=== design 1 ===
**Design 1: wiring heat map**

10 x 10 tiles, from dark blue (low) to red (high), scaled to the fullest tile. Values are wire area over tile area, all layers added.
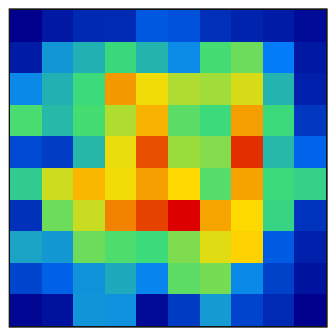
**Design 1: PDN straps and rails**

Scale bar: 20 um. Pins as bars on the die edge. Tap cells in grey.
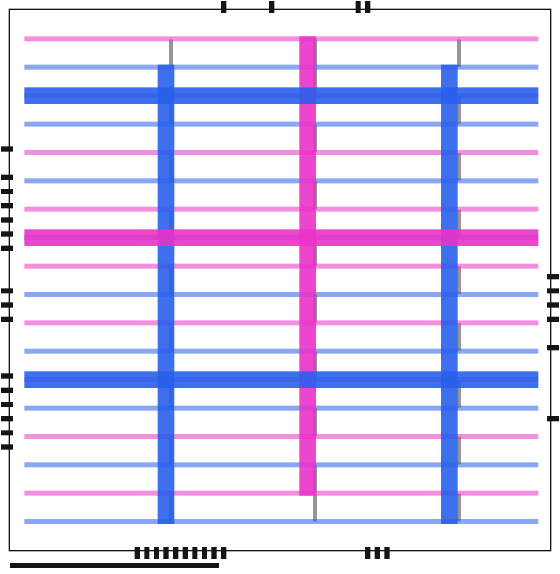
**Design 1: cell classes on the final placement**

Fill, decap, tap and diode cells in grey.
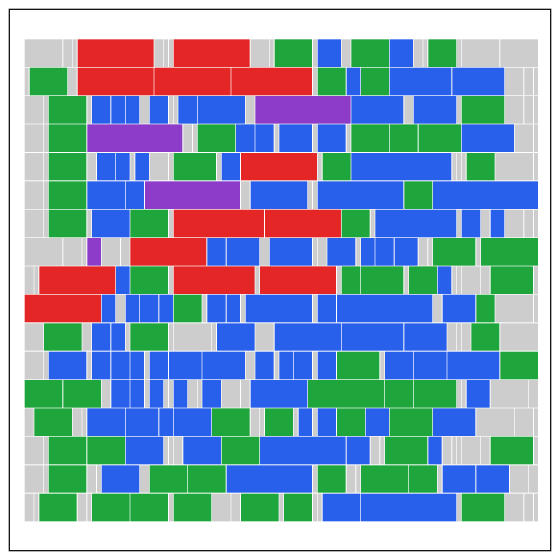
### src/rtl/rr_mux_stream.sv
// N-input stream multiplexer with its own arbiter and a registered output.
// Round-robin or fixed-priority; a grant is held until the packet's last beat.
module rr_mux_stream #(
    parameter int N           = 4,
    parameter int W           = 4,
    parameter int ROUND_ROBIN = 1,
    localparam int SW         = (N > 2) ? $clog2(N) : 1
) (
    input  logic            CLK,
    input  logic            RESET,
    input  logic [N-1:0]    I_valid,
    input  logic [N*W-1:0]  I_data,
    input  logic [N-1:0]    I_last,
    output logic [N-1:0]    I_ready,
    output logic            O_valid,
    output logic [W-1:0]    O_data,
    output logic            O_last,
    output logic [SW-1:0]   O_sel,
    input  logic            O_ready
);

    logic          o_valid_q, o_valid_d;
    logic [W-1:0]  o_data_q, o_data_d;
    logic          o_last_q, o_last_d;
    logic [SW-1:0] o_sel_q, o_sel_d;
    logic [SW-1:0] ptr_q, ptr_d;
    logic          locked_q, locked_d;
    logic [SW-1:0] lock_ch_q, lock_ch_d;

    logic          load;
    logic          gnt_found;
    logic [SW-1:0] gnt_idx;
    logic [SW-1:0] base;
    logic [SW-1:0] cand;
    logic [SW:0]   sum;
    logic          xfer;

    // Scan from base modulo N; fixed priority is the same scan from 0.
    always_comb begin
        base      = (ROUND_ROBIN != 0) ? ptr_q : '0;
        gnt_found = 1'b0;
        gnt_idx   = '0;
        sum       = '0;
        cand      = '0;
        if (locked_q) begin
            gnt_found = 1'b1;
            gnt_idx   = lock_ch_q;
        end else begin
            for (int k = 0; k < N; k++) begin
                sum = {1'b0, base} + (SW+1)'(k);
                if (sum >= (SW+1)'(N)) begin
                    sum = sum - (SW+1)'(N);
                end
                cand = sum[SW-1:0];
                if (!gnt_found && I_valid[cand]) begin
                    gnt_found = 1'b1;
                    gnt_idx   = cand;
                end
            end
        end
    end

    assign load = !o_valid_q || O_ready;
    assign xfer = load && gnt_found && I_valid[gnt_idx];

    always_comb begin
        I_ready = '0;
        for (int i = 0; i < N; i++) begin
            I_ready[i] = load && gnt_found && (gnt_idx == SW'(i));
        end
    end

    always_comb begin
        o_valid_d = o_valid_q;
        o_data_d  = o_data_q;
        o_last_d  = o_last_q;
        o_sel_d   = o_sel_q;
        ptr_d     = ptr_q;
        locked_d  = locked_q;
        lock_ch_d = lock_ch_q;
        if (xfer) begin
            o_valid_d = 1'b1;
            o_data_d  = I_data[int'(gnt_idx)*W +: W];
            o_last_d  = I_last[gnt_idx];
            o_sel_d   = gnt_idx;
            if (I_last[gnt_idx]) begin
                locked_d = 1'b0;
                if (ROUND_ROBIN != 0) begin
                    ptr_d = (gnt_idx == SW'(N-1)) ? '0 : gnt_idx + 1'b1;
                end
            end else begin
                locked_d  = 1'b1;
                lock_ch_d = gnt_idx;
            end
        end else if (O_ready && o_valid_q) begin
            o_valid_d = 1'b0;
        end
    end

    always_ff @(posedge CLK) begin
        if (RESET) begin
            o_valid_q <= 1'b0;
            o_data_q  <= '0;
            o_last_q  <= 1'b0;
            o_sel_q   <= '0;
            ptr_q     <= '0;
            locked_q  <= 1'b0;
            lock_ch_q <= '0;
        end else begin
            o_valid_q <= o_valid_d;
            o_data_q  <= o_data_d;
            o_last_q  <= o_last_d;
            o_sel_q   <= o_sel_d;
            ptr_q     <= ptr_d;
            locked_q  <= locked_d;
            lock_ch_q <= lock_ch_d;
        end
    end

    assign O_valid = o_valid_q;
    assign O_data  = o_data_q;
    assign O_last  = o_last_q;
    assign O_sel   = o_sel_q;

endmodule

### config.mk
export PLATFORM = sky130hd
export DESIGN_NAME = rr_mux_stream
export DESIGN_NICKNAME = d
export VERILOG_FILES = /design/src/rtl/rr_mux_stream.sv
export SDC_FILE = /design/constraint.sdc
export NUM_CORES = 1
export LEC_CHECK = 0
export CAP_MARGIN = 20
export CORE_UTILIZATION = 38
export CTS_BUF_LIST = sky130_fd_sc_hd__clkbuf_16
export DETAILED_ROUTE_END_ITERATION = 12
export PLACE_DENSITY = 0.77
export SKIP_CTS_REPAIR_TIMING = 1
export SLEW_MARGIN = 10
export SYNTH_ARGS = -nofsm -noshare
export SYNTH_HDL_FRONTEND = slang
export SYNTH_SLANG_ARGS = --single-unit
### constraint.sdc
create_clock -name CLK -period 2.2 [get_ports CLK]
set_clock_uncertainty 0.2 [all_clocks]
set_input_delay 0.44 -clock CLK [delete_from_list [all_inputs] [get_ports CLK]]
set_output_delay 0.44 -clock CLK [all_outputs]
set_load 0.005 [all_outputs]
==> Slide: Implementation Results <==
Run Summary

Run status
  • Status: finished, violations left
  • Failing checks: negative setup slack

GRT
  • Met1 GRT Util: 24.9%
  • Tot GR Track Use: 23.2%
  • Gr ovfl total: 0

Critical path
  • Worst r2r dst: base[0]
  • Slowest stage delay, CP: 370 ps
  • Critical Path Source Type: register

Final timing
  • Final setup fails: 15
  • RSZ-0062 raised after global routing: yes
  • Post-route setup slack: -226 ps
  • Final Hold Viols: 0

Die
  • Fp_density: 41.3%
  • IO Count: 39
  • Core box area: 2280 um2

Pwr
  • Top pwr grp: combinational cells
  • Sw frac: 39.1%

Route
  • Metal3 WL: 203 um

Synthesis
  • Post-synth EDFFs: 0
  • Basic Gates by Area: 24.0%

Final layout
  • Layout area overhead: 96.7%
About 'wiring heat map' of design 1:
tiles over half the peak = 39%
mean over tiles = 0.22
fullest tile = 0.52

About 'PDN straps and rails' of design 1:
VDD -> magenta
VSS -> blue
rows = 17
met4 straps = 3
met1 rails = 18

About 'cell classes on the final placement' of design 1:
combinational and other logic -> blue  # cells 97
clock drivers and dummy loads -> purple  # cells 4
sequential cells -> red  # cells 13
remaining buffers and delay cells -> green  # cells 64

[through the flow]
| step | cell area, um2 | hold slack [ps] | setup WS [ps] | std cells | util (%) |
|---|---|---|---|---|---|
| floorplan | 993 | 253 | -45.3 | 115 | - |
| global placement | 1510 | 246 | -1010 | 196 | 66.2 |
| detailed placement | 1510 | 251 | -1090 | 196 | 66.2 |
| CTS | 1590 | 260 | -1100 | 200 | 69.7 |
| global route | 1850 | 289 | -280 | 206 | 81.2 |
| finish | 1850 | 261 | -226 | 206 | 81.2 |

=== design 2 ===
**Design 2: wiring heat map**

22 x 22 tiles, from dark blue (low) to red (high), scaled to the fullest tile. Values are wire area over tile area, all layers added.
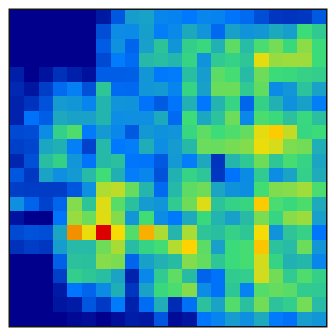
**Design 2: cell placement**

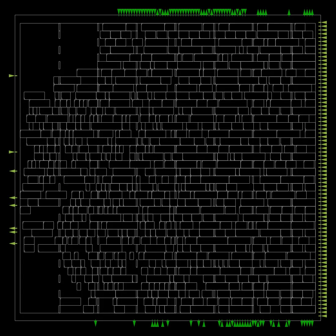
`src/rtl/seg_display_arbiter.sv`:
```
// Round-robin owner of the shared 8-digit display, with a minimum dwell per owner and a switch override.
// Optional feature: define SEG_ARB_LOCK_EN to add the per-source lock port (hold grant at expiry).
module seg_display_arbiter #(
  parameter int unsigned       N_SRC      = 4,
  parameter int unsigned       DATA_W     = 32,
  parameter int unsigned       DWELL      = 50_000_000,
  parameter logic [DATA_W-1:0] IDLE_VALUE = '0
) (
  input  logic                    clk,
  input  logic                    rst,
  input  logic [N_SRC-1:0]        req,
  input  logic [N_SRC*DATA_W-1:0] data,
  input  logic                    force_en,
  input  logic [2:0]              force_idx,
`ifdef SEG_ARB_LOCK_EN
  input  logic [N_SRC-1:0]        lock,
`endif
  output logic [N_SRC-1:0]        grant,
  output logic [N_SRC-1:0]        ack,
  output logic [2:0]              cur_idx,
  output logic                    busy,
  output logic [DATA_W-1:0]       disp_din
);

  localparam int unsigned      CNT_W    = $clog2(DWELL);
  localparam logic [CNT_W-1:0] CNT_LAST = CNT_W'(DWELL - 1);
  localparam logic [CNT_W-1:0] CNT_MAX  = '1;
  localparam logic [2:0]       LAST_RST = 3'(N_SRC - 1);

  typedef enum logic [1:0] {S_IDLE, S_HOLD, S_FORCE} state_t;

  state_t             state, state_next;
  logic [CNT_W-1:0]   cnt, cnt_d;
  logic [2:0]         last, last_d;
  logic [2:0]         fidx, fidx_d;
  logic [N_SRC-1:0]   grant_d, ack_d;
  logic [2:0]         cur_idx_d;
  logic               busy_d;
  logic [DATA_W-1:0]  disp_d;

  logic [DATA_W-1:0]  words [8];
  logic [7:0]         req8;
  logic [3:0]         pick_idle, pick_exp;
  logic               expire, own_req, own_lock, force_ok, force_req;

  // First set bit of mask searching from base+1 with wrap; bit 3 flags a hit.
  function automatic logic [3:0] rr_pick(input logic [7:0] mask, input logic [2:0] base);
    logic [3:0]  r;
    int unsigned j;
    r = '0;
    for (int unsigned i = 1; i <= N_SRC; i++) begin
      j = (32'(base) + i) % N_SRC;
      if (!r[3] && mask[3'(j)]) r = {1'b1, 3'(j)};
    end
    return r;
  endfunction

  function automatic logic [N_SRC-1:0] onehot(input logic [2:0] idx);
    logic [7:0] v;
    v = 8'b1 << idx;
    return v[N_SRC-1:0];
  endfunction

  // Sources beyond N_SRC read as the idle word so out-of-range indices need no special case.
  for (genvar g = 0; g < 8; g++) begin : g_words
    if (g < N_SRC) begin : g_src
      assign words[g] = data[g*DATA_W +: DATA_W];
    end else begin : g_pad
      assign words[g] = IDLE_VALUE;
    end
  end

  assign req8      = 8'(req);
  assign own_req   = req8[cur_idx];
  assign expire    = (cnt == CNT_LAST);
  assign force_ok  = (32'(force_idx) < N_SRC);
  assign force_req = req8[force_idx];
  assign pick_idle = rr_pick(req8, last);
  assign pick_exp  = rr_pick(req8 & ~(8'b1 << cur_idx), cur_idx);

`ifdef SEG_ARB_LOCK_EN
  logic [7:0] lock8;
  assign lock8    = 8'(lock);
  assign own_lock = lock8[cur_idx];
`else
  assign own_lock = 1'b0;
`endif

  // State register
  always_ff @(posedge clk) begin
    if (rst) state <= S_IDLE;
    else     state <= state_next;
  end

  // Next-state logic; the override wins from any state
  always_comb begin
    state_next = state;
    if (force_en) begin
      state_next = S_FORCE;
    end else begin
      case (state)
        S_IDLE:  if (pick_idle[3]) state_next = S_HOLD;
        S_HOLD:  if (expire && !pick_exp[3] && !own_req) state_next = S_IDLE;
        S_FORCE: state_next = force_req ? S_HOLD : S_IDLE;
        default: state_next = S_IDLE;
      endcase
    end
  end

  // Next values of the registered outputs and datapath
  always_comb begin
    grant_d   = grant;
    ack_d     = '0;
    cur_idx_d = cur_idx;
    busy_d    = busy;
    disp_d    = disp_din;
    cnt_d     = cnt;
    last_d    = last;
    fidx_d    = fidx;
    if (force_en) begin
      grant_d   = onehot(force_idx);
      cur_idx_d = force_ok ? force_idx : 3'd0;
      busy_d    = force_ok;
      disp_d    = words[force_idx];
      cnt_d     = '0;
      fidx_d    = force_idx;
      if (state != S_FORCE || force_idx != fidx) ack_d = onehot(force_idx);
    end else begin
      case (state)
        S_IDLE: begin
          grant_d   = '0;
          cur_idx_d = 3'd0;
          busy_d    = 1'b0;
          disp_d    = IDLE_VALUE;
          cnt_d     = '0;
          if (pick_idle[3]) begin
            grant_d   = onehot(pick_idle[2:0]);
            ack_d     = onehot(pick_idle[2:0]);
            cur_idx_d = pick_idle[2:0];
            last_d    = pick_idle[2:0];
            busy_d    = 1'b1;
          end
        end
        S_HOLD: begin
          if (own_req) disp_d = words[cur_idx];
          cnt_d = (cnt == CNT_MAX) ? cnt : cnt + 1'b1;
          if (expire) begin
            cnt_d = '0;
            if (own_lock && own_req) begin
              cnt_d = '0;
            end else if (pick_exp[3]) begin
              grant_d   = onehot(pick_exp[2:0]);
              ack_d     = onehot(pick_exp[2:0]);
              cur_idx_d = pick_exp[2:0];
              last_d    = pick_exp[2:0];
            end else if (!own_req) begin
              grant_d   = '0;
              cur_idx_d = 3'd0;
              busy_d    = 1'b0;
              disp_d    = IDLE_VALUE;
            end
          end
        end
        S_FORCE: begin
          cnt_d = '0;
          if (force_req) begin
            grant_d   = onehot(force_idx);
            cur_idx_d = force_idx;
            busy_d    = 1'b1;
            disp_d    = words[force_idx];
          end else begin
            grant_d   = '0;
            cur_idx_d = 3'd0;
            busy_d    = 1'b0;
            disp_d    = IDLE_VALUE;
          end
        end
        default: begin
          grant_d   = '0;
          cur_idx_d = 3'd0;
          busy_d    = 1'b0;
          disp_d    = IDLE_VALUE;
          cnt_d     = '0;
        end
      endcase
    end
  end

  // Output and datapath registers
  always_ff @(posedge clk) begin
    if (rst) begin
      grant    <= '0;
      ack      <= '0;
      cur_idx  <= 3'd0;
      busy     <= 1'b0;
      disp_din <= IDLE_VALUE;
      cnt      <= '0;
      last     <= LAST_RST;
      fidx     <= 3'd0;
    end else begin
      grant    <= grant_d;
      ack      <= ack_d;
      cur_idx  <= cur_idx_d;
      busy     <= busy_d;
      disp_din <= disp_d;
      cnt      <= cnt_d;
      last     <= last_d;
      fidx     <= fidx_d;
    end
  end

endmodule
```
`config.mk`:
```
export PLATFORM = sky130hd
export DESIGN_NAME = seg_display_arbiter
export DESIGN_NICKNAME = d
export VERILOG_FILES = /design/src/rtl/seg_display_arbiter.sv
export SDC_FILE = /design/constraint.sdc
export NUM_CORES = 1
export LEC_CHECK = 0
export CAP_MARGIN = 40
export CORE_MARGIN = 1.5
export CORE_UTILIZATION = 53
export CTS_BUF_LIST = sky130_fd_sc_hd__clkbuf_4 sky130_fd_sc_hd__clkbuf_8
export CTS_CLUSTER_SIZE = 30
export DETAILED_ROUTE_END_ITERATION = 8
export PLACE_DENSITY = 0.88
export SLEW_MARGIN = 20
export SYNTH_ARGS = -nofsm -noshare
export SYNTH_HDL_FRONTEND = slang
export SYNTH_SLANG_ARGS = --single-unit
```
`constraint.sdc`:
```
create_clock -name clk -period 9 [get_ports clk]
set_input_delay 0.9 -clock clk [delete_from_list [all_inputs] [get_ports clk]]
set_output_delay 0.9 -clock clk [all_outputs]
set_load 0.01 [all_outputs]
```
==> Slide: Implementation Results <==
Run Summary

Critical path
  • Buf/Inv on CP: 1
  • Crit path DAT: 3580 ps
  • R2R Path Start: cur_idx[0]
  • Crit path kind: in2reg

Synthesis
  • Cell Area, Synth: 5960 um2
  • Cell area leaders: dfxtp_1 (26%), mux4_2 (25%), mux2_2 (6.8%)
  • Yosys aoi share: 15.7%
  • Max-area cell share: 25.9%
  • Syn Nets: 733
  • Ys Warns: 0
  • Mapped Cells: 586

Flow run
  • Tool warnings: 32

Final timing
  • Post-route setup slack: 5660 ps
  • Worst hold slack: 507 ps
  • Fmax: 299 MHz
  • RSZ-0062 raised after global routing: no

Run status
  • Status: completed

GRT
  • Number of global-route vias before repair: 5675
  • First-pass GRT wire length: 30500 um

Place
  • RD Place Congestion: 0.945
  • Pre-CTS setup slack: 5410 ps

Die
  • IO Count: 182
  • Row Count: 38

Final layout
  • Fin nets: 894
  • Largest Register: disp_din

Route
  • First-pass DRT Iterations: 7
  • Via Count: 5861

Pwr
  • Clock net power: 0.381 mW

Clocking
  • H-tree depth: 3
  • Cts repair resizes: 0
## Picture notes: 'wiring heat map' of design 2
emptiest ninth of the die = top left
densest ninth of the die = right middle
nearly empty tiles = 9.3%

## Picture notes: 'cell placement' of design 2
final std cells w/o fill: 894
Layout Utilization: 75.6%
fill cell count: 696

[area by class of cell]
type                    count  area [um2]
diodes                      2        5.00
clock buffers              10         131
clock inverters             6         159
fillers                   696        2660
inverters                  18        67.6
multi-input cells         450        4190
flip-flops and latches     77        1540
well taps                 140         175
repair buffers            191        1970
[worst register-to-register path: cells and delay by family, from the launching register on]
family,cells,cell delay (ps)
multiplexers,1,110
AND/OR/NAND/NOR,2,520
AND-OR/OR-AND,3,1380
buffers and inverters,1,400
adder cells (fa/ha/maj),1,270
flip-flops,1,350

=== design 3 ===
**Design 3: nets reached from selected ports**

Scale bar: 20 um.
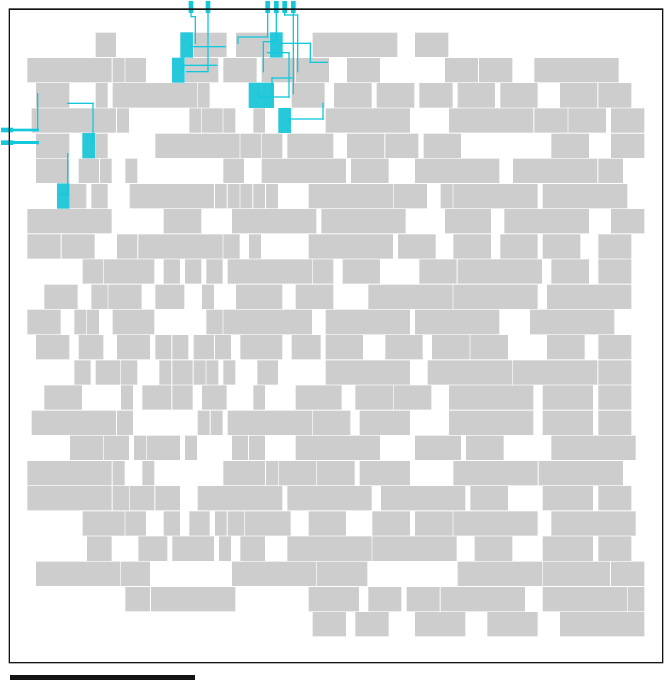
**Design 3: PDN straps and rails**

Scale bar: 20 um. Pins as bars on the die edge. Tap cells in grey.
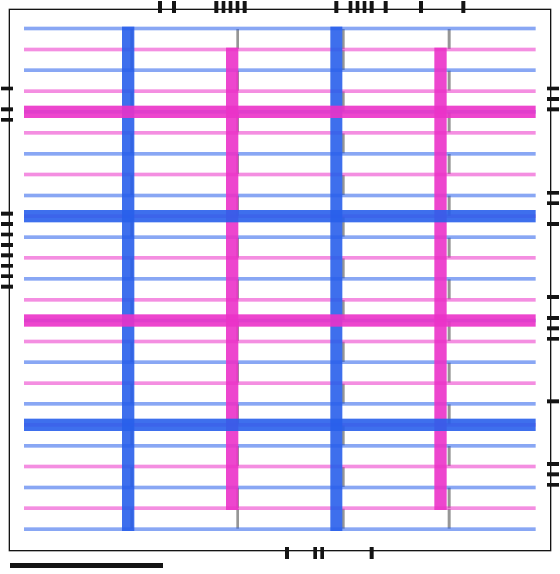
**Design 3: cell classes on the final placement**

Fill, decap, tap and diode cells in grey.
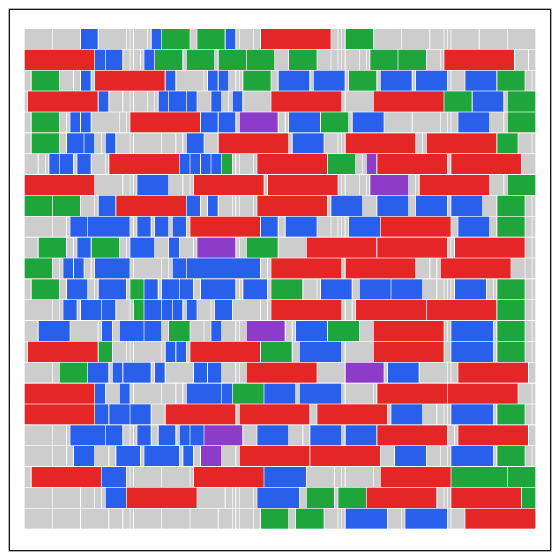
<file path="config.mk">
export PLATFORM = sky130hd
export DESIGN_NAME = slave_port
export DESIGN_NICKNAME = d
export VERILOG_FILES = /design/src/rtl/bus_pkg.sv /design/src/rtl/serial_shifter.sv /design/src/rtl/slave_port.sv
export SDC_FILE = /design/constraint.sdc
export NUM_CORES = 1
export LEC_CHECK = 0
export CORE_MARGIN = 1.5
export CORE_UTILIZATION = 56
export DETAILED_ROUTE_END_ITERATION = 6
export GPL_TIMING_DRIVEN = 0
export PLACE_DENSITY_LB_ADDON = 0.05
export SYNTH_ARGS = -nofsm -noshare
export SYNTH_HDL_FRONTEND = slang
export SYNTH_SLANG_ARGS = --single-unit
</file>
<file path="constraint.sdc">
create_clock -name clk -period 5.61 [get_ports clk]
set_input_delay 1.122 -clock clk [delete_from_list [all_inputs] [get_ports clk]]
set_output_delay 1.122 -clock clk [all_outputs]
set_load 0.02 [all_outputs]
</file>
<file path="src/rtl/bus_pkg.sv">
// Shared definitions for the serial slave port: bus widths, mode encoding,
// slave FSM states and the bit-count helper.
package bus_pkg;

    localparam int ADDR_W = 16;
    localparam int DATA_W = 8;
    localparam int CNT_W  = 5;

    localparam logic MODE_WRITE = 1'b1;
    localparam logic MODE_READ  = 1'b0;

    typedef enum logic [2:0] {
        ST_IDLE    = 3'd0,
        ST_ADDR    = 3'd1,
        ST_WR_DATA = 3'd2,
        ST_WRITE   = 3'd3,
        ST_RD_REQ  = 3'd4,
        ST_RD_WAIT = 3'd5,
        ST_RD_DATA = 3'd6
    } slave_state_e;

    // True when the bit being transferred now completes a field of `width` bits.
    function automatic logic last_bit(input logic [CNT_W-1:0] cnt, input int width);
        return cnt == CNT_W'(width - 1);
    endfunction

endpackage

</file>
<file path="src/rtl/serial_shifter.sv">
// Parameterised left-shifting register with parallel load, serial in at the
// LSB and serial out from the MSB.
module serial_shifter #(
    parameter int WIDTH = 8
) (
    input  logic             clk,
    input  logic             rstn,
    input  logic             load,
    input  logic [WIDTH-1:0] load_data,
    input  logic             shift_en,
    input  logic             serial_in,
    output logic [WIDTH-1:0] data,
    output logic             serial_out
);

    logic [WIDTH-1:0] data_q;
    logic [WIDTH-1:0] data_d;

    always_comb begin
        // NOTE: default assignment first so every path drives data_d; otherwise a latch is inferred.
        data_d = data_q;
        if (load) begin
            data_d = load_data;
        end else if (shift_en) begin
            data_d = {data_q[WIDTH-2:0], serial_in};
        end
    end

    // NOTE: the register is reset explicitly because its contents are visible on the bus after reset.
    always_ff @(posedge clk or negedge rstn) begin
        if (!rstn) begin
            data_q <= '0;
        end else begin
            // NOTE: non-blocking so every flop samples the pre-edge values.
            data_q <= data_d;
        end
    end

    assign data       = data_q;
    assign serial_out = data_q[WIDTH-1];

endmodule

</file>
<file path="src/rtl/slave_port.sv">
// Serial bus slave: receives address/write data bit-serially, strobes the local
// slave, and returns local read data bit-serially with valid/ready handshakes.
module slave_port
    import bus_pkg::*;
(
    input  logic              clk,
    input  logic              rstn,
    input  logic              mode,
    input  logic              wr_bus,
    input  logic              master_valid,
    output logic              slave_ready,
    input  logic              master_ready,
    output logic              slave_valid,
    output logic              rd_bus,
    output logic [ADDR_W-1:0] s_addr,
    output logic [DATA_W-1:0] s_wr_data,
    output logic              s_wr_en,
    output logic              s_rd_en,
    input  logic [DATA_W-1:0] s_rd_data,
    input  logic              s_rd_valid
);

    slave_state_e      state_q, state_d;
    logic [CNT_W-1:0]  cnt_q, cnt_d;
    logic              mode_q, mode_d;
    logic [ADDR_W-1:0] s_addr_q, s_addr_d;

    logic              wr_xfer;
    logic              rd_xfer;
    logic              addr_shift;
    logic              wd_shift;
    logic              rd_load;
    logic              rd_shift;

    logic [ADDR_W-1:0] addr_sh;
    logic              addr_so;
    logic              wd_so;
    logic [DATA_W-1:0] rd_par;
    logic              rd_so;
    logic              unused_ok;

    assign slave_ready = (state_q == ST_IDLE) || (state_q == ST_ADDR) || (state_q == ST_WR_DATA);
    assign slave_valid = (state_q == ST_RD_DATA) && master_ready;
    assign wr_xfer     = master_valid && slave_ready;
    assign rd_xfer     = slave_valid;

    assign s_wr_en = (state_q == ST_WRITE);
    assign s_rd_en = (state_q == ST_RD_REQ);
    assign rd_bus  = (state_q == ST_RD_DATA) && rd_so;
    assign s_addr  = s_addr_q;

    always_comb begin
        state_d    = state_q;
        cnt_d      = cnt_q;
        mode_d     = mode_q;
        s_addr_d   = s_addr_q;
        addr_shift = 1'b0;
        wd_shift   = 1'b0;
        rd_load    = 1'b0;
        rd_shift   = 1'b0;

        case (state_q)
            ST_IDLE: begin
                if (wr_xfer) begin
                    mode_d     = mode;
                    addr_shift = 1'b1;
                    cnt_d      = CNT_W'(1);
                    state_d    = ST_ADDR;
                end
            end
            ST_ADDR: begin
                if (wr_xfer) begin
                    addr_shift = 1'b1;
                    if (last_bit(cnt_q, ADDR_W)) begin
                        // Published address only changes once a full address has arrived.
                        s_addr_d = {addr_sh[ADDR_W-2:0], wr_bus};
                        cnt_d    = '0;
                        state_d  = (mode_q == MODE_READ) ? ST_RD_REQ : ST_WR_DATA;
                    end else begin
                        cnt_d = cnt_q + CNT_W'(1);
                    end
                end
            end
            ST_WR_DATA: begin
                if (wr_xfer) begin
                    wd_shift = 1'b1;
                    if (last_bit(cnt_q, DATA_W)) begin
                        cnt_d   = '0;
                        state_d = ST_WRITE;
                    end else begin
                        cnt_d = cnt_q + CNT_W'(1);
                    end
                end
            end
            ST_WRITE:  state_d = ST_IDLE;
            ST_RD_REQ: state_d = ST_RD_WAIT;
            ST_RD_WAIT: begin
                if (s_rd_valid) begin
                    rd_load = 1'b1;
                    cnt_d   = '0;
                    state_d = ST_RD_DATA;
                end
            end
            ST_RD_DATA: begin
                if (rd_xfer) begin
                    rd_shift = 1'b1;
                    if (last_bit(cnt_q, DATA_W)) begin
                        cnt_d   = '0;
                        state_d = ST_IDLE;
                    end else begin
                        cnt_d = cnt_q + CNT_W'(1);
                    end
                end
            end
            default: state_d = ST_IDLE;
        endcase
    end

    always_ff @(posedge clk or negedge rstn) begin
        if (!rstn) begin
            state_q  <= ST_IDLE;
            cnt_q    <= '0;
            mode_q   <= MODE_READ;
            s_addr_q <= '0;
        end else begin
            state_q  <= state_d;
            cnt_q    <= cnt_d;
            mode_q   <= mode_d;
            s_addr_q <= s_addr_d;
        end
    end

    serial_shifter #(.WIDTH(ADDR_W)) u_addr_sh (
        .clk        (clk),
        .rstn       (rstn),
        .load       (1'b0),
        .load_data  ('0),
        .shift_en   (addr_shift),
        .serial_in  (wr_bus),
        .data       (addr_sh),
        .serial_out (addr_so)
    );

    serial_shifter #(.WIDTH(DATA_W)) u_wdata_sh (
        .clk        (clk),
        .rstn       (rstn),
        .load       (1'b0),
        .load_data  ('0),
        .shift_en   (wd_shift),
        .serial_in  (wr_bus),
        .data       (s_wr_data),
        .serial_out (wd_so)
    );

    serial_shifter #(.WIDTH(DATA_W)) u_rdata_sh (
        .clk        (clk),
        .rstn       (rstn),
        .load       (rd_load),
        .load_data  (s_rd_data),
        .shift_en   (rd_shift),
        .serial_in  (1'b0),
        .data       (rd_par),
        .serial_out (rd_so)
    );

    // Shifter taps that this port does not need.
    assign unused_ok = ^{addr_sh[ADDR_W-1], addr_so, wd_so, rd_par};

endmodule
</file>
==> Slide: Implementation Results <==
Run Summary

Pwr
  • Seq pwr share: 49.1%
  • Max VDD drop: 238 uV

Synthesis
  • Max-area cell share: 55.1%
  • Cell area leaders: dfrtp_1 (55%), mux2_2 (14%), mux2_4 (5.9%)
  • Post-synthesis sequential area ratio: 55.1%
  • Primary FF master, synth: dfrtp_1
  • Post-synthesis async set-or-reset flop share: 100%
  • Syn Nets: 220
  • Count leader, synth: dfrtp_1

Flow run
  • Max Cap Viol: 0

Final layout
  • Register area: 1400 um2
  • Post-Layout Inst Area: 3150 um2
  • Layout area overhead: 23.7%
  • Fin nets: 271
  • Largest register FFs: 16

Critical path
  • Crit Path Max Fanout: 10
  • Worst path slowest cell: clkdlybuf4s50_1
  • Cell Chain, Critical Path: clkdlybuf4s50_1 > nand4b_2 > clkinv_1 > clkdlybuf4s50_1
  • Worst Reg-to-Reg Cells: 9
  • Worst r2r dst: state_q[0]
  • Crit path DAT: 2860 ps

Clocking
  • CTS Buffer Depth: 2
  • CTS tree: built
  • Cts repair resizes: 0

GRT
  • Met1 GRT Util: 26.4%
  • Largest net degree at the start of global routing: 32

Place
  • RD Place Congestion: 0.837
  • Post-DP Area: 3060 um2

Route
  • Metal3 WL: 172 um
  • Wire per inst: 14.1 um
  • First-iteration detailed-routing DRC count: 109

Final timing
  • Final Hold Viols: 0
  • Final worst-path cycle share: 71.0%

Run status
  • Status: completed

Die
  • IO Count: 44
## Picture notes: 'nets reached from selected ports' of design 3
s_rd_data -> cyan  # direction input, end cells 8, wire 101 um

## Picture notes: 'PDN straps and rails' of design 3
VSS -> blue
VDD -> magenta
tap cells = 52
met1 rails = 25
met4 straps = 4
signal pins = 44

## Picture notes: 'cell classes on the final placement' of design 3
sequential cells -> red  # cells 56
remaining buffers and delay cells -> green  # cells 55
combinational and other logic -> blue  # cells 135
clock drivers and dummy loads -> purple  # cells 8

[power by group through the flow]
stage | logic, mW | clock network [mW] | registers [mW]
floorplan | 0.288 | 0 | 0.581
global placement | 0.371 | 0 | 0.591
detailed placement | 0.383 | 0 | 0.594
CTS | 0.387 | 0.227 | 0.585
global route | 0.427 | 0.243 | 0.603
finish | 0.385 | 0.222 | 0.585
[kinds of logic after synthesis]
group | share of synthesized area (%)
buf+inv | 4.23
flops | 55.1
compound gates | 7.87
fa+ha+maj | 1.48
mux | 19.6
simple gates | 11.8

=== design 4 ===
## config.mk

```make
export PLATFORM = sky130hd
export DESIGN_NAME = lif_scheduler
export DESIGN_NICKNAME = d
export VERILOG_FILES = /design/src/rtl/lif_pkg.sv /design/src/rtl/lif_core.sv /design/src/rtl/lif_scheduler.sv
export SDC_FILE = /design/constraint.sdc
export NUM_CORES = 1
export LEC_CHECK = 0
export ABC_AREA = 1
export CAP_MARGIN = 20
export CORE_ASPECT_RATIO = 1.5
export CORE_MARGIN = 5
export CORE_UTILIZATION = 50
export DETAILED_ROUTE_END_ITERATION = 16
export GPL_ROUTABILITY_DRIVEN = 0
export PLACE_DENSITY = 0.7
export SYNTH_ARGS = -nofsm -noshare
export SYNTH_HDL_FRONTEND = slang
export SYNTH_SLANG_ARGS = --single-unit
```

## constraint.sdc

```tcl
create_clock -name clk -period 9.2 [get_ports clk]
set_input_delay 1.84 -clock clk [delete_from_list [all_inputs] [get_ports clk]]
set_output_delay 1.84 -clock clk [all_outputs]
set_load 0.01 [all_outputs]
```

## src/rtl/lif_pkg.sv

```systemverilog
`default_nettype none
// ============================================================================
// Module   : lif_pkg
// Brief    : Shared types and constants for the LIF neuron scheduler. The
//            package provides the FSM state enum, the saturation width and
//            the default firing threshold. It also provides a saturating
//            8-bit adder used for both current accumulation and integration.
// Revision : 1.0 - initial release
// ============================================================================
package lif_pkg;

  typedef enum logic [1:0] {
    ST_IDLE  = 2'd0,
    ST_SWEEP = 2'd1,
    ST_DONE  = 2'd2
  } lif_state_t;

  localparam int SAT_W = 8;
  localparam logic [SAT_W-1:0] SAT_MAX = '1;
  localparam int LIF_DEF_THRESHOLD = 32;

  // Unsigned add clamped to the largest SAT_W-bit value.
  function automatic logic [SAT_W-1:0] sat_add(input logic [SAT_W-1:0] a,
                                               input logic [SAT_W-1:0] b);
    logic [SAT_W:0] sum;
    sum = {1'b0, a} + {1'b0, b};
    return sum[SAT_W] ? SAT_MAX : sum[SAT_W-1:0];
  endfunction

endpackage
`default_nettype wire

```

## src/rtl/lif_core.sv

```systemverilog
`default_nettype none
// ============================================================================
// Module   : lif_core
// Brief    : Combinational leaky-integrate step for one neuron. It computes
//            next = sat(pending + state/2) and flags a spike when next
//            reaches the threshold. One instance is shared by all neurons.
// Revision : 1.0 - initial release
// ============================================================================
module lif_core
  import lif_pkg::*;
(
  input  logic [SAT_W-1:0] state_in,
  input  logic [SAT_W-1:0] pending_in,
  input  logic [SAT_W-1:0] threshold,
  output logic [SAT_W-1:0] next_out,
  output logic             spike
);

  // The leak halves the membrane before the pending current is added.
  logic [SAT_W-1:0] w_leak;

  assign w_leak   = state_in >> 1;
  assign next_out = sat_add(pending_in, w_leak);
  assign spike    = (next_out >= threshold);

endmodule
`default_nettype wire

```

## src/rtl/lif_scheduler.sv

```systemverilog
`default_nettype none
// ============================================================================
// Module   : lif_scheduler
// Brief    : Time-multiplexed LIF neuron array. Stimuli accumulate into
//            per-neuron pending registers while idle. A tick launches a
//            sweep that integrates one neuron per cycle through a shared
//            lif_core. Results are registered one cycle after each
//            processing cycle.
//            Optional: define LIF_SCHED_REFRACTORY_EN to add a per-neuron
//            refractory counter that suppresses integration after a spike.
// Revision : 1.0 - initial release
// ============================================================================
module lif_scheduler
  import lif_pkg::*;
#(
  parameter int N_NEURONS     = 4,
  parameter int DEF_THRESHOLD = LIF_DEF_THRESHOLD,
  parameter int REFRACT_TICKS = 2
) (
  input  logic                         clk,
  input  logic                         rst_n,
  input  logic                         tick,
  input  logic                         in_valid,
  output logic                         in_ready,
  input  logic [$clog2(N_NEURONS)-1:0] in_idx,
  input  logic [SAT_W-1:0]             in_current,
  input  logic                         cfg_we,
  input  logic [SAT_W-1:0]             cfg_threshold,
  output logic                         spike_valid,
  output logic [$clog2(N_NEURONS)-1:0] spike_idx,
  output logic [SAT_W-1:0]             mem_out,
  output logic                         busy,
  output logic                         done,
  output logic                         overrun
);

  localparam int IDX_W = $clog2(N_NEURONS);
  localparam logic [IDX_W-1:0] LAST_IDX = IDX_W'(N_NEURONS - 1);
  localparam logic [IDX_W-1:0] IDX_ONE  = IDX_W'(1);

  lif_state_t       r_fsm;
  logic [IDX_W-1:0] r_idx;
  logic [SAT_W-1:0] r_threshold;
  logic [SAT_W-1:0] r_state   [N_NEURONS];
  logic [SAT_W-1:0] r_pending [N_NEURONS];

  logic             w_accept;
  logic             w_processing;
  logic             w_core_spike;
  logic             w_fire;
  logic [SAT_W-1:0] w_next;
  logic [SAT_W-1:0] w_mem;

  assign w_accept     = in_valid && in_ready;
  assign w_processing = (r_fsm == ST_SWEEP);

  lif_core u_core (
    .state_in   (r_state[r_idx]),
    .pending_in (r_pending[r_idx]),
    .threshold  (r_threshold),
    .next_out   (w_next),
    .spike      (w_core_spike)
  );

`ifdef LIF_SCHED_REFRACTORY_EN
  localparam int REFR_W = (REFRACT_TICKS > 0) ? $clog2(REFRACT_TICKS + 1) : 1;
  localparam logic [REFR_W-1:0] REFR_ONE = REFR_W'(1);

  logic [REFR_W-1:0] r_refr [N_NEURONS];
  logic              w_refractory;

  // A refractory neuron reports a zero membrane and never fires.
  assign w_refractory = (r_refr[r_idx] != '0);
  assign w_fire       = w_core_spike && !w_refractory;
  assign w_mem        = w_refractory ? '0 : w_next;

  // Load the counter on a spike and count it down once per visit in a sweep.
  always_ff @(posedge clk) begin
    if (!rst_n) begin
      for (int i = 0; i < N_NEURONS; i++) begin
        r_refr[i] <= '0;
      end
    end else if (w_processing) begin
      if (w_refractory) begin
        r_refr[r_idx] <= r_refr[r_idx] - REFR_ONE;
      end else if (w_core_spike) begin
        r_refr[r_idx] <= REFR_W'(REFRACT_TICKS);
      end
    end
  end
`else
  assign w_fire = w_core_spike;
  assign w_mem  = w_next;
`endif

  // Neuron memories: accumulate stimuli while idle, commit integration in a sweep.
  always_ff @(posedge clk) begin
    if (!rst_n) begin
      for (int i = 0; i < N_NEURONS; i++) begin
        r_state[i]   <= '0;
        r_pending[i] <= '0;
      end
    end else if (w_processing) begin
      r_pending[r_idx] <= '0;
      r_state[r_idx]   <= w_fire ? '0 : w_mem;
    end else if (w_accept) begin
      r_pending[in_idx] <= sat_add(r_pending[in_idx], in_current);
    end
  end

  // Sweep FSM with registered handshake, status and result outputs.
  always_ff @(posedge clk) begin
    if (!rst_n) begin
      r_fsm       <= ST_IDLE;
      r_idx       <= '0;
      r_threshold <= SAT_W'(DEF_THRESHOLD);
      in_ready    <= 1'b1;
      busy        <= 1'b0;
      done        <= 1'b0;
      overrun     <= 1'b0;
      spike_valid <= 1'b0;
      spike_idx   <= '0;
      mem_out     <= '0;
    end else begin
      spike_valid <= 1'b0;
      done        <= 1'b0;
      if (cfg_we) begin
        r_threshold <= cfg_threshold;
      end
      // A tick outside IDLE is dropped but remembered until reset.
      if (tick && (r_fsm != ST_IDLE)) begin
        overrun <= 1'b1;
      end
      case (r_fsm)
        ST_IDLE: begin
          if (tick) begin
            r_fsm    <= ST_SWEEP;
            r_idx    <= '0;
            busy     <= 1'b1;
            in_ready <= 1'b0;
          end
        end
        ST_SWEEP: begin
          spike_valid <= w_fire;
          spike_idx   <= r_idx;
          mem_out     <= w_mem;
          if (r_idx == LAST_IDX) begin
            r_fsm <= ST_DONE;
            done  <= 1'b1;
          end else begin
            r_idx <= r_idx + IDX_ONE;
          end
        end
        ST_DONE: begin
          r_fsm    <= ST_IDLE;
          busy     <= 1'b0;
          in_ready <= 1'b1;
        end
        default: begin
          r_fsm    <= ST_IDLE;
          busy     <= 1'b0;
          in_ready <= 1'b1;
        end
      endcase
    end
  end

endmodule
`default_nettype wire

```

**Design 4: cell classes on the final placement**

Fill, decap, tap and diode cells in grey.
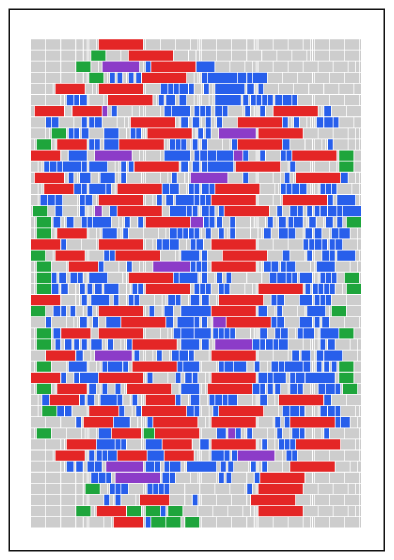
remaining buffers and delay cells -> green  # cells 38
combinational and other logic -> blue  # cells 476
clock drivers and dummy loads -> purple  # cells 16
sequential cells -> red  # cells 89

**Design 4: PDN straps and rails**

Scale bar: 20 um. Pins as bars on the die edge. Tap cells in grey.
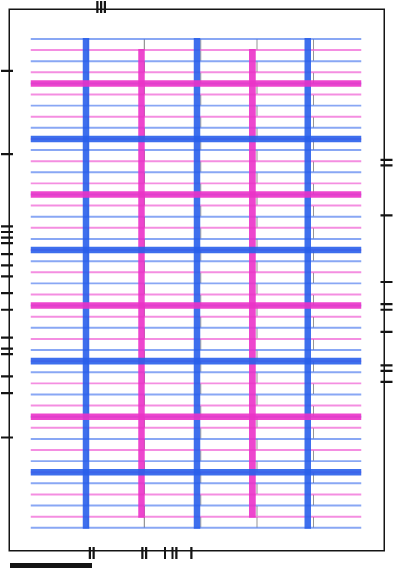
VDD -> magenta
VSS -> blue
met5 straps = 8
rows = 44
met1 rails = 45
tap cells = 115

==> Slide: Implementation Results <==
Run Summary

Run status
  • Status: completed

Final layout
  • Non-Clock Buffer Count: 38
  • Commonest Layout Cell: nor2_1
  • Comb area: 2250 um2
  • Mi-comb count: 406

Final timing
  • Max Slew Vio Count: 0
  • Final Hold Viols: 0
  • Fmax: 207 MHz
  • Worst-Margin Slew: 945 ps
  • Final setup fails: 0
  • Worst hold slack: 465 ps

Pwr
  • Top pwr grp: registers
  • Overall Power: 1.18 mW
  • Sw frac: 32.6%
  • Static Leak: 2.51 nW
  • Max VDD drop: 141 uV
  • Power per standard cell area: 206 nW/um2

Route
  • DRT antenna net count: 0
  • DR top layer: met4

Clocking
  • Hold Buf Count CTS: 0
  • Clk Latency, worst-skew pair: 350 ps
  • Cts bufs inserted: 9

Die
  • Die span in y: 132 um
  • Row Count: 44

Synthesis
  • Synth Area in Adders: 6.84%
  • Yosys aoi share: 12.3%
  • Dominant comb cell: simple AND/OR/NAND/NOR gates
  • Mapped Avg Cell Area: 8.55 um2
  • Post-synth EDFFs: 60
  • Primary FF master, synth: edfxtp_1
  • Post-synth top cells: nor2_1 (106), nand2_1 (97), inv_1 (63)

Critical path
  • Setup crit end: r_pending[2][7]
  • Worst Reg-to-Reg Cells: 20
  • Crit path DAT: 4910 ps

GRT
  • Tot GR Track Use: 19.7%
  • Largest net degree at the start of global routing: 32
==> critical path, cell delays in order <==
cell and delay [ps]:
clkdlybuf4s50_1 830, inv_1 410, o21ai_0 250, o22ai_1 110
ha_1 350, a21oi_1 280, o21ai_1 120, a21oi_2 340
nand3_1 160, nand2_1 150, nor2_1 50
==> registers in the layout (all words and copies together) (netlist names), named ones only <==
name,flops
busy,1
done,1
in_ready,1
mem_out,8
overrun,1
r_fsm,2
r_idx,2
r_pending,32
r_state,28
r_threshold,8
spike_idx,2
spike_valid,1

=== design 5 ===
**Design 5: nets reached from selected ports**

Scale bar: 20 um.
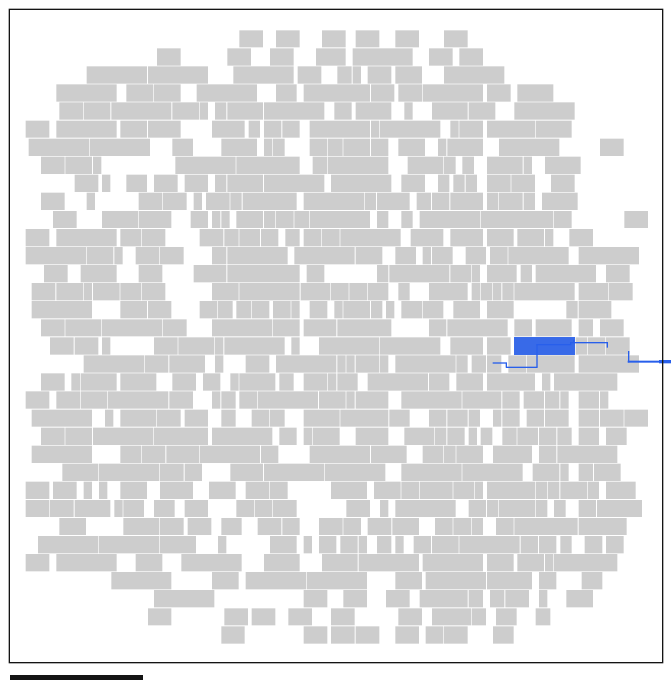
**Design 5: wiring heat map**

20 x 20 tiles, from dark blue (low) to red (high), scaled to the fullest tile. Values are wire area over tile area, all layers added.
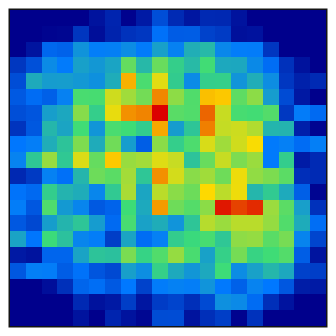
`src/rtl/iter_shift_ctrl_if.sv`:
```
// iter_shift_ctrl_if: start/done handshake bundle for iter_shift_ctrl; ITER_SHIFT_ARITH_EN adds arith
interface iter_shift_ctrl_if #(
  parameter int n   = 32,
  parameter int SHW = 5
);
  logic           start;
  logic [n-1:0]   num;
  logic [SHW-1:0] shamt;
  logic           dir;
`ifdef ITER_SHIFT_ARITH_EN
  logic           arith;
`endif
  logic           busy;
  logic           done;
  logic [n-1:0]   result;
  logic           lost;
`ifdef ITER_SHIFT_ARITH_EN
  modport master (output start, num, shamt, dir, arith, input busy, done, result, lost);
  modport slave  (input start, num, shamt, dir, arith, output busy, done, result, lost);
`else
  modport master (output start, num, shamt, dir, input busy, done, result, lost);
  modport slave  (input start, num, shamt, dir, output busy, done, result, lost);
`endif
endinterface

```
`src/rtl/iter_shift_ctrl.sv`:
```
// iter_shift_ctrl: multi-cycle logical shifter stepping by 2 (plus a 1-bit tail); ITER_SHIFT_ARITH_EN enables arithmetic right shift
module iter_shift_ctrl #(
  parameter int n   = 32,
  parameter int SHW = 5
) (
  input  logic           clk,
  input  logic           rst_n,
  iter_shift_ctrl_if.slave bus
);
  typedef enum logic [1:0] {IDLE, SHIFT, DONE} state_t;
  state_t         state, state_nx;
  logic [n-1:0]   acc, sh, result;
  logic [SHW-1:0] rem, rem_nx;
  logic           sticky, dir_q, fill, two, shout, lost, accept;
  assign accept = (state == IDLE) && bus.start;
  assign two    = rem > SHW'(1);
  assign rem_nx = two ? rem - SHW'(2) : '0;
`ifdef ITER_SHIFT_ARITH_EN
  logic arith_q;
  // capture arith alongside the other operands
  always_ff @(posedge clk or negedge rst_n)
    if (!rst_n) arith_q <= 1'b0;
    else if (accept) arith_q <= bus.arith;
  assign fill = dir_q & arith_q & acc[n-1];
`else
  assign fill = 1'b0;
`endif
  // one shifter step: by 2 while rem >= 2, else by 1; shout collects bits leaving the word
  always_comb begin
    sh    = dir_q ? (two ? {{2{fill}}, acc[n-1:2]} : {fill, acc[n-1:1]})
                  : (two ? {acc[n-3:0], 2'b00} : {acc[n-2:0], 1'b0});
    shout = dir_q ? (two ? |acc[1:0] : acc[0]) : (two ? |acc[n-1:n-2] : acc[n-1]);
  end
  // state register
  always_ff @(posedge clk or negedge rst_n)
    if (!rst_n) state <= IDLE;
    else state <= state_nx;
  // next-state logic; start is only honoured in IDLE
  always_comb begin
    state_nx = state;
    case (state)
      IDLE:    if (bus.start) state_nx = (bus.shamt == '0) ? DONE : SHIFT;
      SHIFT:   if (rem_nx == '0) state_nx = DONE;
      default: state_nx = IDLE;
    endcase
  end
  // datapath: load on accept, step in SHIFT, publish result/lost on entry to DONE
  always_ff @(posedge clk or negedge rst_n)
    if (!rst_n) begin
      acc    <= '0;
      rem    <= '0;
      sticky <= 1'b0;
      dir_q  <= 1'b0;
      result <= '0;
      lost   <= 1'b0;
    end else if (accept) begin
      if (bus.shamt == '0) begin
        result <= bus.num;
        lost   <= 1'b0;
      end else begin
        acc    <= bus.num;
        rem    <= bus.shamt;
        dir_q  <= bus.dir;
        sticky <= 1'b0;
      end
    end else if (state == SHIFT) begin
      acc    <= sh;
      rem    <= rem_nx;
      sticky <= sticky | shout;
      if (rem_nx == '0) begin
        result <= sh;
        lost   <= sticky | shout;
      end
    end
  assign bus.busy   = state != IDLE;
  assign bus.done   = state == DONE;
  assign bus.result = result;
  assign bus.lost   = lost;
endmodule

```
`src/flat_wrapper.sv`:
```
// flat-port wrapper written by rule: the top's interface ports become plain ports
module iter_shift_ctrl_flat 
#(
  parameter int n   = 32,
  parameter int SHW = 5
)
  (clk, rst_n, bus_start, bus_num, bus_shamt, bus_dir, bus_busy, bus_done, bus_result, bus_lost);
  iter_shift_ctrl_if #(.n(n), .SHW(SHW)) bus_i ();
  input  logic clk;
  input  logic rst_n;
  input wire logic [$bits(bus_i.start)-1:0] bus_start;
  input wire logic [$bits(bus_i.num)-1:0] bus_num;
  input wire logic [$bits(bus_i.shamt)-1:0] bus_shamt;
  input wire logic [$bits(bus_i.dir)-1:0] bus_dir;
  output wire logic [$bits(bus_i.busy)-1:0] bus_busy;
  output wire logic [$bits(bus_i.done)-1:0] bus_done;
  output wire logic [$bits(bus_i.result)-1:0] bus_result;
  output wire logic [$bits(bus_i.lost)-1:0] bus_lost;
  assign bus_i.start = bus_start;
  assign bus_i.num = bus_num;
  assign bus_i.shamt = bus_shamt;
  assign bus_i.dir = bus_dir;
  assign bus_busy = bus_i.busy;
  assign bus_done = bus_i.done;
  assign bus_result = bus_i.result;
  assign bus_lost = bus_i.lost;
  iter_shift_ctrl #(.n(n), .SHW(SHW)) u_core (.clk(clk), .rst_n(rst_n), .bus(bus_i));
endmodule
```
`config.mk`:
```
export PLATFORM = sky130hd
export DESIGN_NAME = iter_shift_ctrl_flat
export DESIGN_NICKNAME = d
export VERILOG_FILES = /design/src/rtl/iter_shift_ctrl_if.sv /design/src/rtl/iter_shift_ctrl.sv /design/src/flat_wrapper.sv
export SDC_FILE = /design/constraint.sdc
export NUM_CORES = 1
export LEC_CHECK = 0
export CAP_MARGIN = 20
export CORE_MARGIN = 2
export CORE_UTILIZATION = 48
export DETAILED_ROUTE_END_ITERATION = 8
export GPL_ROUTABILITY_DRIVEN = 0
export GPL_TIMING_DRIVEN = 0
export HOLD_SLACK_MARGIN = 0.02
export PLACE_DENSITY = 0.77
export REMOVE_ABC_BUFFERS = 1
export SLEW_MARGIN = 20
export SYNTH_ARGS = -nofsm -noshare
export SYNTH_HDL_FRONTEND = slang
export SYNTH_SLANG_ARGS = --single-unit
```
`constraint.sdc`:
```
create_clock -name clk -period 2.1 [get_ports clk]
set_input_delay 0.525 -clock clk [delete_from_list [all_inputs] [get_ports clk]]
set_output_delay 0.525 -clock clk [all_outputs]
set_load 0.05 [all_outputs]
```
==> Slide: Implementation Results <==
Run Summary

GRT
  • Largest net degree at the start of global routing: 42
  • Global route hottest layer: met2
  • First-pass GRT wire length: 19700 um

Run status
  • Status: finished, violations left
  • Failing checks: negative setup slack

Final timing
  • Post-route setup slack: -178 ps
  • Final setup fails: 55

Critical path
  • Worst r2r dst: u_core.sticky
  • Critical Path RT: 2330 ps

Synthesis
  • Basic Gates by Area: 11.0%
  • Dominant comb cell: multiplexers
  • Mapped Cells: 400
  • Cell Area, Synth: 4260 um2

Clocking
  • Setup Fix Bufs, Post-CTS: 15
  • H-tree depth: 3
  • CTS Buffer Depth: 2

Route
  • Wire per inst: 21.6 um

Final layout
  • ClkCell Share: 3.33%
  • Fin nets: 546
  • Post-Layout Inst Area: 6130 um2
About 'nets reached from selected ports' of design 5:
bus_lost -> blue  # direction output, end cells 1, wire 29.0 um

About 'wiring heat map' of design 5:
densest ninth of the die = middle
fullest tile = 0.69
tiles over half the peak = 27%

stage by stage:
stage | setup TNS [ps] | hold slack, ps | setup slack (ps) | std cells
detailed placement | -78980 | 499 | -1600 | 559
global route | -7040 | 142 | -314 | 617
CTS | -195 | 131 | -99.4 | 594
floorplan | -150370 | 229 | -2510 | 369
finish | -3490 | 113 | -178 | 617
global placement | -480570 | 487 | -5260 | 552
worst reg2reg max path, cell delays in order, from the launching register on:
cell and delay, ps:
dfrtp_2 430, inv_2 80, ha_4 160, nor2b_4 220, o21ai_4 130, buf_4 210, a2111oi_0 570, or3_1 260
o21ai_1 90

=== design 6 ===
===== src/rtl/rc_pkg.sv =====
// Shared encodings and default thresholds for the RC/autopilot mode controller.
package rc_pkg;

  typedef enum logic [1:0] {
    MODE_AUTO     = 2'b00,
    MODE_RC       = 2'b01,
    MODE_TO_AUTO  = 2'b10,
    MODE_FAILSAFE = 2'b11
  } mode_e;

  typedef enum logic [1:0] {
    VOTE_LOW     = 2'd0,
    VOTE_HIGH    = 2'd1,
    VOTE_ILLEGAL = 2'd2
  } vote_e;

  localparam int unsigned DEF_MIN_US    = 800;
  localparam int unsigned DEF_MAX_US    = 2200;
  localparam int unsigned DEF_HI_TH     = 1600;
  localparam int unsigned DEF_LO_TH     = 1400;
  localparam int unsigned DEF_CONFIRM   = 3;
  localparam int unsigned DEF_BAD_LIMIT = 4;
  localparam int unsigned DEF_LOSS_US   = 50000;
  localparam int unsigned DEF_ACK_US    = 20000;

  // Widths inside the hysteresis band repeat the previous legal vote.
  function automatic vote_e classify(input logic [15:0] w, input vote_e prev,
                                     input int unsigned min_us, input int unsigned max_us,
                                     input int unsigned hi_th, input int unsigned lo_th);
    int unsigned wi;
    wi = 32'(w);
    if (wi < min_us || wi > max_us) return VOTE_ILLEGAL;
    if (wi >= hi_th) return VOTE_HIGH;
    if (wi <= lo_th) return VOTE_LOW;
    return prev;
  endfunction

endpackage


===== src/rtl/rc_pulse_meter.sv =====
// Synchronises the RC enable PWM, measures high time in pwm_clk ticks and
// flags link loss when no rising edge arrives within LOSS_US ticks.
module rc_pulse_meter
  import rc_pkg::*;
#(
  parameter int unsigned LOSS_US = DEF_LOSS_US
) (
  input  logic        clk,
  input  logic        rst_n,
  input  logic        pwm_clk,
  input  logic        rc_en_in,
  output logic [15:0] pulse_width,
  output logic        width_valid,
  output logic        loss
);

  localparam int unsigned WDW = $clog2(LOSS_US + 1);
  localparam logic [WDW-1:0] WD_MAX = WDW'(LOSS_US);

  logic           sync1, sync2, sync_d;
  logic           rise, fall;
  logic [15:0]    width_cnt;
  logic [WDW-1:0] wd_cnt;

  always_ff @(posedge clk or negedge rst_n) begin
    if (!rst_n) begin
      sync1  <= 1'b0;
      sync2  <= 1'b0;
      sync_d <= 1'b0;
    end else begin
      sync1  <= rc_en_in;
      sync2  <= sync1;
      sync_d <= sync2;
    end
  end

  assign rise = sync2 & ~sync_d;
  assign fall = ~sync2 & sync_d;

  always_ff @(posedge clk or negedge rst_n) begin
    if (!rst_n) begin
      width_cnt <= '0;
    end else if (rise) begin
      width_cnt <= '0;
    end else if (pwm_clk && sync2 && width_cnt != '1) begin
      width_cnt <= width_cnt + 16'd1;
    end
  end

  // sync2 is already low in the falling-edge cycle, so the capture never
  // races a same-cycle increment.
  always_ff @(posedge clk or negedge rst_n) begin
    if (!rst_n) begin
      pulse_width <= '0;
      width_valid <= 1'b0;
    end else begin
      width_valid <= fall;
      if (fall) pulse_width <= width_cnt;
    end
  end

  always_ff @(posedge clk or negedge rst_n) begin
    if (!rst_n) begin
      wd_cnt <= '0;
    end else if (rise) begin
      wd_cnt <= '0;
    end else if (pwm_clk && wd_cnt != WD_MAX) begin
      wd_cnt <= wd_cnt + 1'b1;
    end
  end

  assign loss = (wd_cnt == WD_MAX);

endmodule


===== src/rtl/rc_mode_ctrl.sv =====
// Chooses RC pilot or autopilot for the servo mux from the RC enable channel,
// with pulse sanity checks, hysteresis, link-loss failsafe and CPU handover.
module rc_mode_ctrl
  import rc_pkg::*;
#(
  parameter int unsigned MIN_US    = DEF_MIN_US,
  parameter int unsigned MAX_US    = DEF_MAX_US,
  parameter int unsigned HI_TH     = DEF_HI_TH,
  parameter int unsigned LO_TH     = DEF_LO_TH,
  parameter int unsigned CONFIRM   = DEF_CONFIRM,
  parameter int unsigned BAD_LIMIT = DEF_BAD_LIMIT,
  parameter int unsigned LOSS_US   = DEF_LOSS_US,
  parameter int unsigned ACK_US    = DEF_ACK_US
) (
  input  logic        clk,
  input  logic        rst_n,
  input  logic        pwm_clk,
  input  logic        rc_en_in,
  input  logic        cpu_ack,
  output logic        sel_rc,
  output logic        failsafe,
  output logic        auto_req,
  output logic        ack_err,
  output logic [1:0]  mode,
  output logic        mode_irq,
  output logic [15:0] pulse_width,
  output logic        width_valid
);

  localparam int unsigned AW  = $clog2(CONFIRM + 1);
  localparam int unsigned BW  = $clog2(BAD_LIMIT + 1);
  localparam int unsigned AKW = $clog2(ACK_US + 1);
  localparam logic [AW-1:0]  AGREE_MAX = AW'(CONFIRM);
  localparam logic [BW-1:0]  BAD_MAX   = BW'(BAD_LIMIT);
  localparam logic [AKW-1:0] ACK_MAX   = AKW'(ACK_US);

  logic           loss;
  vote_e          vote_now, prev_vote;
  logic           judge, judge_legal;
  logic [AW-1:0]  agree_cnt;
  logic [BW-1:0]  bad_cnt;
  logic [AKW-1:0] ack_cnt;
  mode_e          state_q, state_nxt;
  logic           ack_err_nxt;
  logic           bad_hit, timeout, confirm, hi_vote, lo_vote;

  rc_pulse_meter #(
    .LOSS_US(LOSS_US)
  ) u_meter (
    .clk        (clk),
    .rst_n      (rst_n),
    .pwm_clk    (pwm_clk),
    .rc_en_in   (rc_en_in),
    .pulse_width(pulse_width),
    .width_valid(width_valid),
    .loss       (loss)
  );

  assign vote_now = classify(pulse_width, prev_vote, MIN_US, MAX_US, HI_TH, LO_TH);

  always_ff @(posedge clk or negedge rst_n) begin
    if (!rst_n) begin
      prev_vote   <= VOTE_LOW;
      judge       <= 1'b0;
      judge_legal <= 1'b0;
      bad_cnt     <= '0;
    end else begin
      judge       <= width_valid;
      judge_legal <= width_valid && (vote_now != VOTE_ILLEGAL);
      if (width_valid) begin
        if (vote_now == VOTE_ILLEGAL) begin
          if (bad_cnt != BAD_MAX) bad_cnt <= bad_cnt + 1'b1;
        end else begin
          bad_cnt   <= '0;
          prev_vote <= vote_now;
        end
      end
    end
  end

  // State entry wins over a coincident pulse so every state starts counting from zero.
  always_ff @(posedge clk or negedge rst_n) begin
    if (!rst_n) begin
      agree_cnt <= '0;
    end else if (state_nxt != state_q) begin
      agree_cnt <= '0;
    end else if (width_valid) begin
      if (vote_now == VOTE_ILLEGAL)      agree_cnt <= '0;
      else if (vote_now != prev_vote)    agree_cnt <= AW'(1);
      else if (agree_cnt != AGREE_MAX)   agree_cnt <= agree_cnt + 1'b1;
    end
  end

  always_ff @(posedge clk or negedge rst_n) begin
    if (!rst_n) begin
      ack_cnt <= '0;
    end else if (state_q != MODE_TO_AUTO) begin
      ack_cnt <= '0;
    end else if (pwm_clk && ack_cnt != ACK_MAX) begin
      ack_cnt <= ack_cnt + 1'b1;
    end
  end

  assign bad_hit = judge && (bad_cnt == BAD_MAX);
  assign timeout = (state_q == MODE_TO_AUTO) && (ack_cnt == ACK_MAX);
  assign confirm = judge_legal && (agree_cnt == AGREE_MAX);
  assign hi_vote = judge_legal && (prev_vote == VOTE_HIGH);
  assign lo_vote = judge_legal && (prev_vote == VOTE_LOW);

  always_ff @(posedge clk or negedge rst_n) begin
    if (!rst_n) begin
      state_q  <= MODE_FAILSAFE;
      mode_irq <= 1'b0;
      ack_err  <= 1'b0;
    end else begin
      state_q  <= state_nxt;
      mode_irq <= (state_nxt != state_q);
      ack_err  <= ack_err_nxt;
    end
  end

  always_comb begin
    state_nxt   = state_q;
    ack_err_nxt = 1'b0;
    case (state_q)
      MODE_FAILSAFE: begin
        if (confirm && hi_vote)      state_nxt = MODE_RC;
        else if (confirm && lo_vote) state_nxt = MODE_AUTO;
      end
      MODE_AUTO: begin
        if (loss || bad_hit)         state_nxt = MODE_FAILSAFE;
        else if (confirm && hi_vote) state_nxt = MODE_RC;
      end
      MODE_RC: begin
        if (loss || bad_hit)         state_nxt = MODE_FAILSAFE;
        else if (confirm && lo_vote) state_nxt = MODE_TO_AUTO;
      end
      MODE_TO_AUTO: begin
        if (loss || bad_hit) begin
          state_nxt = MODE_FAILSAFE;
        end else if (cpu_ack) begin
          state_nxt = MODE_AUTO;
        end else if (timeout) begin
          state_nxt   = MODE_RC;
          ack_err_nxt = 1'b1;
        end else if (hi_vote) begin
          state_nxt = MODE_RC;
        end
      end
      default: state_nxt = MODE_FAILSAFE;
    endcase
  end

  assign mode     = state_q;
  assign sel_rc   = (state_q == MODE_RC) || (state_q == MODE_TO_AUTO);
  assign failsafe = (state_q == MODE_FAILSAFE);
  assign auto_req = (state_q == MODE_TO_AUTO);

endmodule


===== config.mk =====
export PLATFORM = sky130hd
export DESIGN_NAME = rc_mode_ctrl
export DESIGN_NICKNAME = d
export VERILOG_FILES = /design/src/rtl/rc_pkg.sv /design/src/rtl/rc_pulse_meter.sv /design/src/rtl/rc_mode_ctrl.sv
export SDC_FILE = /design/constraint.sdc
export NUM_CORES = 1
export LEC_CHECK = 0
export ABC_AREA = 0
export CORE_ASPECT_RATIO = 1.5
export CORE_UTILIZATION = 35
export CTS_CLUSTER_SIZE = 24
export DETAILED_ROUTE_END_ITERATION = 10
export HOLD_SLACK_MARGIN = 0.12
export PLACE_DENSITY_LB_ADDON = 0.25
export SLEW_MARGIN = 20
export SYNTH_ARGS = -nofsm -noshare
export SYNTH_HDL_FRONTEND = slang
export SYNTH_SLANG_ARGS = --single-unit

===== constraint.sdc =====
create_clock -name clk -period 2.3 [get_ports clk]
set_input_delay 0.69 -clock clk [delete_from_list [all_inputs] [get_ports clk]]
set_output_delay 0.69 -clock clk [all_outputs]
set_load 0.05 [all_outputs]

**Design 6: PDN straps and rails**

Scale bar: 20 um. Pins as bars on the die edge. Tap cells in grey.
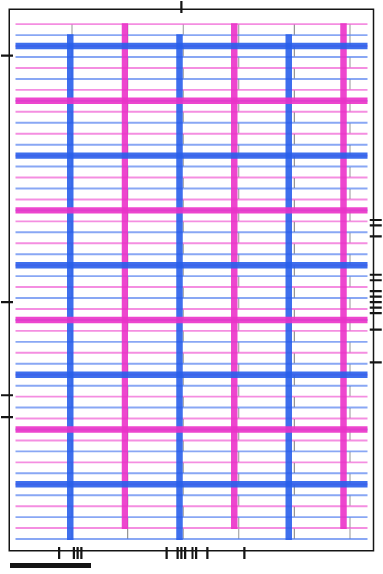
VDD -> magenta
VSS -> blue
met5 straps = 9
met1 rails = 48
signal pins = 29
tap cells = 147
met4 straps = 6

**Design 6: wiring heat map**

18 x 27 tiles, from dark blue (low) to red (high), scaled to the fullest tile. Values are wire area over tile area, all layers added.
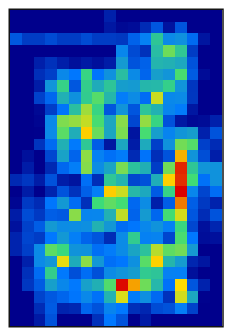
nearly empty tiles = 22%
densest ninth of the die = middle
mean over tiles = 0.11
tiles over half the peak = 11%
fullest tile = 0.49
emptiest ninth of the die = top left

==> Slide: Implementation Results <==
Run Summary

Pwr
  • Sw frac: 30.9%
  • Clock net power: 1.60 mW
  • Comb pwr share: 27.9%

Final timing
  • Worst-Margin Slew: 886 ps
  • Final worst-path cycle share: 105%
  • Final setup fails: 3
  • Worst hold slack: 280 ps
  • Skew final: 7.75 ps
  • Post-route setup slack: -123 ps

Final layout
  • Fin nets: 480
  • Comb area: 2010 um2
  • ClkCell Share: 6.57%
  • Sequential cells: 80
  • Register area: 2010 um2
  • Fill cell count: 1074
  • Seq area share: 38.9%

Die
  • IO Count: 29
  • Tap Cells: 147

Route
  • Wire per inst: 13.8 um
  • DR top layer: met4
  • Via Count: 3127

Critical path
  • Critical Path RT: 2550 ps
  • Cell Chain, Critical Path: or4_4 > or4_4 > nand2_4 > o22ai_2 > a31o_1 > a211o_1 > nor4_2
  • Beginning of the critical path: u_meter.wd_cnt[7]
  • Worst Reg-to-Reg Cells: 7
  • Levels on crit path: 7
  • Setup crit end: agree_cnt[0]
  • Critical path's most frequent cell: or4_4

Synthesis
  • Synth Area in Adders: 3.69%
  • Yosys reg bits: 80
  • Mux cell area share: 5.16%
  • Syn Nets: 419
  • Dominant comb cell: simple AND/OR/NAND/NOR gates
  • Ys cells: 402

GRT
  • Met1 GRT Util: 18.0%
  • Met2 usage: 26.0%
  • Largest net degree at the start of global routing: 34
  • First-pass GRT wire length: 14500 um

Place
  • Port bufs: 28

Run status
  • Failing checks: negative setup slack
  • Status: finished, violations left

Clocking
  • Setup Fix Bufs, Post-CTS: 0
  • Hold Buf Count CTS: 0

Flow run
  • Tool warnings: 35
**Design 6: nets reached from selected ports**

Scale bar: 20 um.
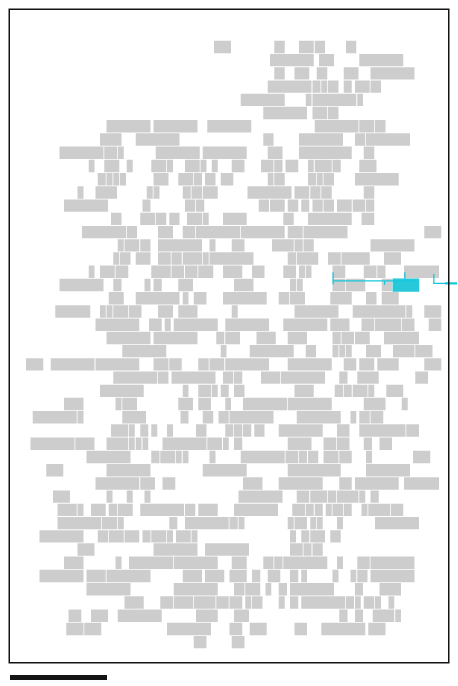
auto_req -> cyan  # direction output, end cells 1, wire 26.2 um

==> placed cells by master (no fill, tap or decap), drive strengths merged, types with 6 or more instances in the layout <==
cell | netlist | final
a21oi | 11 | 11
and2 | 16 | 16
and3 | 10 | 10
buf | 0 | 44
clkbuf | 11 | 11
clkdlybuf4s50 | 0 | 15
dfrtp | 78 | 78
ha | 12 | 12
inv | 16 | 18
mux2 | 16 | 16
nand2 | 28 | 28
nand3 | 25 | 25
nand4 | 13 | 13
nor2 | 43 | 43
nor4 | 6 | 6
o21ai | 13 | 13
xnor2 | 18 | 18
xor2 | 22 | 22

=== design 7 ===
**config.mk**
```make
export PLATFORM = sky130hd
export DESIGN_NAME = window_timing_gen
export DESIGN_NICKNAME = d
export VERILOG_FILES = /design/src/rtl/vdma_video_pkg.sv /design/src/rtl/win_region_cmp.sv /design/src/rtl/window_timing_gen.sv
export SDC_FILE = /design/constraint.sdc
export NUM_CORES = 1
export LEC_CHECK = 0
export CORE_UTILIZATION = 50
export DETAILED_ROUTE_END_ITERATION = 10
export PLACE_DENSITY = 0.7
export SYNTH_ARGS = -nofsm -noshare
export SYNTH_HDL_FRONTEND = slang
export SYNTH_SLANG_ARGS = --single-unit
```
**constraint.sdc**
```tcl
create_clock -name pclk -period 7.45 [get_ports pclk]
set_input_delay 0.745 -clock pclk [delete_from_list [all_inputs] [get_ports pclk]]
set_output_delay 0.745 -clock pclk [all_outputs]
set_load 0.005 [all_outputs]
```
**src/rtl/vdma_video_pkg.sv**
```systemverilog
// Shared types for the VDMA video path: timing FSM states, counter and
// coordinate widths, the window configuration payload and a raster total helper.
package vdma_video_pkg;

  localparam int unsigned COORD_W = 12;
  localparam int unsigned CNT_W   = 13;

  typedef logic [COORD_W-1:0] coord_t;
  typedef logic [CNT_W-1:0]   cnt_t;

  typedef enum logic [1:0] {
    IDLE = 2'd0,
    RUN  = 2'd1,
    STOP = 2'd2
  } timing_state_e;

  // Window rectangle as presented by the register block.
  typedef struct packed {
    coord_t top;
    coord_t left;
    coord_t width;
    coord_t height;
  } win_cfg_t;

  // Total clocks per line (or lines per frame) from its four regions.
  function automatic int unsigned timing_total(input int unsigned active,
                                               input int unsigned fp,
                                               input int unsigned sync,
                                               input int unsigned bp);
    return active + fp + sync + bp;
  endfunction

endpackage

```
**src/rtl/win_region_cmp.sv**
```systemverilog
// Window region comparator: latches the window bounds on load and flags
// whether the current raster position lies inside the clipped rectangle.
// Ports:
//   clk, rst      clock, synchronous active-high reset
//   load          capture cfg into the bound registers
//   cfg           window top/left/width/height
//   hcnt, vcnt    current raster position
//   in_win_c      combinational: position inside latched window
module win_region_cmp
  import vdma_video_pkg::*;
#(
  parameter int unsigned H_ACTIVE = 1920,
  parameter int unsigned V_ACTIVE = 1080
) (
  input  logic     clk,
  input  logic     rst,
  input  logic     load,
  input  win_cfg_t cfg,
  input  cnt_t     hcnt,
  input  cnt_t     vcnt,
  output logic     in_win_c
);

  localparam cnt_t H_LAST = cnt_t'(H_ACTIVE - 1);
  localparam cnt_t V_LAST = cnt_t'(V_ACTIVE - 1);

  cnt_t left_q;
  cnt_t top_q;
  cnt_t x_end_q;
  cnt_t y_end_q;
  cnt_t x_end;
  cnt_t y_end;

  // Inclusive end coordinate; size 0 means "to the end of the active span".
  // Clipped to the last active coordinate; a start beyond it leaves end < start,
  // so the window simply never matches.
  function automatic cnt_t span_end(input coord_t start, input coord_t size,
                                    input cnt_t last);
    cnt_t ext;
    cnt_t sum;
    ext = (size != '0) ? (cnt_t'(size) - cnt_t'(1)) : last;
    sum = cnt_t'(start) + ext;
    return (sum > last) ? last : sum;
  endfunction

  assign x_end = span_end(cfg.left, cfg.width,  H_LAST);
  assign y_end = span_end(cfg.top,  cfg.height, V_LAST);

  // Bound registers, updated only at frame boundaries chosen by the parent.
  always_ff @(posedge clk) begin
    if (rst) begin
      left_q  <= '0;
      top_q   <= '0;
      x_end_q <= '0;
      y_end_q <= '0;
    end else if (load) begin
      left_q  <= cnt_t'(cfg.left);
      top_q   <= cnt_t'(cfg.top);
      x_end_q <= x_end;
      y_end_q <= y_end;
    end
  end

  assign in_win_c = (hcnt >= left_q) && (hcnt <= x_end_q) &&
                    (vcnt >= top_q)  && (vcnt <= y_end_q);

endmodule

```
**src/rtl/window_timing_gen.sv**
```systemverilog
// Video timing source: full-frame vsync/hsync/de plus win_de over a
// programmable rectangle latched at frame boundaries.
// Ports:
//   pclk, prst          pixel clock, synchronous active-high reset
//   enable              1: run frames, 0: stop at end of current frame
//   win_top/left        window first line / first pixel
//   win_width/height    window size, 0 = to end of active area
//   outvsync/outhsync   syncs with VS_POL/HS_POL polarity
//   outde               full-frame active video
//   win_de              outde inside latched window
//   sof                 pulse on first active pixel of a frame
//   busy                generator not idle
module window_timing_gen
  import vdma_video_pkg::*;
#(
  parameter int unsigned H_ACTIVE = 1920,
  parameter int unsigned H_FP     = 88,
  parameter int unsigned H_SYNC   = 44,
  parameter int unsigned H_BP     = 148,
  parameter int unsigned V_ACTIVE = 1080,
  parameter int unsigned V_FP     = 4,
  parameter int unsigned V_SYNC   = 5,
  parameter int unsigned V_BP     = 36,
  parameter bit          HS_POL   = 1'b1,
  parameter bit          VS_POL   = 1'b1
) (
  input  logic               pclk,
  input  logic               prst,
  input  logic               enable,
  input  logic [COORD_W-1:0] win_top,
  input  logic [COORD_W-1:0] win_left,
  input  logic [COORD_W-1:0] win_width,
  input  logic [COORD_W-1:0] win_height,
  output logic               outvsync,
  output logic               outhsync,
  output logic               outde,
  output logic               win_de,
  output logic               sof,
  output logic               busy
);

  localparam int unsigned H_TOTAL = timing_total(H_ACTIVE, H_FP, H_SYNC, H_BP);
  localparam int unsigned V_TOTAL = timing_total(V_ACTIVE, V_FP, V_SYNC, V_BP);

  localparam cnt_t H_ACT_C    = cnt_t'(H_ACTIVE);
  localparam cnt_t V_ACT_C    = cnt_t'(V_ACTIVE);
  localparam cnt_t H_LAST_C   = cnt_t'(H_TOTAL - 1);
  localparam cnt_t V_LAST_C   = cnt_t'(V_TOTAL - 1);
  localparam cnt_t HS_START_C = cnt_t'(H_ACTIVE + H_FP);
  localparam cnt_t HS_END_C   = cnt_t'(H_ACTIVE + H_FP + H_SYNC);
  localparam cnt_t VS_START_C = cnt_t'(V_ACTIVE + V_FP);
  localparam cnt_t VS_END_C   = cnt_t'(V_ACTIVE + V_FP + V_SYNC);

  timing_state_e state_q;
  timing_state_e state_d;
  cnt_t          hcnt_q;
  cnt_t          hcnt_d;
  cnt_t          vcnt_q;
  cnt_t          vcnt_d;
  cnt_t          hcnt_adv;
  cnt_t          vcnt_adv;
  logic          line_last;
  logic          frame_last;
  logic          load_win;
  logic          running;
  logic          de_act;
  logic          hs_act;
  logic          vs_act;
  logic          in_win;
  win_cfg_t      win_cfg;

  assign win_cfg = '{top: win_top, left: win_left, width: win_width, height: win_height};

  // Free-running raster advance; only applied outside IDLE.
  assign line_last  = (hcnt_q == H_LAST_C);
  assign frame_last = line_last && (vcnt_q == V_LAST_C);
  assign hcnt_adv   = line_last ? '0 : hcnt_q + cnt_t'(1);
  assign vcnt_adv   = !line_last ? vcnt_q :
                      (frame_last ? '0 : vcnt_q + cnt_t'(1));

  // State and raster counter registers.
  always_ff @(posedge pclk) begin
    if (prst) begin
      state_q <= IDLE;
      hcnt_q  <= '0;
      vcnt_q  <= '0;
    end else begin
      state_q <= state_d;
      hcnt_q  <= hcnt_d;
      vcnt_q  <= vcnt_d;
    end
  end

  // Next state, next counters and window latch strobe.
  always_comb begin
    state_d  = state_q;
    hcnt_d   = '0;
    vcnt_d   = '0;
    load_win = 1'b0;
    case (state_q)
      IDLE: begin
        if (enable) begin
          state_d  = RUN;
          load_win = 1'b1;
        end
      end
      RUN: begin
        hcnt_d = hcnt_adv;
        vcnt_d = vcnt_adv;
        if (!enable) begin
          // Dropping enable on the very last pixel ends the frame right here.
          state_d = frame_last ? IDLE : STOP;
        end else if (frame_last) begin
          load_win = 1'b1;
        end
      end
      STOP: begin
        hcnt_d = hcnt_adv;
        vcnt_d = vcnt_adv;
        if (enable) begin
          state_d  = RUN;
          load_win = frame_last;
        end else if (frame_last) begin
          state_d = IDLE;
        end
      end
      default: state_d = IDLE;
    endcase
  end

  win_region_cmp #(
    .H_ACTIVE (H_ACTIVE),
    .V_ACTIVE (V_ACTIVE)
  ) u_win_cmp (
    .clk      (pclk),
    .rst      (prst),
    .load     (load_win),
    .cfg      (win_cfg),
    .hcnt     (hcnt_q),
    .vcnt     (vcnt_q),
    .in_win_c (in_win)
  );

  // Raster decode of the current counter state.
  assign running = (state_q != IDLE);
  assign de_act  = running && (hcnt_q < H_ACT_C) && (vcnt_q < V_ACT_C);
  assign hs_act  = running && (hcnt_q >= HS_START_C) && (hcnt_q < HS_END_C);
  assign vs_act  = running && (vcnt_q >= VS_START_C) && (vcnt_q < VS_END_C);

  // Output registers: one pclk behind the decoded counter state.
  always_ff @(posedge pclk) begin
    if (prst) begin
      outvsync <= ~VS_POL;
      outhsync <= ~HS_POL;
      outde    <= 1'b0;
      win_de   <= 1'b0;
      sof      <= 1'b0;
      busy     <= 1'b0;
    end else begin
      outvsync <= vs_act ? VS_POL : ~VS_POL;
      outhsync <= hs_act ? HS_POL : ~HS_POL;
      outde    <= de_act;
      win_de   <= de_act && in_win;
      sof      <= de_act && (hcnt_q == '0) && (vcnt_q == '0);
      busy     <= running;
    end
  end

endmodule
```
==> Slide: Implementation Results <==
Run Summary

Final layout
  • Comb area share: 57.9%
  • Share of cells above drive strength 1: 3.83%
  • Logic inverters: 68
  • Sequential cells: 84
  • Fill cell count: 1000
  • Top class by area: combinational gates

Pwr
  • Comb pwr share: 35.3%
  • Net Sw Power: 0.520 mW
  • Clock network power share: 28.8%
  • Clock net power: 0.445 mW
  • Overall Power: 1.54 mW

Hold path
  • Endpoint, Worst Hold: u_win_cmp.y_end_q[11]
  • HP Class: reg2reg

Critical path
  • Worst Reg-to-Reg Cells: 10
  • Beginning of the critical path: win_height[3]
  • Crit Path Max Fanout: 6

Die
  • Die span in y: 113 um
  • IO Count: 57

Synthesis
  • Mapped Cells: 729
  • Cell area leaders: dfxtp_1 (28%), ha_1 (17%), nor2_1 (6.0%)
  • Synth Area in Adders: 17.9%
  • Dominant comb cell: simple AND/OR/NAND/NOR gates

Final timing
  • Slew HR: 30.7%
  • Post-route setup slack: 3030 ps
  • Final setup fails: 0

GRT
  • Initial antenna violation count: 0
  • Met3 GRT Util: 2.48%

Run status
  • Status: completed

Clocking
  • Clk Latency, worst-skew pair: 350 ps

Route
  • First-iteration detailed-routing DRC count: 224
  • First-pass DRT Iterations: 5
  • DR top layer: met4
  • Final WL: 14000 um
worst max-delay path by stage:
stage	end	slack [ps]	cells past startpoint
3_3_place_gp	u_win_cmp.y_end_q[1]	2860	13
3_5_place_dp	u_win_cmp.y_end_q[1]	2690	13
5_1_grt	u_win_cmp.y_end_q[7]	2800	13
6_report	u_win_cmp.y_end_q[1]	3030	13
2_1_floorplan	u_win_cmp.y_end_q[0]	3450	13
4_1_cts	u_win_cmp.y_end_q[0]	3050	13
**Design 7: cell classes on the final placement**

Fill, decap, tap and diode cells in grey.
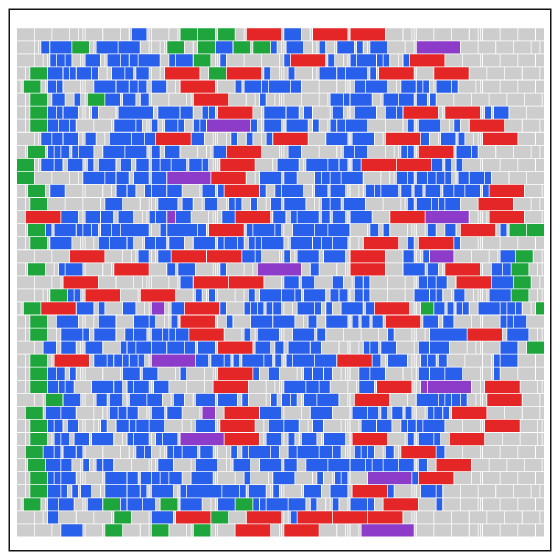
clock drivers and dummy loads -> purple  # cells 15
sequential cells -> red  # cells 84
combinational and other logic -> blue  # cells 627
remaining buffers and delay cells -> green  # cells 57

**Design 7: wiring heat map**

23 x 23 tiles, from dark blue (low) to red (high), scaled to the fullest tile. Values are wire area over tile area, all layers added.
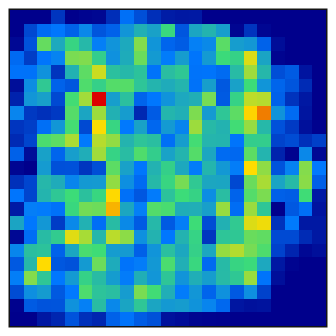
nearly empty tiles = 13%
tiles over half the peak = 16%
densest ninth of the die = middle


=== design 8 ===
**Design 8: cell classes on the final placement**

Fill, decap, tap and diode cells in grey.
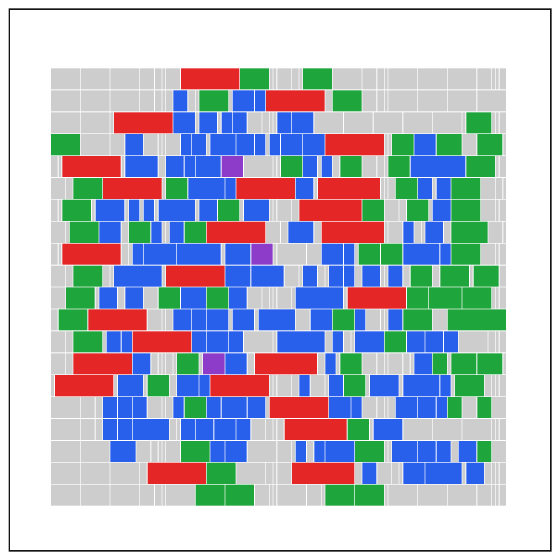
**Design 8: wiring heat map**

13 x 13 tiles, from dark blue (low) to red (high), scaled to the fullest tile. Values are wire area over tile area, all layers added.
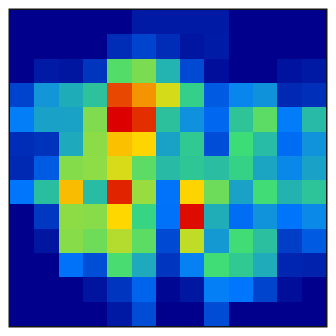
File: config.mk
export PLATFORM = sky130hd
export DESIGN_NAME = proc_ctrl_fsm
export DESIGN_NICKNAME = d
export VERILOG_FILES = /design/src/rtl/proc_pkg.sv /design/src/rtl/proc_ctrl_decode.sv /design/src/rtl/proc_ctrl_fsm.sv
export SDC_FILE = /design/constraint.sdc
export NUM_CORES = 1
export LEC_CHECK = 0
export CAP_MARGIN = 10
export CORE_MARGIN = 5
export CORE_UTILIZATION = 42
export DETAILED_ROUTE_END_ITERATION = 7
export GPL_ROUTABILITY_DRIVEN = 0
export PLACE_DENSITY = 0.75
export REMOVE_ABC_BUFFERS = 1
export SLEW_MARGIN = 15
export SYNTH_ARGS = -nofsm -noshare
export SYNTH_HDL_FRONTEND = slang
export SYNTH_HIERARCHICAL = 1
export SYNTH_SLANG_ARGS = --single-unit
export TNS_END_PERCENT = 100
File: constraint.sdc
create_clock -name clk -period 1.9 [get_ports clk]
set_input_delay 0.38 -clock clk [delete_from_list [all_inputs] [get_ports clk]]
set_output_delay 0.38 -clock clk [all_outputs]
set_load 0.01 [all_outputs]
File: src/rtl/proc_pkg.sv
// Shared definitions for the processor control unit: opcodes, ALU op codes,
// FSM state encoding and the decoded-instruction record.
package proc_pkg;

    localparam int OP_W = 4;

    localparam logic [OP_W-1:0] OP_NOP = 4'h0;
    localparam logic [OP_W-1:0] OP_ADD = 4'h1;
    localparam logic [OP_W-1:0] OP_SUB = 4'h2;
    localparam logic [OP_W-1:0] OP_AND = 4'h3;
    localparam logic [OP_W-1:0] OP_OR  = 4'h4;
    localparam logic [OP_W-1:0] OP_LDI = 4'h5;
    localparam logic [OP_W-1:0] OP_MOV = 4'h6;
    localparam logic [OP_W-1:0] OP_JMP = 4'h7;
    localparam logic [OP_W-1:0] OP_JZ  = 4'h8;
    localparam logic [OP_W-1:0] OP_HLT = 4'hF;

    localparam logic [2:0] ALU_PASS = 3'd0;
    localparam logic [2:0] ALU_ADD  = 3'd1;
    localparam logic [2:0] ALU_SUB  = 3'd2;
    localparam logic [2:0] ALU_AND  = 3'd3;
    localparam logic [2:0] ALU_OR   = 3'd4;

    typedef enum logic [2:0] {
        IDLE    = 3'd0,
        FETCH   = 3'd1,
        DECODE  = 3'd2,
        EXECUTE = 3'd3,
        WB      = 3'd4,
        HALT    = 3'd5,
        PAUSE   = 3'd6
    } state_t;

    typedef struct packed {
        logic [2:0] alu_op;
        logic       alu_src_imm;
        logic       needs_wb;
        logic       is_halt;
        logic       is_jump;
        logic       is_jz;
        logic       is_mov;
        logic       is_illegal;
    } dec_t;

endpackage

File: src/rtl/proc_ctrl_decode.sv
// Purely combinational map from the registered opcode to the control
// attributes the FSM needs in EXECUTE and WB.
module proc_ctrl_decode
    import proc_pkg::*;
(
    input  logic [OP_W-1:0] opcode,
    output dec_t            dec
);

    always_comb begin
        dec = '0;
        case (opcode)
            OP_NOP: ;
            OP_ADD: begin dec.alu_op = ALU_ADD; dec.needs_wb = 1'b1; end
            OP_SUB: begin dec.alu_op = ALU_SUB; dec.needs_wb = 1'b1; end
            OP_AND: begin dec.alu_op = ALU_AND; dec.needs_wb = 1'b1; end
            OP_OR:  begin dec.alu_op = ALU_OR;  dec.needs_wb = 1'b1; end
            OP_LDI: begin
                dec.alu_op      = ALU_PASS;
                dec.alu_src_imm = 1'b1;
                dec.needs_wb    = 1'b1;
            end
            OP_MOV: dec.is_mov  = 1'b1;
            OP_JMP: dec.is_jump = 1'b1;
            OP_JZ:  dec.is_jz   = 1'b1;
            OP_HLT: dec.is_halt = 1'b1;
            default: dec.is_illegal = 1'b1;
        endcase
    end

endmodule

File: src/rtl/proc_ctrl_fsm.sv
// Multi-cycle fetch/decode/execute/writeback sequencer with sticky illegal flag
// and saturating retire counter. Define PROC_CTRL_STEP_EN for single-step PAUSE.
module proc_ctrl_fsm
    import proc_pkg::*;
#(
    parameter int CNT_W = 16
) (
    input  logic             clk,
    input  logic             rst,
    input  logic             start,
`ifdef PROC_CTRL_STEP_EN
    input  logic             step,
`endif
    input  logic [OP_W-1:0]  opcode,
    input  logic             zero,
    output logic             ir_load,
    output logic             pc_inc,
    output logic             pc_load,
    output logic [2:0]       alu_op,
    output logic             alu_src_imm,
    output logic             rf_we,
    output logic             acc_we,
    output logic             busy,
    output logic             halted,
    output logic             illegal,
    output logic [CNT_W-1:0] instr_count,
    output state_t           state_dbg
);

`ifdef PROC_CTRL_STEP_EN
    localparam state_t RETIRE_NEXT = PAUSE;
`else
    localparam state_t RETIRE_NEXT = FETCH;
`endif

    state_t           state, next_state;
    logic [OP_W-1:0]  op_q;
    logic             illegal_q;
    logic [CNT_W-1:0] cnt_q;
    logic             retire;
    dec_t             dec;

    proc_ctrl_decode u_decode (
        .opcode (op_q),
        .dec    (dec)
    );

    // The last cycle of an instruction is EXECUTE unless it owns a WB cycle.
    assign retire = (state == WB) || (state == EXECUTE && !dec.needs_wb);

    always_ff @(posedge clk) begin
        if (rst) begin
            state     <= IDLE;
            op_q      <= '0;
            illegal_q <= 1'b0;
            cnt_q     <= '0;
        end else begin
            state <= next_state;
            if (state == DECODE)
                op_q <= opcode;
            if (state == EXECUTE && dec.is_illegal)
                illegal_q <= 1'b1;
            if (retire && cnt_q != '1)
                cnt_q <= cnt_q + CNT_W'(1);
        end
    end

    always_comb begin
        next_state  = state;
        ir_load     = 1'b0;
        pc_inc      = 1'b0;
        pc_load     = 1'b0;
        alu_op      = ALU_PASS;
        alu_src_imm = 1'b0;
        rf_we       = 1'b0;
        acc_we      = 1'b0;
        busy        = 1'b0;
        halted      = 1'b0;
        case (state)
            IDLE: if (start) next_state = FETCH;
            FETCH: begin
                busy       = 1'b1;
                ir_load    = 1'b1;
                pc_inc     = 1'b1;
                next_state = DECODE;
            end
            DECODE: begin
                busy       = 1'b1;
                next_state = EXECUTE;
            end
            EXECUTE: begin
                busy        = 1'b1;
                alu_op      = dec.alu_op;
                alu_src_imm = dec.alu_src_imm;
                rf_we       = dec.is_mov;
                pc_load     = dec.is_jump | (dec.is_jz & zero);
                if (dec.needs_wb)
                    next_state = WB;
                else if (dec.is_halt)
                    next_state = HALT;
                else
                    next_state = RETIRE_NEXT;
            end
            WB: begin
                busy        = 1'b1;
                acc_we      = 1'b1;
                alu_op      = dec.alu_op;
                alu_src_imm = dec.alu_src_imm;
                next_state  = RETIRE_NEXT;
            end
            HALT: begin
                halted = 1'b1;
                if (start) next_state = FETCH;
            end
            PAUSE: begin
                busy = 1'b1;
`ifdef PROC_CTRL_STEP_EN
                if (step) next_state = FETCH;
`else
                next_state = IDLE;
`endif
            end
            default: next_state = IDLE;
        endcase
    end

    assign illegal     = illegal_q;
    assign instr_count = cnt_q;
    assign state_dbg   = state;

endmodule

==> Slide: Implementation Results <==
Run Summary

Clocking
  • Clock Sinks: 24

Pwr
  • Overall Power: 1.11 mW
  • Static Leak: 0.740 nW

Final layout
  • Largest register FFs: 16
  • Post-Layout Inst Area: 2030 um2
  • Comb area: 865 um2
  • Register area: 488 um2
  • Share of cells above drive strength 1: 26.6%
  • Fill cell count: 268
  • Layout area overhead: 48.4%
  • ClkCell Share: 1.11%

Synthesis
  • Cell Type Count: 46
  • Yosys aoi share: 19.1%
  • Post-synth top cells: dfxtp_1 (24), nor2_1 (15), a21oi_1 (12)

Route
  • First-pass DRT Iterations: 4
  • Vias per inst: 5.49
  • First-iteration detailed-routing DRC count: 60

GRT
  • First-pass GRT wire length: 6270 um

Final timing
  • Worst-Margin Slew: 550 ps
  • Post-route setup slack: -36.5 ps
  • Skew final: 1.22 ps
  • Final setup fails: 1

Die
  • Die ar.: 4490 um2

Hold path
  • HP Start: illegal
  • Hold Crit Depth: 2
  • Endpoint, Worst Hold: illegal

Run status
  • Status: finished, violations left
  • Failing checks: negative setup slack

Flow run
  • Tool warnings: 27
  • Max Cap Viol: 0

Critical path
  • Setup crit end: pc_load
Notes on 'cell classes on the final placement' of design 8 above:
clock drivers -> purple  # cells 3
combinational and other logic -> blue  # cells 130
remaining buffers and delay cells -> green  # cells 65
sequential cells -> red  # cells 24

Notes on 'wiring heat map' of design 8 above:
nearly empty tiles = 23%
tiles over half the peak = 20%
fullest tile = 0.49

-- report_power, final --
group	leakage (nW)	internal (mW)	switching [mW]	total [mW]
combinational	0.530	0.176	0.154	0.330
sequential	0.197	0.529	0.0265	0.555
clock	0.0138	0.0743	0.149	0.223
total	0.740	0.779	0.329	1.11
-- metal layers --
metal	track usage, %	wire (um)
met5	0	0
met4	6.08	52
met3	3.20	195
met2	32.1	1870
met1	20.1	1630
-- critical path, cell delays in order, from the launching register on --
cell and delay [ps]:
dfxtp_2 360, nor3_4 230, and2_1 160, a21oi_1 70
nor2b_1 130, dlygate4sd2_1 290

=== design 9 ===
==> src/rtl/sc_lsu_pkg.sv <==
// sc_lsu_pkg: shared definitions for the load/store unit.
// Holds the access-size encodings, the FSM state type, byte/half lane
// masks and the alignment test used when the misalignment trap is built in.
package sc_lsu_pkg;

  localparam int unsigned DATA_W = 32;

  // Access size encodings; both 2'b10 and 2'b11 mean word.
  localparam logic [1:0] SZ_BYTE = 2'b00;
  localparam logic [1:0] SZ_HALF = 2'b01;
  localparam logic [1:0] SZ_WORD = 2'b10;

  typedef enum logic [2:0] {
    ST_IDLE   = 3'd0,
    ST_ACCESS = 3'd1,
    ST_LOAD   = 3'd2,
    ST_MERGE  = 3'd3,
    ST_DONE   = 3'd4
  } state_e;

  // Lane masks, right-aligned; shifted into place by the byte offset.
  localparam logic [DATA_W-1:0] LANE_MASK_BYTE = 32'h0000_00FF;
  localparam logic [DATA_W-1:0] LANE_MASK_HALF = 32'h0000_FFFF;
  localparam logic [DATA_W-1:0] LANE_MASK_WORD = 32'hFFFF_FFFF;

  // Half needs addr[0]=0, word needs addr[1:0]=0; bytes are always aligned.
  function automatic logic is_misaligned(input logic [1:0] size, input logic [1:0] lane);
    is_misaligned = ((size == SZ_HALF) && lane[0]) || (size[1] && (lane != 2'b00));
  endfunction

endpackage

==> src/rtl/sc_lsu_lane.sv <==
// sc_lsu_lane: combinational lane logic for the load/store unit.
// Ports:
//   size_i       access size (byte/half/word)
//   lane_i       byte offset within the word (addr[1:0])
//   sign_ext_i   1 = sign-extend loaded byte/half
//   rword_i      word read from RAM
//   wdata_i      store data (low bits used for sub-word stores)
//   load_data_c  extracted and extended load result
//   merge_data_c rword_i with the addressed lane replaced by wdata_i
module sc_lsu_lane
  import sc_lsu_pkg::*;
(
  input  logic [1:0]        size_i,
  input  logic [1:0]        lane_i,
  input  logic              sign_ext_i,
  input  logic [DATA_W-1:0] rword_i,
  input  logic [DATA_W-1:0] wdata_i,
  output logic [DATA_W-1:0] load_data_c,
  output logic [DATA_W-1:0] merge_data_c
);

  logic [4:0]        shamt;
  logic [DATA_W-1:0] mask;
  logic [DATA_W-1:0] lane_mask;
  logic [DATA_W-1:0] shifted;

  // Bit offset and mask of the addressed lane; halves ignore addr[0].
  always_comb begin
    shamt = 5'd0;
    mask  = LANE_MASK_WORD;
    case (size_i)
      SZ_BYTE: begin
        shamt = {lane_i, 3'b000};
        mask  = LANE_MASK_BYTE;
      end
      SZ_HALF: begin
        shamt = {lane_i[1], 4'b0000};
        mask  = LANE_MASK_HALF;
      end
      default: begin
        shamt = 5'd0;
        mask  = LANE_MASK_WORD;
      end
    endcase
  end

  assign shifted   = rword_i >> shamt;
  assign lane_mask = mask << shamt;

  // Load path: right-align the lane, then sign- or zero-extend.
  always_comb begin
    load_data_c = rword_i;
    case (size_i)
      SZ_BYTE: load_data_c = sign_ext_i ? {{24{shifted[7]}}, shifted[7:0]}
                                        : {24'd0, shifted[7:0]};
      SZ_HALF: load_data_c = sign_ext_i ? {{16{shifted[15]}}, shifted[15:0]}
                                        : {16'd0, shifted[15:0]};
      default: load_data_c = rword_i;
    endcase
  end

  // Store path: keep the untouched lanes, insert the new one.
  assign merge_data_c = (rword_i & ~lane_mask) | ((wdata_i << shamt) & lane_mask);

endmodule

==> src/rtl/sc_lsu.sv <==
// sc_lsu: load/store unit between the CPU and the word-wide data RAM.
// Byte/half/word loads are lane-extracted and extended; sub-word stores
// are a read-modify-write. busy stalls the CPU while an access runs.
// Optional macro SC_LSU_MISALIGN_TRAP_EN: misaligned half/word accesses
// skip the RAM and complete with misalign=1; otherwise they are truncated.
// Ports:
//   clock, reset      clock and synchronous active-high reset
//   req, wr, size, sign_ext, addr, wdata   CPU request (sampled in IDLE)
//   busy, done, rdata, misalign            CPU status / load result
//   ram_addr, ram_din, ram_we, ram_dout    data RAM port (registered read)
module sc_lsu
  import sc_lsu_pkg::*;
#(
  parameter int unsigned ADDR_W = 5
) (
  input  logic              clock,
  input  logic              reset,
  input  logic              req,
  input  logic              wr,
  input  logic [1:0]        size,
  input  logic              sign_ext,
  input  logic [DATA_W-1:0] addr,
  input  logic [DATA_W-1:0] wdata,
  output logic              busy,
  output logic              done,
  output logic [DATA_W-1:0] rdata,
  output logic              misalign,
  output logic [ADDR_W-1:0] ram_addr,
  output logic [DATA_W-1:0] ram_din,
  output logic              ram_we,
  input  logic [DATA_W-1:0] ram_dout
);

  localparam int unsigned CAP_W = ADDR_W + 2;

  state_e            state_q, state_d;
  logic [CAP_W-1:0]  addr_q, addr_d;
  logic [1:0]        size_q, size_d;
  logic              wr_q, wr_d;
  logic              sext_q, sext_d;
  logic [DATA_W-1:0] wdata_q, wdata_d;
  logic [DATA_W-1:0] rdata_q, rdata_d;
  logic              misalign_q, misalign_d;

  logic              we_c;
  logic              trap_c;
  logic [DATA_W-1:0] din_c;
  logic [DATA_W-1:0] load_data_c;
  logic [DATA_W-1:0] merge_data_c;

  // Address bits above the RAM range are not used.
  logic unused_addr_hi;
  assign unused_addr_hi = ^addr[DATA_W-1:CAP_W];

`ifdef SC_LSU_MISALIGN_TRAP_EN
  assign trap_c = is_misaligned(size_q, addr_q[1:0]);
`else
  assign trap_c = 1'b0;
`endif

  sc_lsu_lane u_lane (
    .size_i       (size_q),
    .lane_i       (addr_q[1:0]),
    .sign_ext_i   (sext_q),
    .rword_i      (ram_dout),
    .wdata_i      (wdata_q),
    .load_data_c  (load_data_c),
    .merge_data_c (merge_data_c)
  );

  // State and capture registers.
  always_ff @(posedge clock) begin
    if (reset) begin
      state_q    <= ST_IDLE;
      addr_q     <= '0;
      size_q     <= SZ_BYTE;
      wr_q       <= 1'b0;
      sext_q     <= 1'b0;
      wdata_q    <= '0;
      rdata_q    <= '0;
      misalign_q <= 1'b0;
    end else begin
      state_q    <= state_d;
      addr_q     <= addr_d;
      size_q     <= size_d;
      wr_q       <= wr_d;
      sext_q     <= sext_d;
      wdata_q    <= wdata_d;
      rdata_q    <= rdata_d;
      misalign_q <= misalign_d;
    end
  end

  // Next-state and RAM control.
  always_comb begin
    state_d    = state_q;
    addr_d     = addr_q;
    size_d     = size_q;
    wr_d       = wr_q;
    sext_d     = sext_q;
    wdata_d    = wdata_q;
    rdata_d    = rdata_q;
    misalign_d = misalign_q;
    we_c       = 1'b0;
    din_c      = wdata_q;

    case (state_q)
      ST_IDLE: begin
        misalign_d = 1'b0;
        if (req) begin
          addr_d  = addr[CAP_W-1:0];
          size_d  = size;
          wr_d    = wr;
          sext_d  = sign_ext;
          wdata_d = wdata;
          state_d = ST_ACCESS;
        end
      end
      ST_ACCESS: begin
        misalign_d = trap_c;
        if (trap_c) begin
          state_d = ST_DONE;
        end else if (wr_q && size_q[1]) begin
          // Word store writes directly; no read needed.
          we_c    = 1'b1;
          state_d = ST_DONE;
        end else if (!wr_q) begin
          state_d = ST_LOAD;
        end else begin
          state_d = ST_MERGE;
        end
      end
      ST_LOAD: begin
        rdata_d = load_data_c;
        state_d = ST_DONE;
      end
      ST_MERGE: begin
        we_c    = 1'b1;
        din_c   = merge_data_c;
        state_d = ST_DONE;
      end
      ST_DONE: begin
        state_d = ST_IDLE;
      end
      default: begin
        state_d = ST_IDLE;
      end
    endcase
  end

  assign busy     = (state_q != ST_IDLE);
  assign done     = (state_q == ST_DONE);
  assign rdata    = rdata_q;
  assign misalign = misalign_q;
  assign ram_addr = addr_q[CAP_W-1:2];
  assign ram_din  = din_c;
  // Reset must suppress any write in the cycle it is asserted.
  assign ram_we   = we_c & ~reset;

endmodule

==> config.mk <==
export PLATFORM = sky130hd
export DESIGN_NAME = sc_lsu
export DESIGN_NICKNAME = d
export VERILOG_FILES = /design/src/rtl/sc_lsu_pkg.sv /design/src/rtl/sc_lsu_lane.sv /design/src/rtl/sc_lsu.sv
export SDC_FILE = /design/constraint.sdc
export NUM_CORES = 1
export LEC_CHECK = 0
export ABC_AREA = 1
export CAP_MARGIN = 20
export CELL_PAD_IN_SITES_DETAIL_PLACEMENT = 0
export CELL_PAD_IN_SITES_GLOBAL_PLACEMENT = 2
export CORE_AREA = 3 3 159 161
export CTS_CLUSTER_DIAMETER = 40
export DETAILED_ROUTE_END_ITERATION = 12
export DIE_AREA = 0 0 162 164
export PLACE_DENSITY_LB_ADDON = 0.1
export SYNTH_ARGS = -nofsm -noshare
export SYNTH_HDL_FRONTEND = slang
export SYNTH_HIERARCHICAL = 1
export SYNTH_SLANG_ARGS = --single-unit
==> constraint.sdc <==
create_clock -name clock -period 2.35 [get_ports clock]
set_input_delay 0.705 -clock clock [delete_from_list [all_inputs] [get_ports clock]]
set_output_delay 0.705 -clock clock [all_outputs]
set_load 0.02 [all_outputs]
**Design 9: PDN straps and rails**

Scale bar: 50 um. Pins as bars on the die edge. Tap cells in grey.
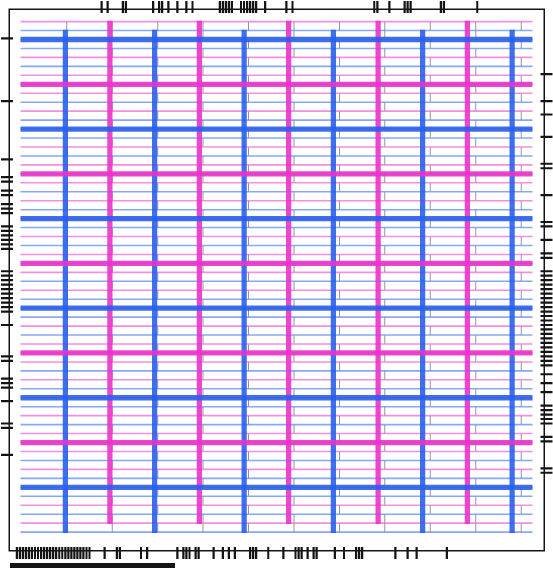
VDD -> magenta
VSS -> blue
met4 straps = 11
rows = 57

**Design 9: wiring heat map**

32 x 33 tiles, from dark blue (low) to red (high), scaled to the fullest tile. Values are wire area over tile area, all layers added.
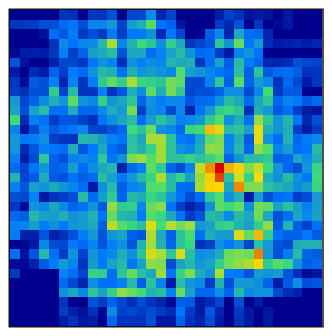
fullest tile = 0.51
mean over tiles = 0.14
nearly empty tiles = 10%

## path summary, 6_finish.rpt
check,from,endpoint,slack (ps),cells past startpoint
min,rdata[0],rdata[0],460,2
max,size_q[1],ram_din[29],-240,11
max reg2reg,state_q[1],wdata_q[3],440,8
min reg2reg,rdata[0],rdata[0],460,2
## metrics by stage
stage | std cells | TNS (ps)
after global routing | 1461 | -10200
after global placement | 1436 | -23010
after detailed placement | 1436 | -22590
after floorplan | 933 | 0
after CTS | 1460 | -8040
final | 1461 | -6450
==> Slide: Implementation Results <==
Run Summary

Critical path
  • Critical Path RT: 1640 ps
  • Worst path slowest cell: dfxtp_4

Route
  • Met1 Wirelength: 11300 um
  • WL met2: 10400 um

Die
  • IO Count: 176

Run status
  • Failing checks: negative setup slack
  • Status: finished, violations left

Synthesis
  • Max-area cell share: 28.6%
  • Synth Area in Adders: 0%
  • Post-synth EDFFs: 0
  • Mapped Avg Cell Area: 5.86 um2

GRT
  • Tot GR Track Use: 17.4%
  • Met2 usage: 27.9%

Final timing
  • Slew HR: 65.1%
  • Final setup fails: 32
  • Final Hold Viols: 0
  • Post-route setup slack: -239 ps

Final layout
  • Comb area share: 37.3%

Pwr
  • Top pwr grp: combinational cells

Place
  • Pre-CTS setup slack: -800 ps

Clocking
  • Cts bufs inserted: 9

=== design 10 ===
File: config.mk
export PLATFORM = sky130hd
export DESIGN_NAME = flappy_bird_ctrl
export DESIGN_NICKNAME = d
export VERILOG_FILES = /design/src/rtl/flappy_pkg.sv /design/src/rtl/bird_physics_step.sv /design/src/rtl/flappy_bird_ctrl.sv
export SDC_FILE = /design/constraint.sdc
export NUM_CORES = 1
export LEC_CHECK = 0
export CAP_MARGIN = 20
export CORE_UTILIZATION = 40
export DETAILED_ROUTE_END_ITERATION = 16
export GPL_TIMING_DRIVEN = 0
export HOLD_SLACK_MARGIN = 0.06
export PLACE_DENSITY = 0.76
export SLEW_MARGIN = 0
export SYNTH_ARGS = -nofsm -noshare
export SYNTH_HDL_FRONTEND = slang
export SYNTH_SLANG_ARGS = --single-unit
File: constraint.sdc
create_clock -name Clk -period 4.3 [get_ports Clk]
set_input_delay 1.29 -clock Clk [delete_from_list [all_inputs] [get_ports Clk]]
set_output_delay 1.29 -clock Clk [all_outputs]
set_load 0.01 [all_outputs]
File: src/rtl/flappy_pkg.sv
// flappy_pkg: state encoding, physics mode and default game constants for the bird controller.
package flappy_pkg;
  typedef enum logic [4:0] {
    ST_I       = 5'b00001,
    ST_GRAV    = 5'b00010,
    ST_FLAP    = 5'b00100,
    ST_UNPRESS = 5'b01000,
    ST_LOST    = 5'b10000
  } state_e;
  typedef enum logic {PH_GRAV = 1'b0, PH_FLAP = 1'b1} phys_mode_e;
  localparam int DEF_Y_W      = 10;
  localparam int DEF_VEL_W    = 6;
  localparam int DEF_SCORE_W  = 8;
  localparam int DEF_GRAVITY  = 1;
  localparam int DEF_FLAP_VEL = 8;
  localparam int DEF_VMAX     = 10;
  localparam int DEF_Y_MIN    = 0;
  localparam int DEF_Y_MAX    = 460;
  localparam int DEF_Y_START  = 240;
  localparam int DEF_X_START  = 160;
endpackage

File: src/rtl/bird_physics_step.sv
// bird_physics_step: one frame of bird motion (gravity or flap impulse) with
// velocity clamp, floor detect and ceiling clamp, computed in widened signed math.
module bird_physics_step
  import flappy_pkg::*;
#(
  parameter int Y_W      = DEF_Y_W,
  parameter int VEL_W    = DEF_VEL_W,
  parameter int GRAVITY  = DEF_GRAVITY,
  parameter int FLAP_VEL = DEF_FLAP_VEL,
  parameter int VMAX     = DEF_VMAX,
  parameter int Y_MIN    = DEF_Y_MIN,
  parameter int Y_MAX    = DEF_Y_MAX
) (
  input  logic [Y_W-1:0]   y,
  input  logic [VEL_W-1:0] vel,
  input  phys_mode_e       mode,
  output logic [Y_W-1:0]   y_n,
  output logic [VEL_W-1:0] v_n,
  output logic             floor_hit
);
  localparam logic signed [VEL_W:0] V_G    = (VEL_W+1)'(GRAVITY);
  localparam logic signed [VEL_W:0] V_MAX  = (VEL_W+1)'(VMAX);
  localparam logic signed [VEL_W:0] V_FLAP = (VEL_W+1)'(FLAP_VEL);
  localparam logic signed [Y_W+1:0] YS_MAX = (Y_W+2)'(Y_MAX);
  localparam logic signed [Y_W+1:0] YS_MIN = (Y_W+2)'(Y_MIN);
  logic signed [VEL_W:0] v_sum, v_new;
  logic signed [Y_W+1:0] y_new;
  logic                  ceil_hit;
  // Semi-implicit Euler: position advances by the already-updated velocity.
  always_comb begin
    v_sum     = $signed({vel[VEL_W-1], vel}) + V_G;
    v_new     = (mode == PH_FLAP) ? -V_FLAP : ((v_sum > V_MAX) ? V_MAX : v_sum);
    y_new     = $signed({2'b00, y}) + (Y_W+2)'(v_new);
    floor_hit = y_new >= YS_MAX;
    ceil_hit  = y_new <= YS_MIN;
    y_n       = floor_hit ? Y_W'(Y_MAX) : (ceil_hit ? Y_W'(Y_MIN) : y_new[Y_W-1:0]);
    v_n       = (ceil_hit && !floor_hit) ? '0 : v_new[VEL_W-1:0];
  end
endmodule

File: src/rtl/flappy_bird_ctrl.sv
// flappy_bird_ctrl: one-hot game FSM, per-frame bird motion registers and
// saturating score, with Start/Ack handshake for begin and restart.
module flappy_bird_ctrl
  import flappy_pkg::*;
#(
  parameter int Y_W      = DEF_Y_W,
  parameter int VEL_W    = DEF_VEL_W,
  parameter int SCORE_W  = DEF_SCORE_W,
  parameter int GRAVITY  = DEF_GRAVITY,
  parameter int FLAP_VEL = DEF_FLAP_VEL,
  parameter int VMAX     = DEF_VMAX,
  parameter int Y_MIN    = DEF_Y_MIN,
  parameter int Y_MAX    = DEF_Y_MAX,
  parameter int Y_START  = DEF_Y_START,
  parameter int X_START  = DEF_X_START
) (
  input  logic               Clk,
  input  logic               Reset_n,
  input  logic               Tick,
  input  logic               Start,
  input  logic               Ack,
  input  logic               Flap_Button,
  input  logic               Hit,
  input  logic               Pipe_Pass,
  output logic [Y_W-1:0]     YBird,
  output logic [Y_W-1:0]     XBird,
  output logic [VEL_W-1:0]   Vel,
  output logic [SCORE_W-1:0] Score,
  output logic               q_I,
  output logic               q_Grav,
  output logic               q_Flap,
  output logic               q_UnPress,
  output logic               q_Lost
);
  state_e             state_q, state_d;
  logic [Y_W-1:0]     y_q, y_d, y_step;
  logic [VEL_W-1:0]   vel_q, vel_d, v_step;
  logic [SCORE_W-1:0] score_q, score_d, score_inc;
  logic               floor_hit;
  phys_mode_e         mode;

  assign mode      = (state_q == ST_FLAP) ? PH_FLAP : PH_GRAV;
  assign score_inc = (Pipe_Pass && score_q != {SCORE_W{1'b1}}) ? score_q + 1'b1 : score_q;

  bird_physics_step #(
    .Y_W(Y_W), .VEL_W(VEL_W), .GRAVITY(GRAVITY), .FLAP_VEL(FLAP_VEL),
    .VMAX(VMAX), .Y_MIN(Y_MIN), .Y_MAX(Y_MAX)
  ) u_step (
    .y(y_q), .vel(vel_q), .mode(mode),
    .y_n(y_step), .v_n(v_step), .floor_hit(floor_hit)
  );

  always_comb begin
    state_d = state_q;
    y_d     = y_q;
    vel_d   = vel_q;
    score_d = score_q;
    case (state_q)
      ST_I: begin
        state_d = Start ? ST_GRAV : ST_I;
        score_d = Start ? '0 : score_q;
      end
      ST_GRAV: begin
        score_d = score_inc;
        if (Hit) state_d = ST_LOST;
        else if (Tick && floor_hit) begin
          state_d = ST_LOST;
          y_d     = y_step;
          vel_d   = v_step;
        end else if (Flap_Button) state_d = ST_FLAP;
        else if (Tick) begin
          y_d   = y_step;
          vel_d = v_step;
        end
      end
      ST_FLAP: begin
        score_d = score_inc;
        if (Hit) state_d = ST_LOST;
        else if (Tick) begin
          state_d = ST_UNPRESS;
          y_d     = y_step;
          vel_d   = v_step;
        end
      end
      ST_UNPRESS: begin
        score_d = score_inc;
        if (Hit) state_d = ST_LOST;
        else begin
          y_d     = Tick ? y_step : y_q;
          vel_d   = Tick ? v_step : vel_q;
          state_d = (Tick && floor_hit) ? ST_LOST : (Flap_Button ? ST_UNPRESS : ST_GRAV);
        end
      end
      ST_LOST: state_d = Ack ? ST_I : ST_LOST;
      default: state_d = ST_I;
    endcase
    // Idle position is (re)loaded on the same edge that enters I.
    if (state_d == ST_I) begin
      y_d   = Y_W'(Y_START);
      vel_d = '0;
    end
  end

  always_ff @(posedge Clk or negedge Reset_n) begin
    if (!Reset_n) begin
      state_q <= ST_I;
      y_q     <= Y_W'(Y_START);
      vel_q   <= '0;
      score_q <= '0;
    end else begin
      state_q <= state_d;
      y_q     <= y_d;
      vel_q   <= vel_d;
      score_q <= score_d;
    end
  end

  assign YBird     = y_q;
  assign XBird     = Y_W'(X_START);
  assign Vel       = vel_q;
  assign Score     = score_q;
  assign q_I       = state_q[0];
  assign q_Grav    = state_q[1];
  assign q_Flap    = state_q[2];
  assign q_UnPress = state_q[3];
  assign q_Lost    = state_q[4];
endmodule

==> Slide: Implementation Results <==
Run Summary

Run status
  • Status: finished, violations left
  • Failing checks: design-rule violations, negative setup slack

Final timing
  • Post-route setup slack: -364 ps
  • Final setup fails: 20
  • Slew HR: 41.5%
  • Final worst-path cycle share: 108%

Synthesis
  • Primary FF master, synth: dfrtp_1
  • Post-synth EDFFs: 0

Route
  • Post-route DRC: 1
  • DR top layer: met4

Final layout
  • Top class by area: combinational gates

Die
  • Fp_density: 41.3%
  • IO Count: 47

GRT
  • Global route hottest layer: met2

Place
  • Pre-CTS setup slack: -891 ps
-- per-stage QoR --
stage | cells | power, mW | util [%] | area (um2)
CTS | 517 | 1.23 | 56.3 | 3820
global route | 529 | 1.44 | 60.2 | 4090
floorplan | 352 | 0.734 | - | 2920
detailed placement | 485 | 0.921 | 50.4 | 3430
global placement | 484 | 0.908 | 50.0 | 3400
finish | 529 | 1.37 | 60.2 | 4090
-- power breakdown --
part	total [mW]	switching, mW	internal, mW
registers	0.354	0.0458	0.308
clock network	0.219	0.107	0.112
logic	0.799	0.470	0.329
total	1.37	0.623	0.749
**Design 10: wiring heat map**

17 x 17 tiles, from dark blue (low) to red (high), scaled to the fullest tile. Values are wire area over tile area, all layers added.
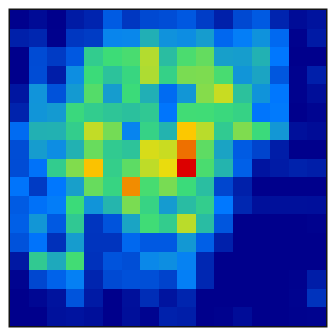
mean over tiles = 0.20
emptiest ninth of the die = bottom right
densest ninth of the die = middle
fullest tile = 0.84

**Design 10: cell classes on the final placement**

Fill, decap, tap and diode cells in grey.
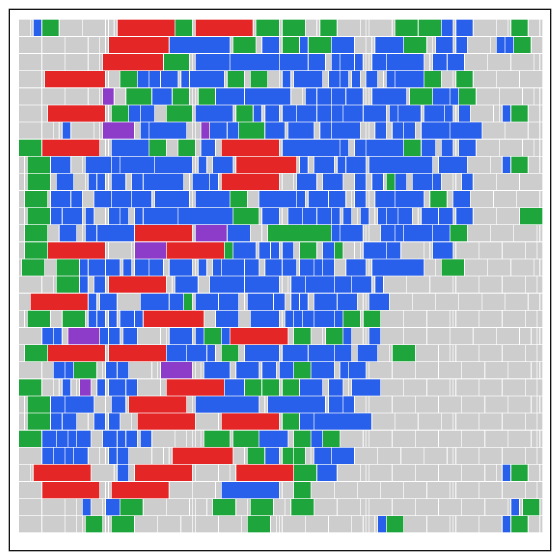
combinational and other logic -> blue  # cells 301
remaining buffers and delay cells -> green  # cells 95
clock drivers and dummy loads -> purple  # cells 8
sequential cells -> red  # cells 29


=== design 11 ===
--- src/rtl/pipe_pkg.sv ---
// Shared definitions for generic pipeline-stage registers: control-bit
// positions, occupancy encoding and default widths.
package pipe_pkg;

  localparam int CTRL_WMEM     = 0;
  localparam int CTRL_WREG     = 1;
  localparam int CTRL_M2REG    = 2;
  localparam int CTRL_JAL      = 3;
  localparam int CTRL_ALUC_LSB = 4;

  localparam int DEF_CTRL_W = 8;
  localparam int DEF_DATA_W = 96;
  localparam int DEF_CNT_W  = 16;

  // Encoding mirrors {S.valid, M.valid}, so FULL implies both slots hold data.
  typedef enum logic [1:0] {
    EMPTY = 2'b00,
    ONE   = 2'b01,
    FULL  = 2'b11
  } occ_e;

endpackage

--- src/rtl/pipe_slot.sv ---
// One storage entry of a pipeline stage: valid bit, control and data fields.
// clear beats load; clearing zeroes ctrl so a bubble never carries write enables.
module pipe_slot
  import pipe_pkg::*;
#(
  parameter int CTRL_W = DEF_CTRL_W,
  parameter int DATA_W = DEF_DATA_W
) (
  input  logic              clk,
  input  logic              clrn,
  input  logic              load,
  input  logic              clear,
  input  logic [CTRL_W-1:0] ld_ctrl,
  input  logic [DATA_W-1:0] ld_data,
  output logic              valid,
  output logic [CTRL_W-1:0] ctrl,
  output logic [DATA_W-1:0] data
);

  always_ff @(posedge clk or negedge clrn) begin
    if (!clrn) begin
      valid <= 1'b0;
      ctrl  <= '0;
      data  <= '0;
    end else if (clear) begin
      valid <= 1'b0;
      ctrl  <= '0;
    end else if (load) begin
      valid <= 1'b1;
      ctrl  <= ld_ctrl;
      data  <= ld_data;
    end
  end

endmodule

--- src/rtl/latch_pipe_stage.sv ---
// Generic valid/ready pipeline register, one cycle accept-to-output, optional
// 2-entry skid buffer (registered in_ready), sync flush, saturating stall counter.
module latch_pipe_stage
  import pipe_pkg::*;
#(
  parameter int CTRL_W = DEF_CTRL_W,
  parameter int DATA_W = DEF_DATA_W,
  parameter int SKID   = 1,
  parameter int CNT_W  = DEF_CNT_W
) (
  input  logic              clk,
  input  logic              clrn,
  input  logic              flush,
  input  logic              in_valid,
  output logic              in_ready,
  input  logic [CTRL_W-1:0] in_ctrl,
  input  logic [DATA_W-1:0] in_data,
  output logic              out_valid,
  input  logic              out_ready,
  output logic [CTRL_W-1:0] out_ctrl,
  output logic [DATA_W-1:0] out_data,
  input  logic              stat_clr,
  output logic [CNT_W-1:0]  stall_cnt
);

  localparam logic [CNT_W-1:0] CNT_MAX = '1;

  logic              accept;
  logic              drain;
  logic              m_vld;
  logic [CTRL_W-1:0] m_ctrl;
  logic [DATA_W-1:0] m_data;
  logic              m_load;
  logic              m_clear;
  logic [CTRL_W-1:0] m_ld_ctrl;
  logic [DATA_W-1:0] m_ld_data;

  assign accept = in_valid & in_ready;
  assign drain  = m_vld & out_ready;

  pipe_slot #(
    .CTRL_W (CTRL_W),
    .DATA_W (DATA_W)
  ) u_m (
    .clk     (clk),
    .clrn    (clrn),
    .load    (m_load),
    .clear   (m_clear),
    .ld_ctrl (m_ld_ctrl),
    .ld_data (m_ld_data),
    .valid   (m_vld),
    .ctrl    (m_ctrl),
    .data    (m_data)
  );

  generate
    if (SKID != 0) begin : g_skid
      occ_e              state;
      occ_e              state_nxt;
      logic              s_vld;
      logic [CTRL_W-1:0] s_ctrl;
      logic [DATA_W-1:0] s_data;
      logic              s_load;
      logic              s_clear;
      logic              from_s;

      pipe_slot #(
        .CTRL_W (CTRL_W),
        .DATA_W (DATA_W)
      ) u_s (
        .clk     (clk),
        .clrn    (clrn),
        .load    (s_load),
        .clear   (s_clear),
        .ld_ctrl (in_ctrl),
        .ld_data (in_data),
        .valid   (s_vld),
        .ctrl    (s_ctrl),
        .data    (s_data)
      );

      always_ff @(posedge clk or negedge clrn) begin
        if (!clrn) begin
          state <= EMPTY;
        end else begin
          state <= state_nxt;
        end
      end

      // Derived from the state register only: out_ready never reaches in_ready.
      assign in_ready  = (state != FULL);
      assign m_ld_ctrl = from_s ? s_ctrl : in_ctrl;
      assign m_ld_data = from_s ? s_data : in_data;

      always_comb begin
        state_nxt = state;
        m_load    = 1'b0;
        m_clear   = 1'b0;
        s_load    = 1'b0;
        s_clear   = 1'b0;
        from_s    = 1'b0;
        if (flush) begin
          m_clear   = 1'b1;
          s_clear   = 1'b1;
          state_nxt = EMPTY;
        end else begin
          case (state)
            EMPTY: begin
              if (accept) begin
                m_load    = 1'b1;
                state_nxt = ONE;
              end
            end
            ONE: begin
              if (accept && drain) begin
                m_load = 1'b1;
              end else if (accept) begin
                s_load    = 1'b1;
                state_nxt = FULL;
              end else if (drain) begin
                m_clear   = 1'b1;
                state_nxt = EMPTY;
              end
            end
            FULL: begin
              if (drain) begin
                m_load    = 1'b1;
                from_s    = 1'b1;
                s_clear   = 1'b1;
                state_nxt = ONE;
              end
            end
            default: begin
              m_clear   = 1'b1;
              s_clear   = 1'b1;
              state_nxt = EMPTY;
            end
          endcase
        end
      end
    end else begin : g_flow
      assign in_ready  = !m_vld | out_ready;
      assign m_ld_ctrl = in_ctrl;
      assign m_ld_data = in_data;

      always_comb begin
        m_load  = accept & !flush;
        m_clear = flush | (drain & !accept);
      end
    end
  endgenerate

  assign out_valid = m_vld;
  assign out_ctrl  = m_ctrl;
  assign out_data  = m_data;

  always_ff @(posedge clk or negedge clrn) begin
    if (!clrn) begin
      stall_cnt <= '0;
    end else if (stat_clr) begin
      stall_cnt <= '0;
    end else if (m_vld && !out_ready && (stall_cnt != CNT_MAX)) begin
      stall_cnt <= stall_cnt + 1'b1;
    end
  end

endmodule

--- config.mk ---
export PLATFORM = sky130hd
export DESIGN_NAME = latch_pipe_stage
export DESIGN_NICKNAME = d
export VERILOG_FILES = /design/src/rtl/pipe_pkg.sv /design/src/rtl/pipe_slot.sv /design/src/rtl/latch_pipe_stage.sv
export SDC_FILE = /design/constraint.sdc
export NUM_CORES = 1
export LEC_CHECK = 0
export CELL_PAD_IN_SITES_DETAIL_PLACEMENT = 1
export CELL_PAD_IN_SITES_GLOBAL_PLACEMENT = 2
export CORE_MARGIN = 2
export CORE_UTILIZATION = 38
export CTS_CLUSTER_DIAMETER = 80
export DETAILED_ROUTE_END_ITERATION = 8
export PLACE_DENSITY_LB_ADDON = 0.05
export SETUP_SLACK_MARGIN = 0.4
export SYNTH_ARGS = -nofsm -noshare
export SYNTH_HDL_FRONTEND = slang
export SYNTH_SLANG_ARGS = --single-unit
--- constraint.sdc ---
create_clock -name clk -period 5.9 [get_ports clk]
set_clock_uncertainty 0.2 [all_clocks]
set_input_delay 1.18 -clock clk [delete_from_list [all_inputs] [get_ports clk]]
set_output_delay 1.18 -clock clk [all_outputs]
set_load 0.01 [all_outputs]
**Design 11: nets reached from selected ports**

Scale bar: 50 um.
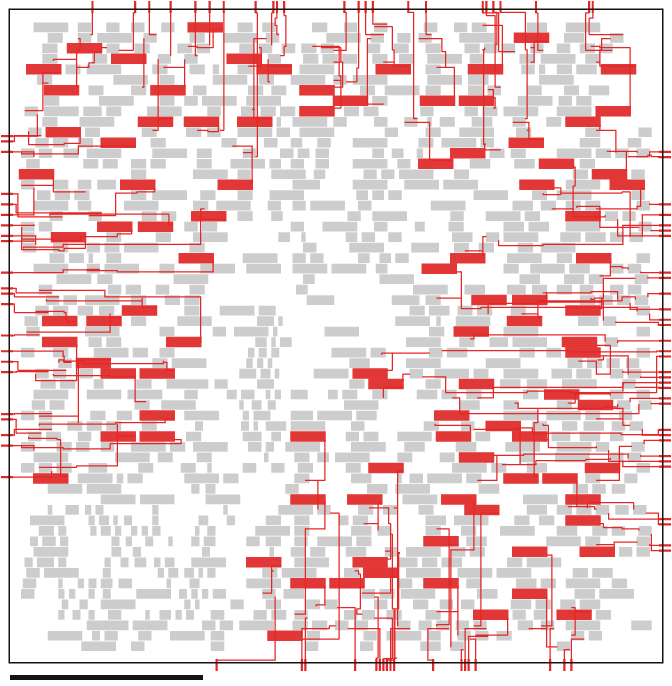
out_data -> red  # direction output, end cells 96, wire 3760 um

**Design 11: wiring heat map**

34 x 34 tiles, from dark blue (low) to red (high), scaled to the fullest tile. Values are wire area over tile area, all layers added.
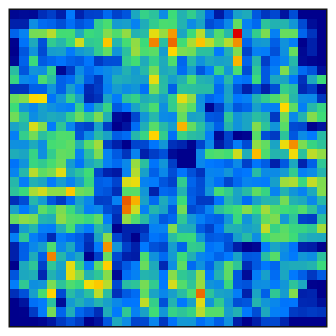
fullest tile = 0.42
mean over tiles = 0.14
tiles over half the peak = 18%
nearly empty tiles = 4.8%

-- area by class of cell --
class,instances,area [um2]
inverter,5,18.8
multi-input combinational,422,4400
timing repair buffer,238,2420
clock inverter,8,98.8
fill,2642,13000
sequential,227,5680
clock buffer,41,798
tap,341,427
-- power by group through the flow --
stage	registers [mW]	logic (mW)	clock network [mW]
final	2.65	2.09	1.66
after global routing	2.75	2.25	1.78
after CTS	2.66	2.13	1.71
after detailed placement	2.68	2.12	0
after global placement	2.63	2.05	0
after floorplan	2.73	0.930	0
==> Slide: Implementation Results <==
Run Summary

Run status
  • Status: completed

Critical path
  • Crit Path Max Fanout: 61
  • Buf/Inv on CP: 2

Final timing
  • Post-route setup slack: 2290 ps
  • Final Hold Viols: 0
  • Max Slew Vio Count: 0
  • Final setup fails: 0
  • Setup tns final: 0 ps

Pwr
  • Net Sw Power: 1.79 mW
  • Internal: 4.60 mW
  • Clock network power share: 25.9%

Final layout
  • Share of cells above drive strength 1: 37.1%
  • Most numerous logic cells after layout: mux2_2 (239), clkdlybuf4s50_1 (230), dfrtp_1 (227), mux2_4 (52), clkbuf_16 (27)
  • Fin nets: 1037

GRT
  • Tot GR Track Use: 17.8%
  • Met3 GRT Util: 4.02%
  • Global route hottest layer: met2

Route
  • Vias per inst: 5.10
  • DR top layer: met4
  • DRT antenna net count: 0

Synthesis
  • Cell Type Count: 45
  • Max-area cell share: 54.9%
  • Mux cell area share: 34.4%

Flow run
  • Max Cap Viol: 0

Hold path
  • Hold Crit Depth: 1

Clocking
  • Clk pin slew, worst setup/hold paths: 60 ps


==> gallery <==
PDN straps and rails.
(a)
Scale bar: 20 um. Pins as bars on the die edge. Tap cells in grey.
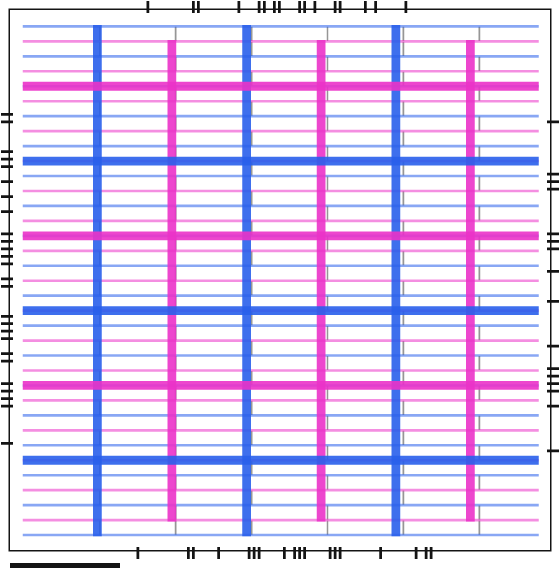
(b)
Scale bar: 20 um. Pins as bars on the die edge. Tap cells in grey.
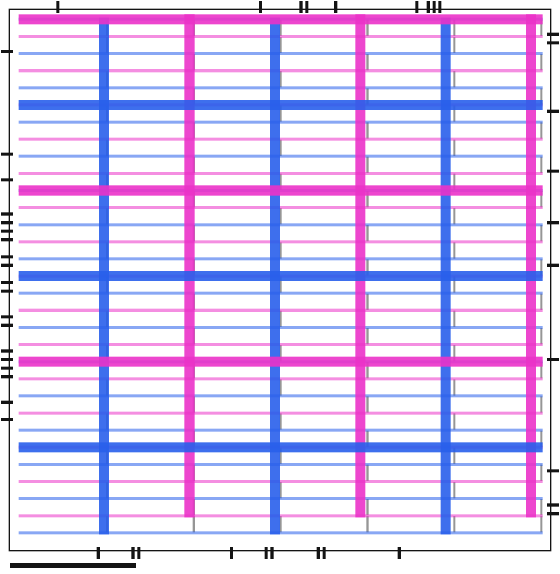
(c)
Scale bar: 20 um. Pins as bars on the die edge. Tap cells in grey.
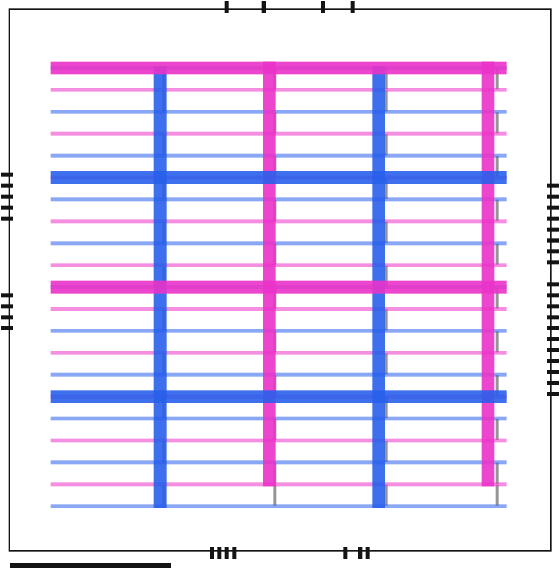
(d)
Scale bar: 20 um. Pins as bars on the die edge. Tap cells in grey.
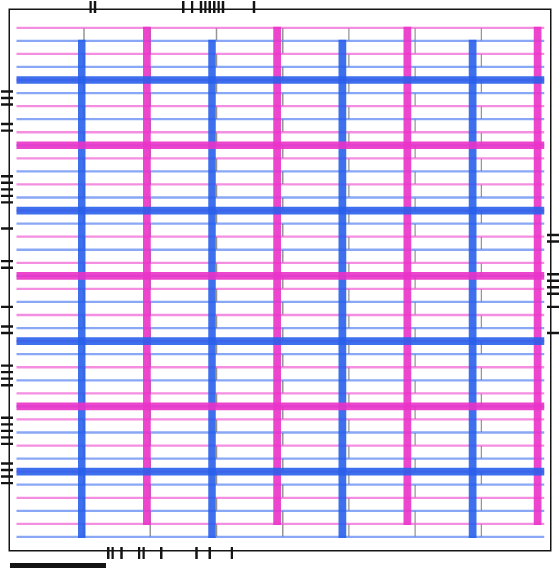
(e)
Scale bar: 20 um. Pins as bars on the die edge. Tap cells in grey.
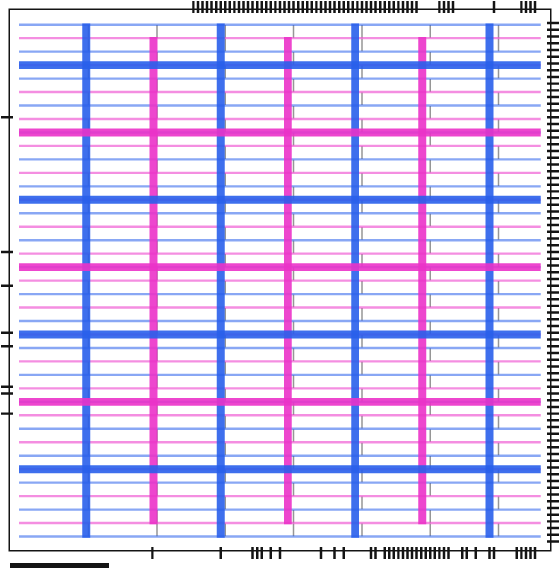
(f)
Scale bar: 50 um. Pins as bars on the die edge. Tap cells in grey.
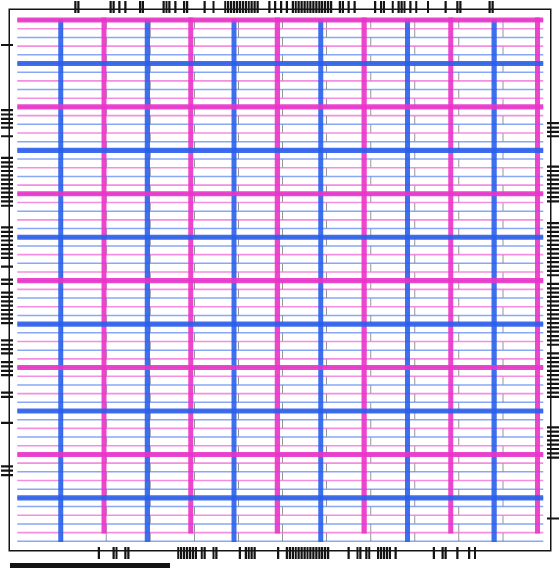
| picture | from |
|---|---|
| (f) | design 11 |
| (d) | design 7 |
| (b) | design 10 |
| (c) | design 8 |
| (a) | design 5 |
| (e) | design 2 |
Of these, largest die: (f)


==> gallery <==
Nets reached from selected ports.
Plate I
Scale bar: 20 um.
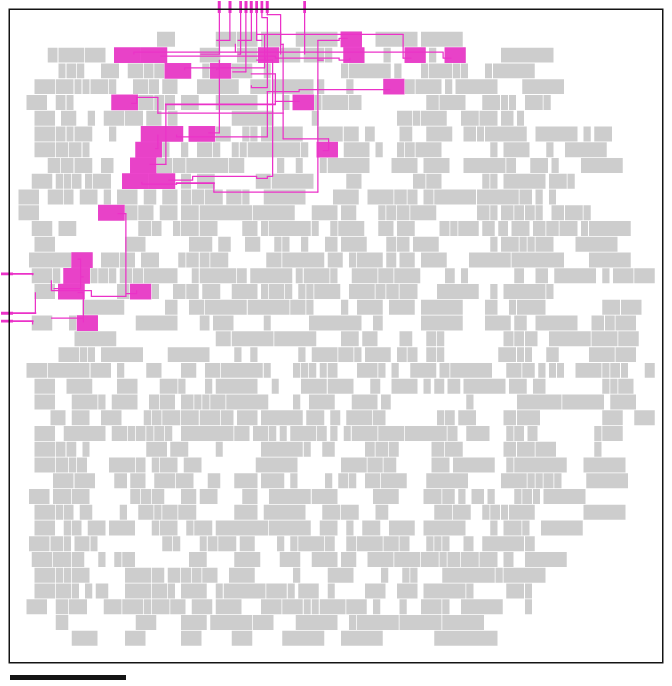
Plate II
Scale bar: 20 um.
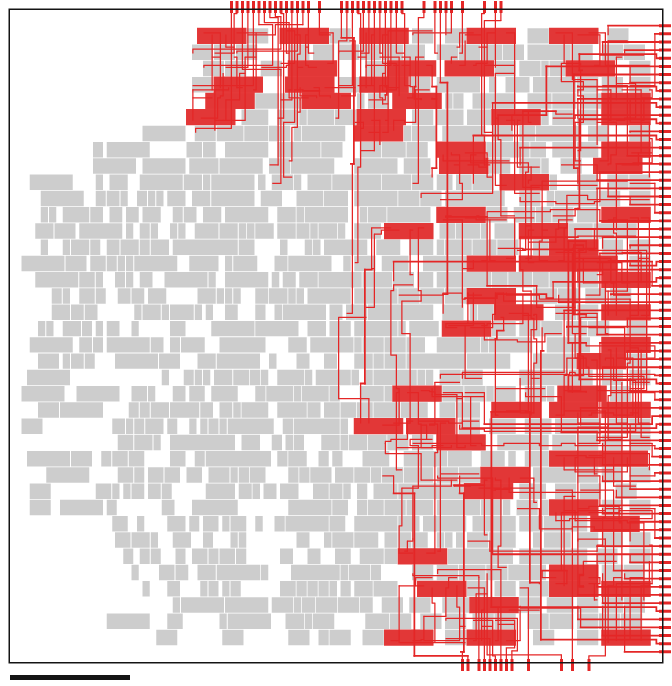
Plate III
Scale bar: 50 um.
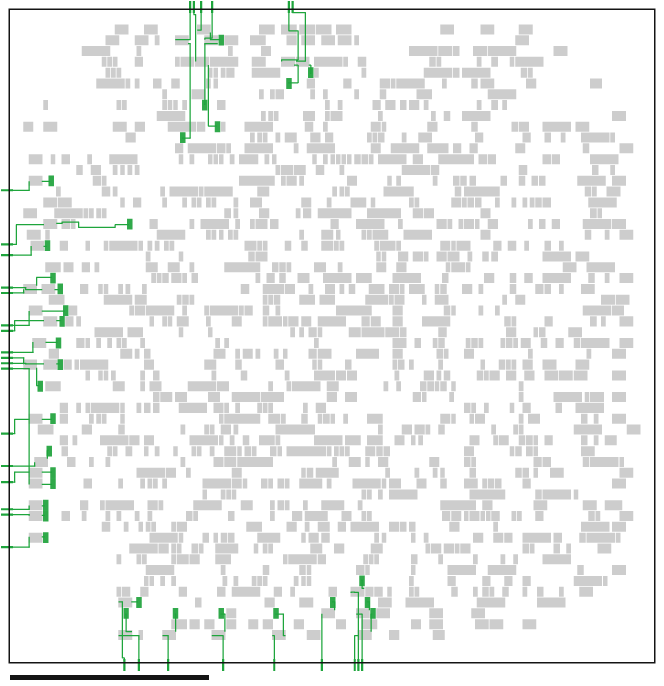
Plate IV
Scale bar: 20 um.
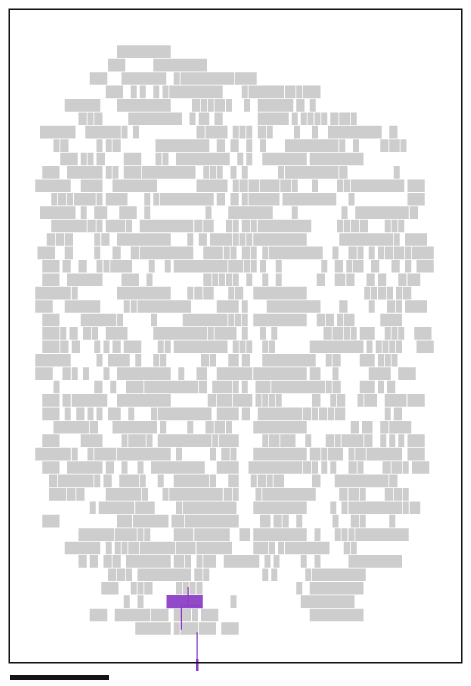
Plate II: design 2
Plate IV: design 4
Plate III: design 9
Plate I: design 7

Key to Plate I:
win_left -> magenta  # direction input, end cells 25, wire 572 um

Power figures rest on the tool's default switching activity, not on a simulated workload.
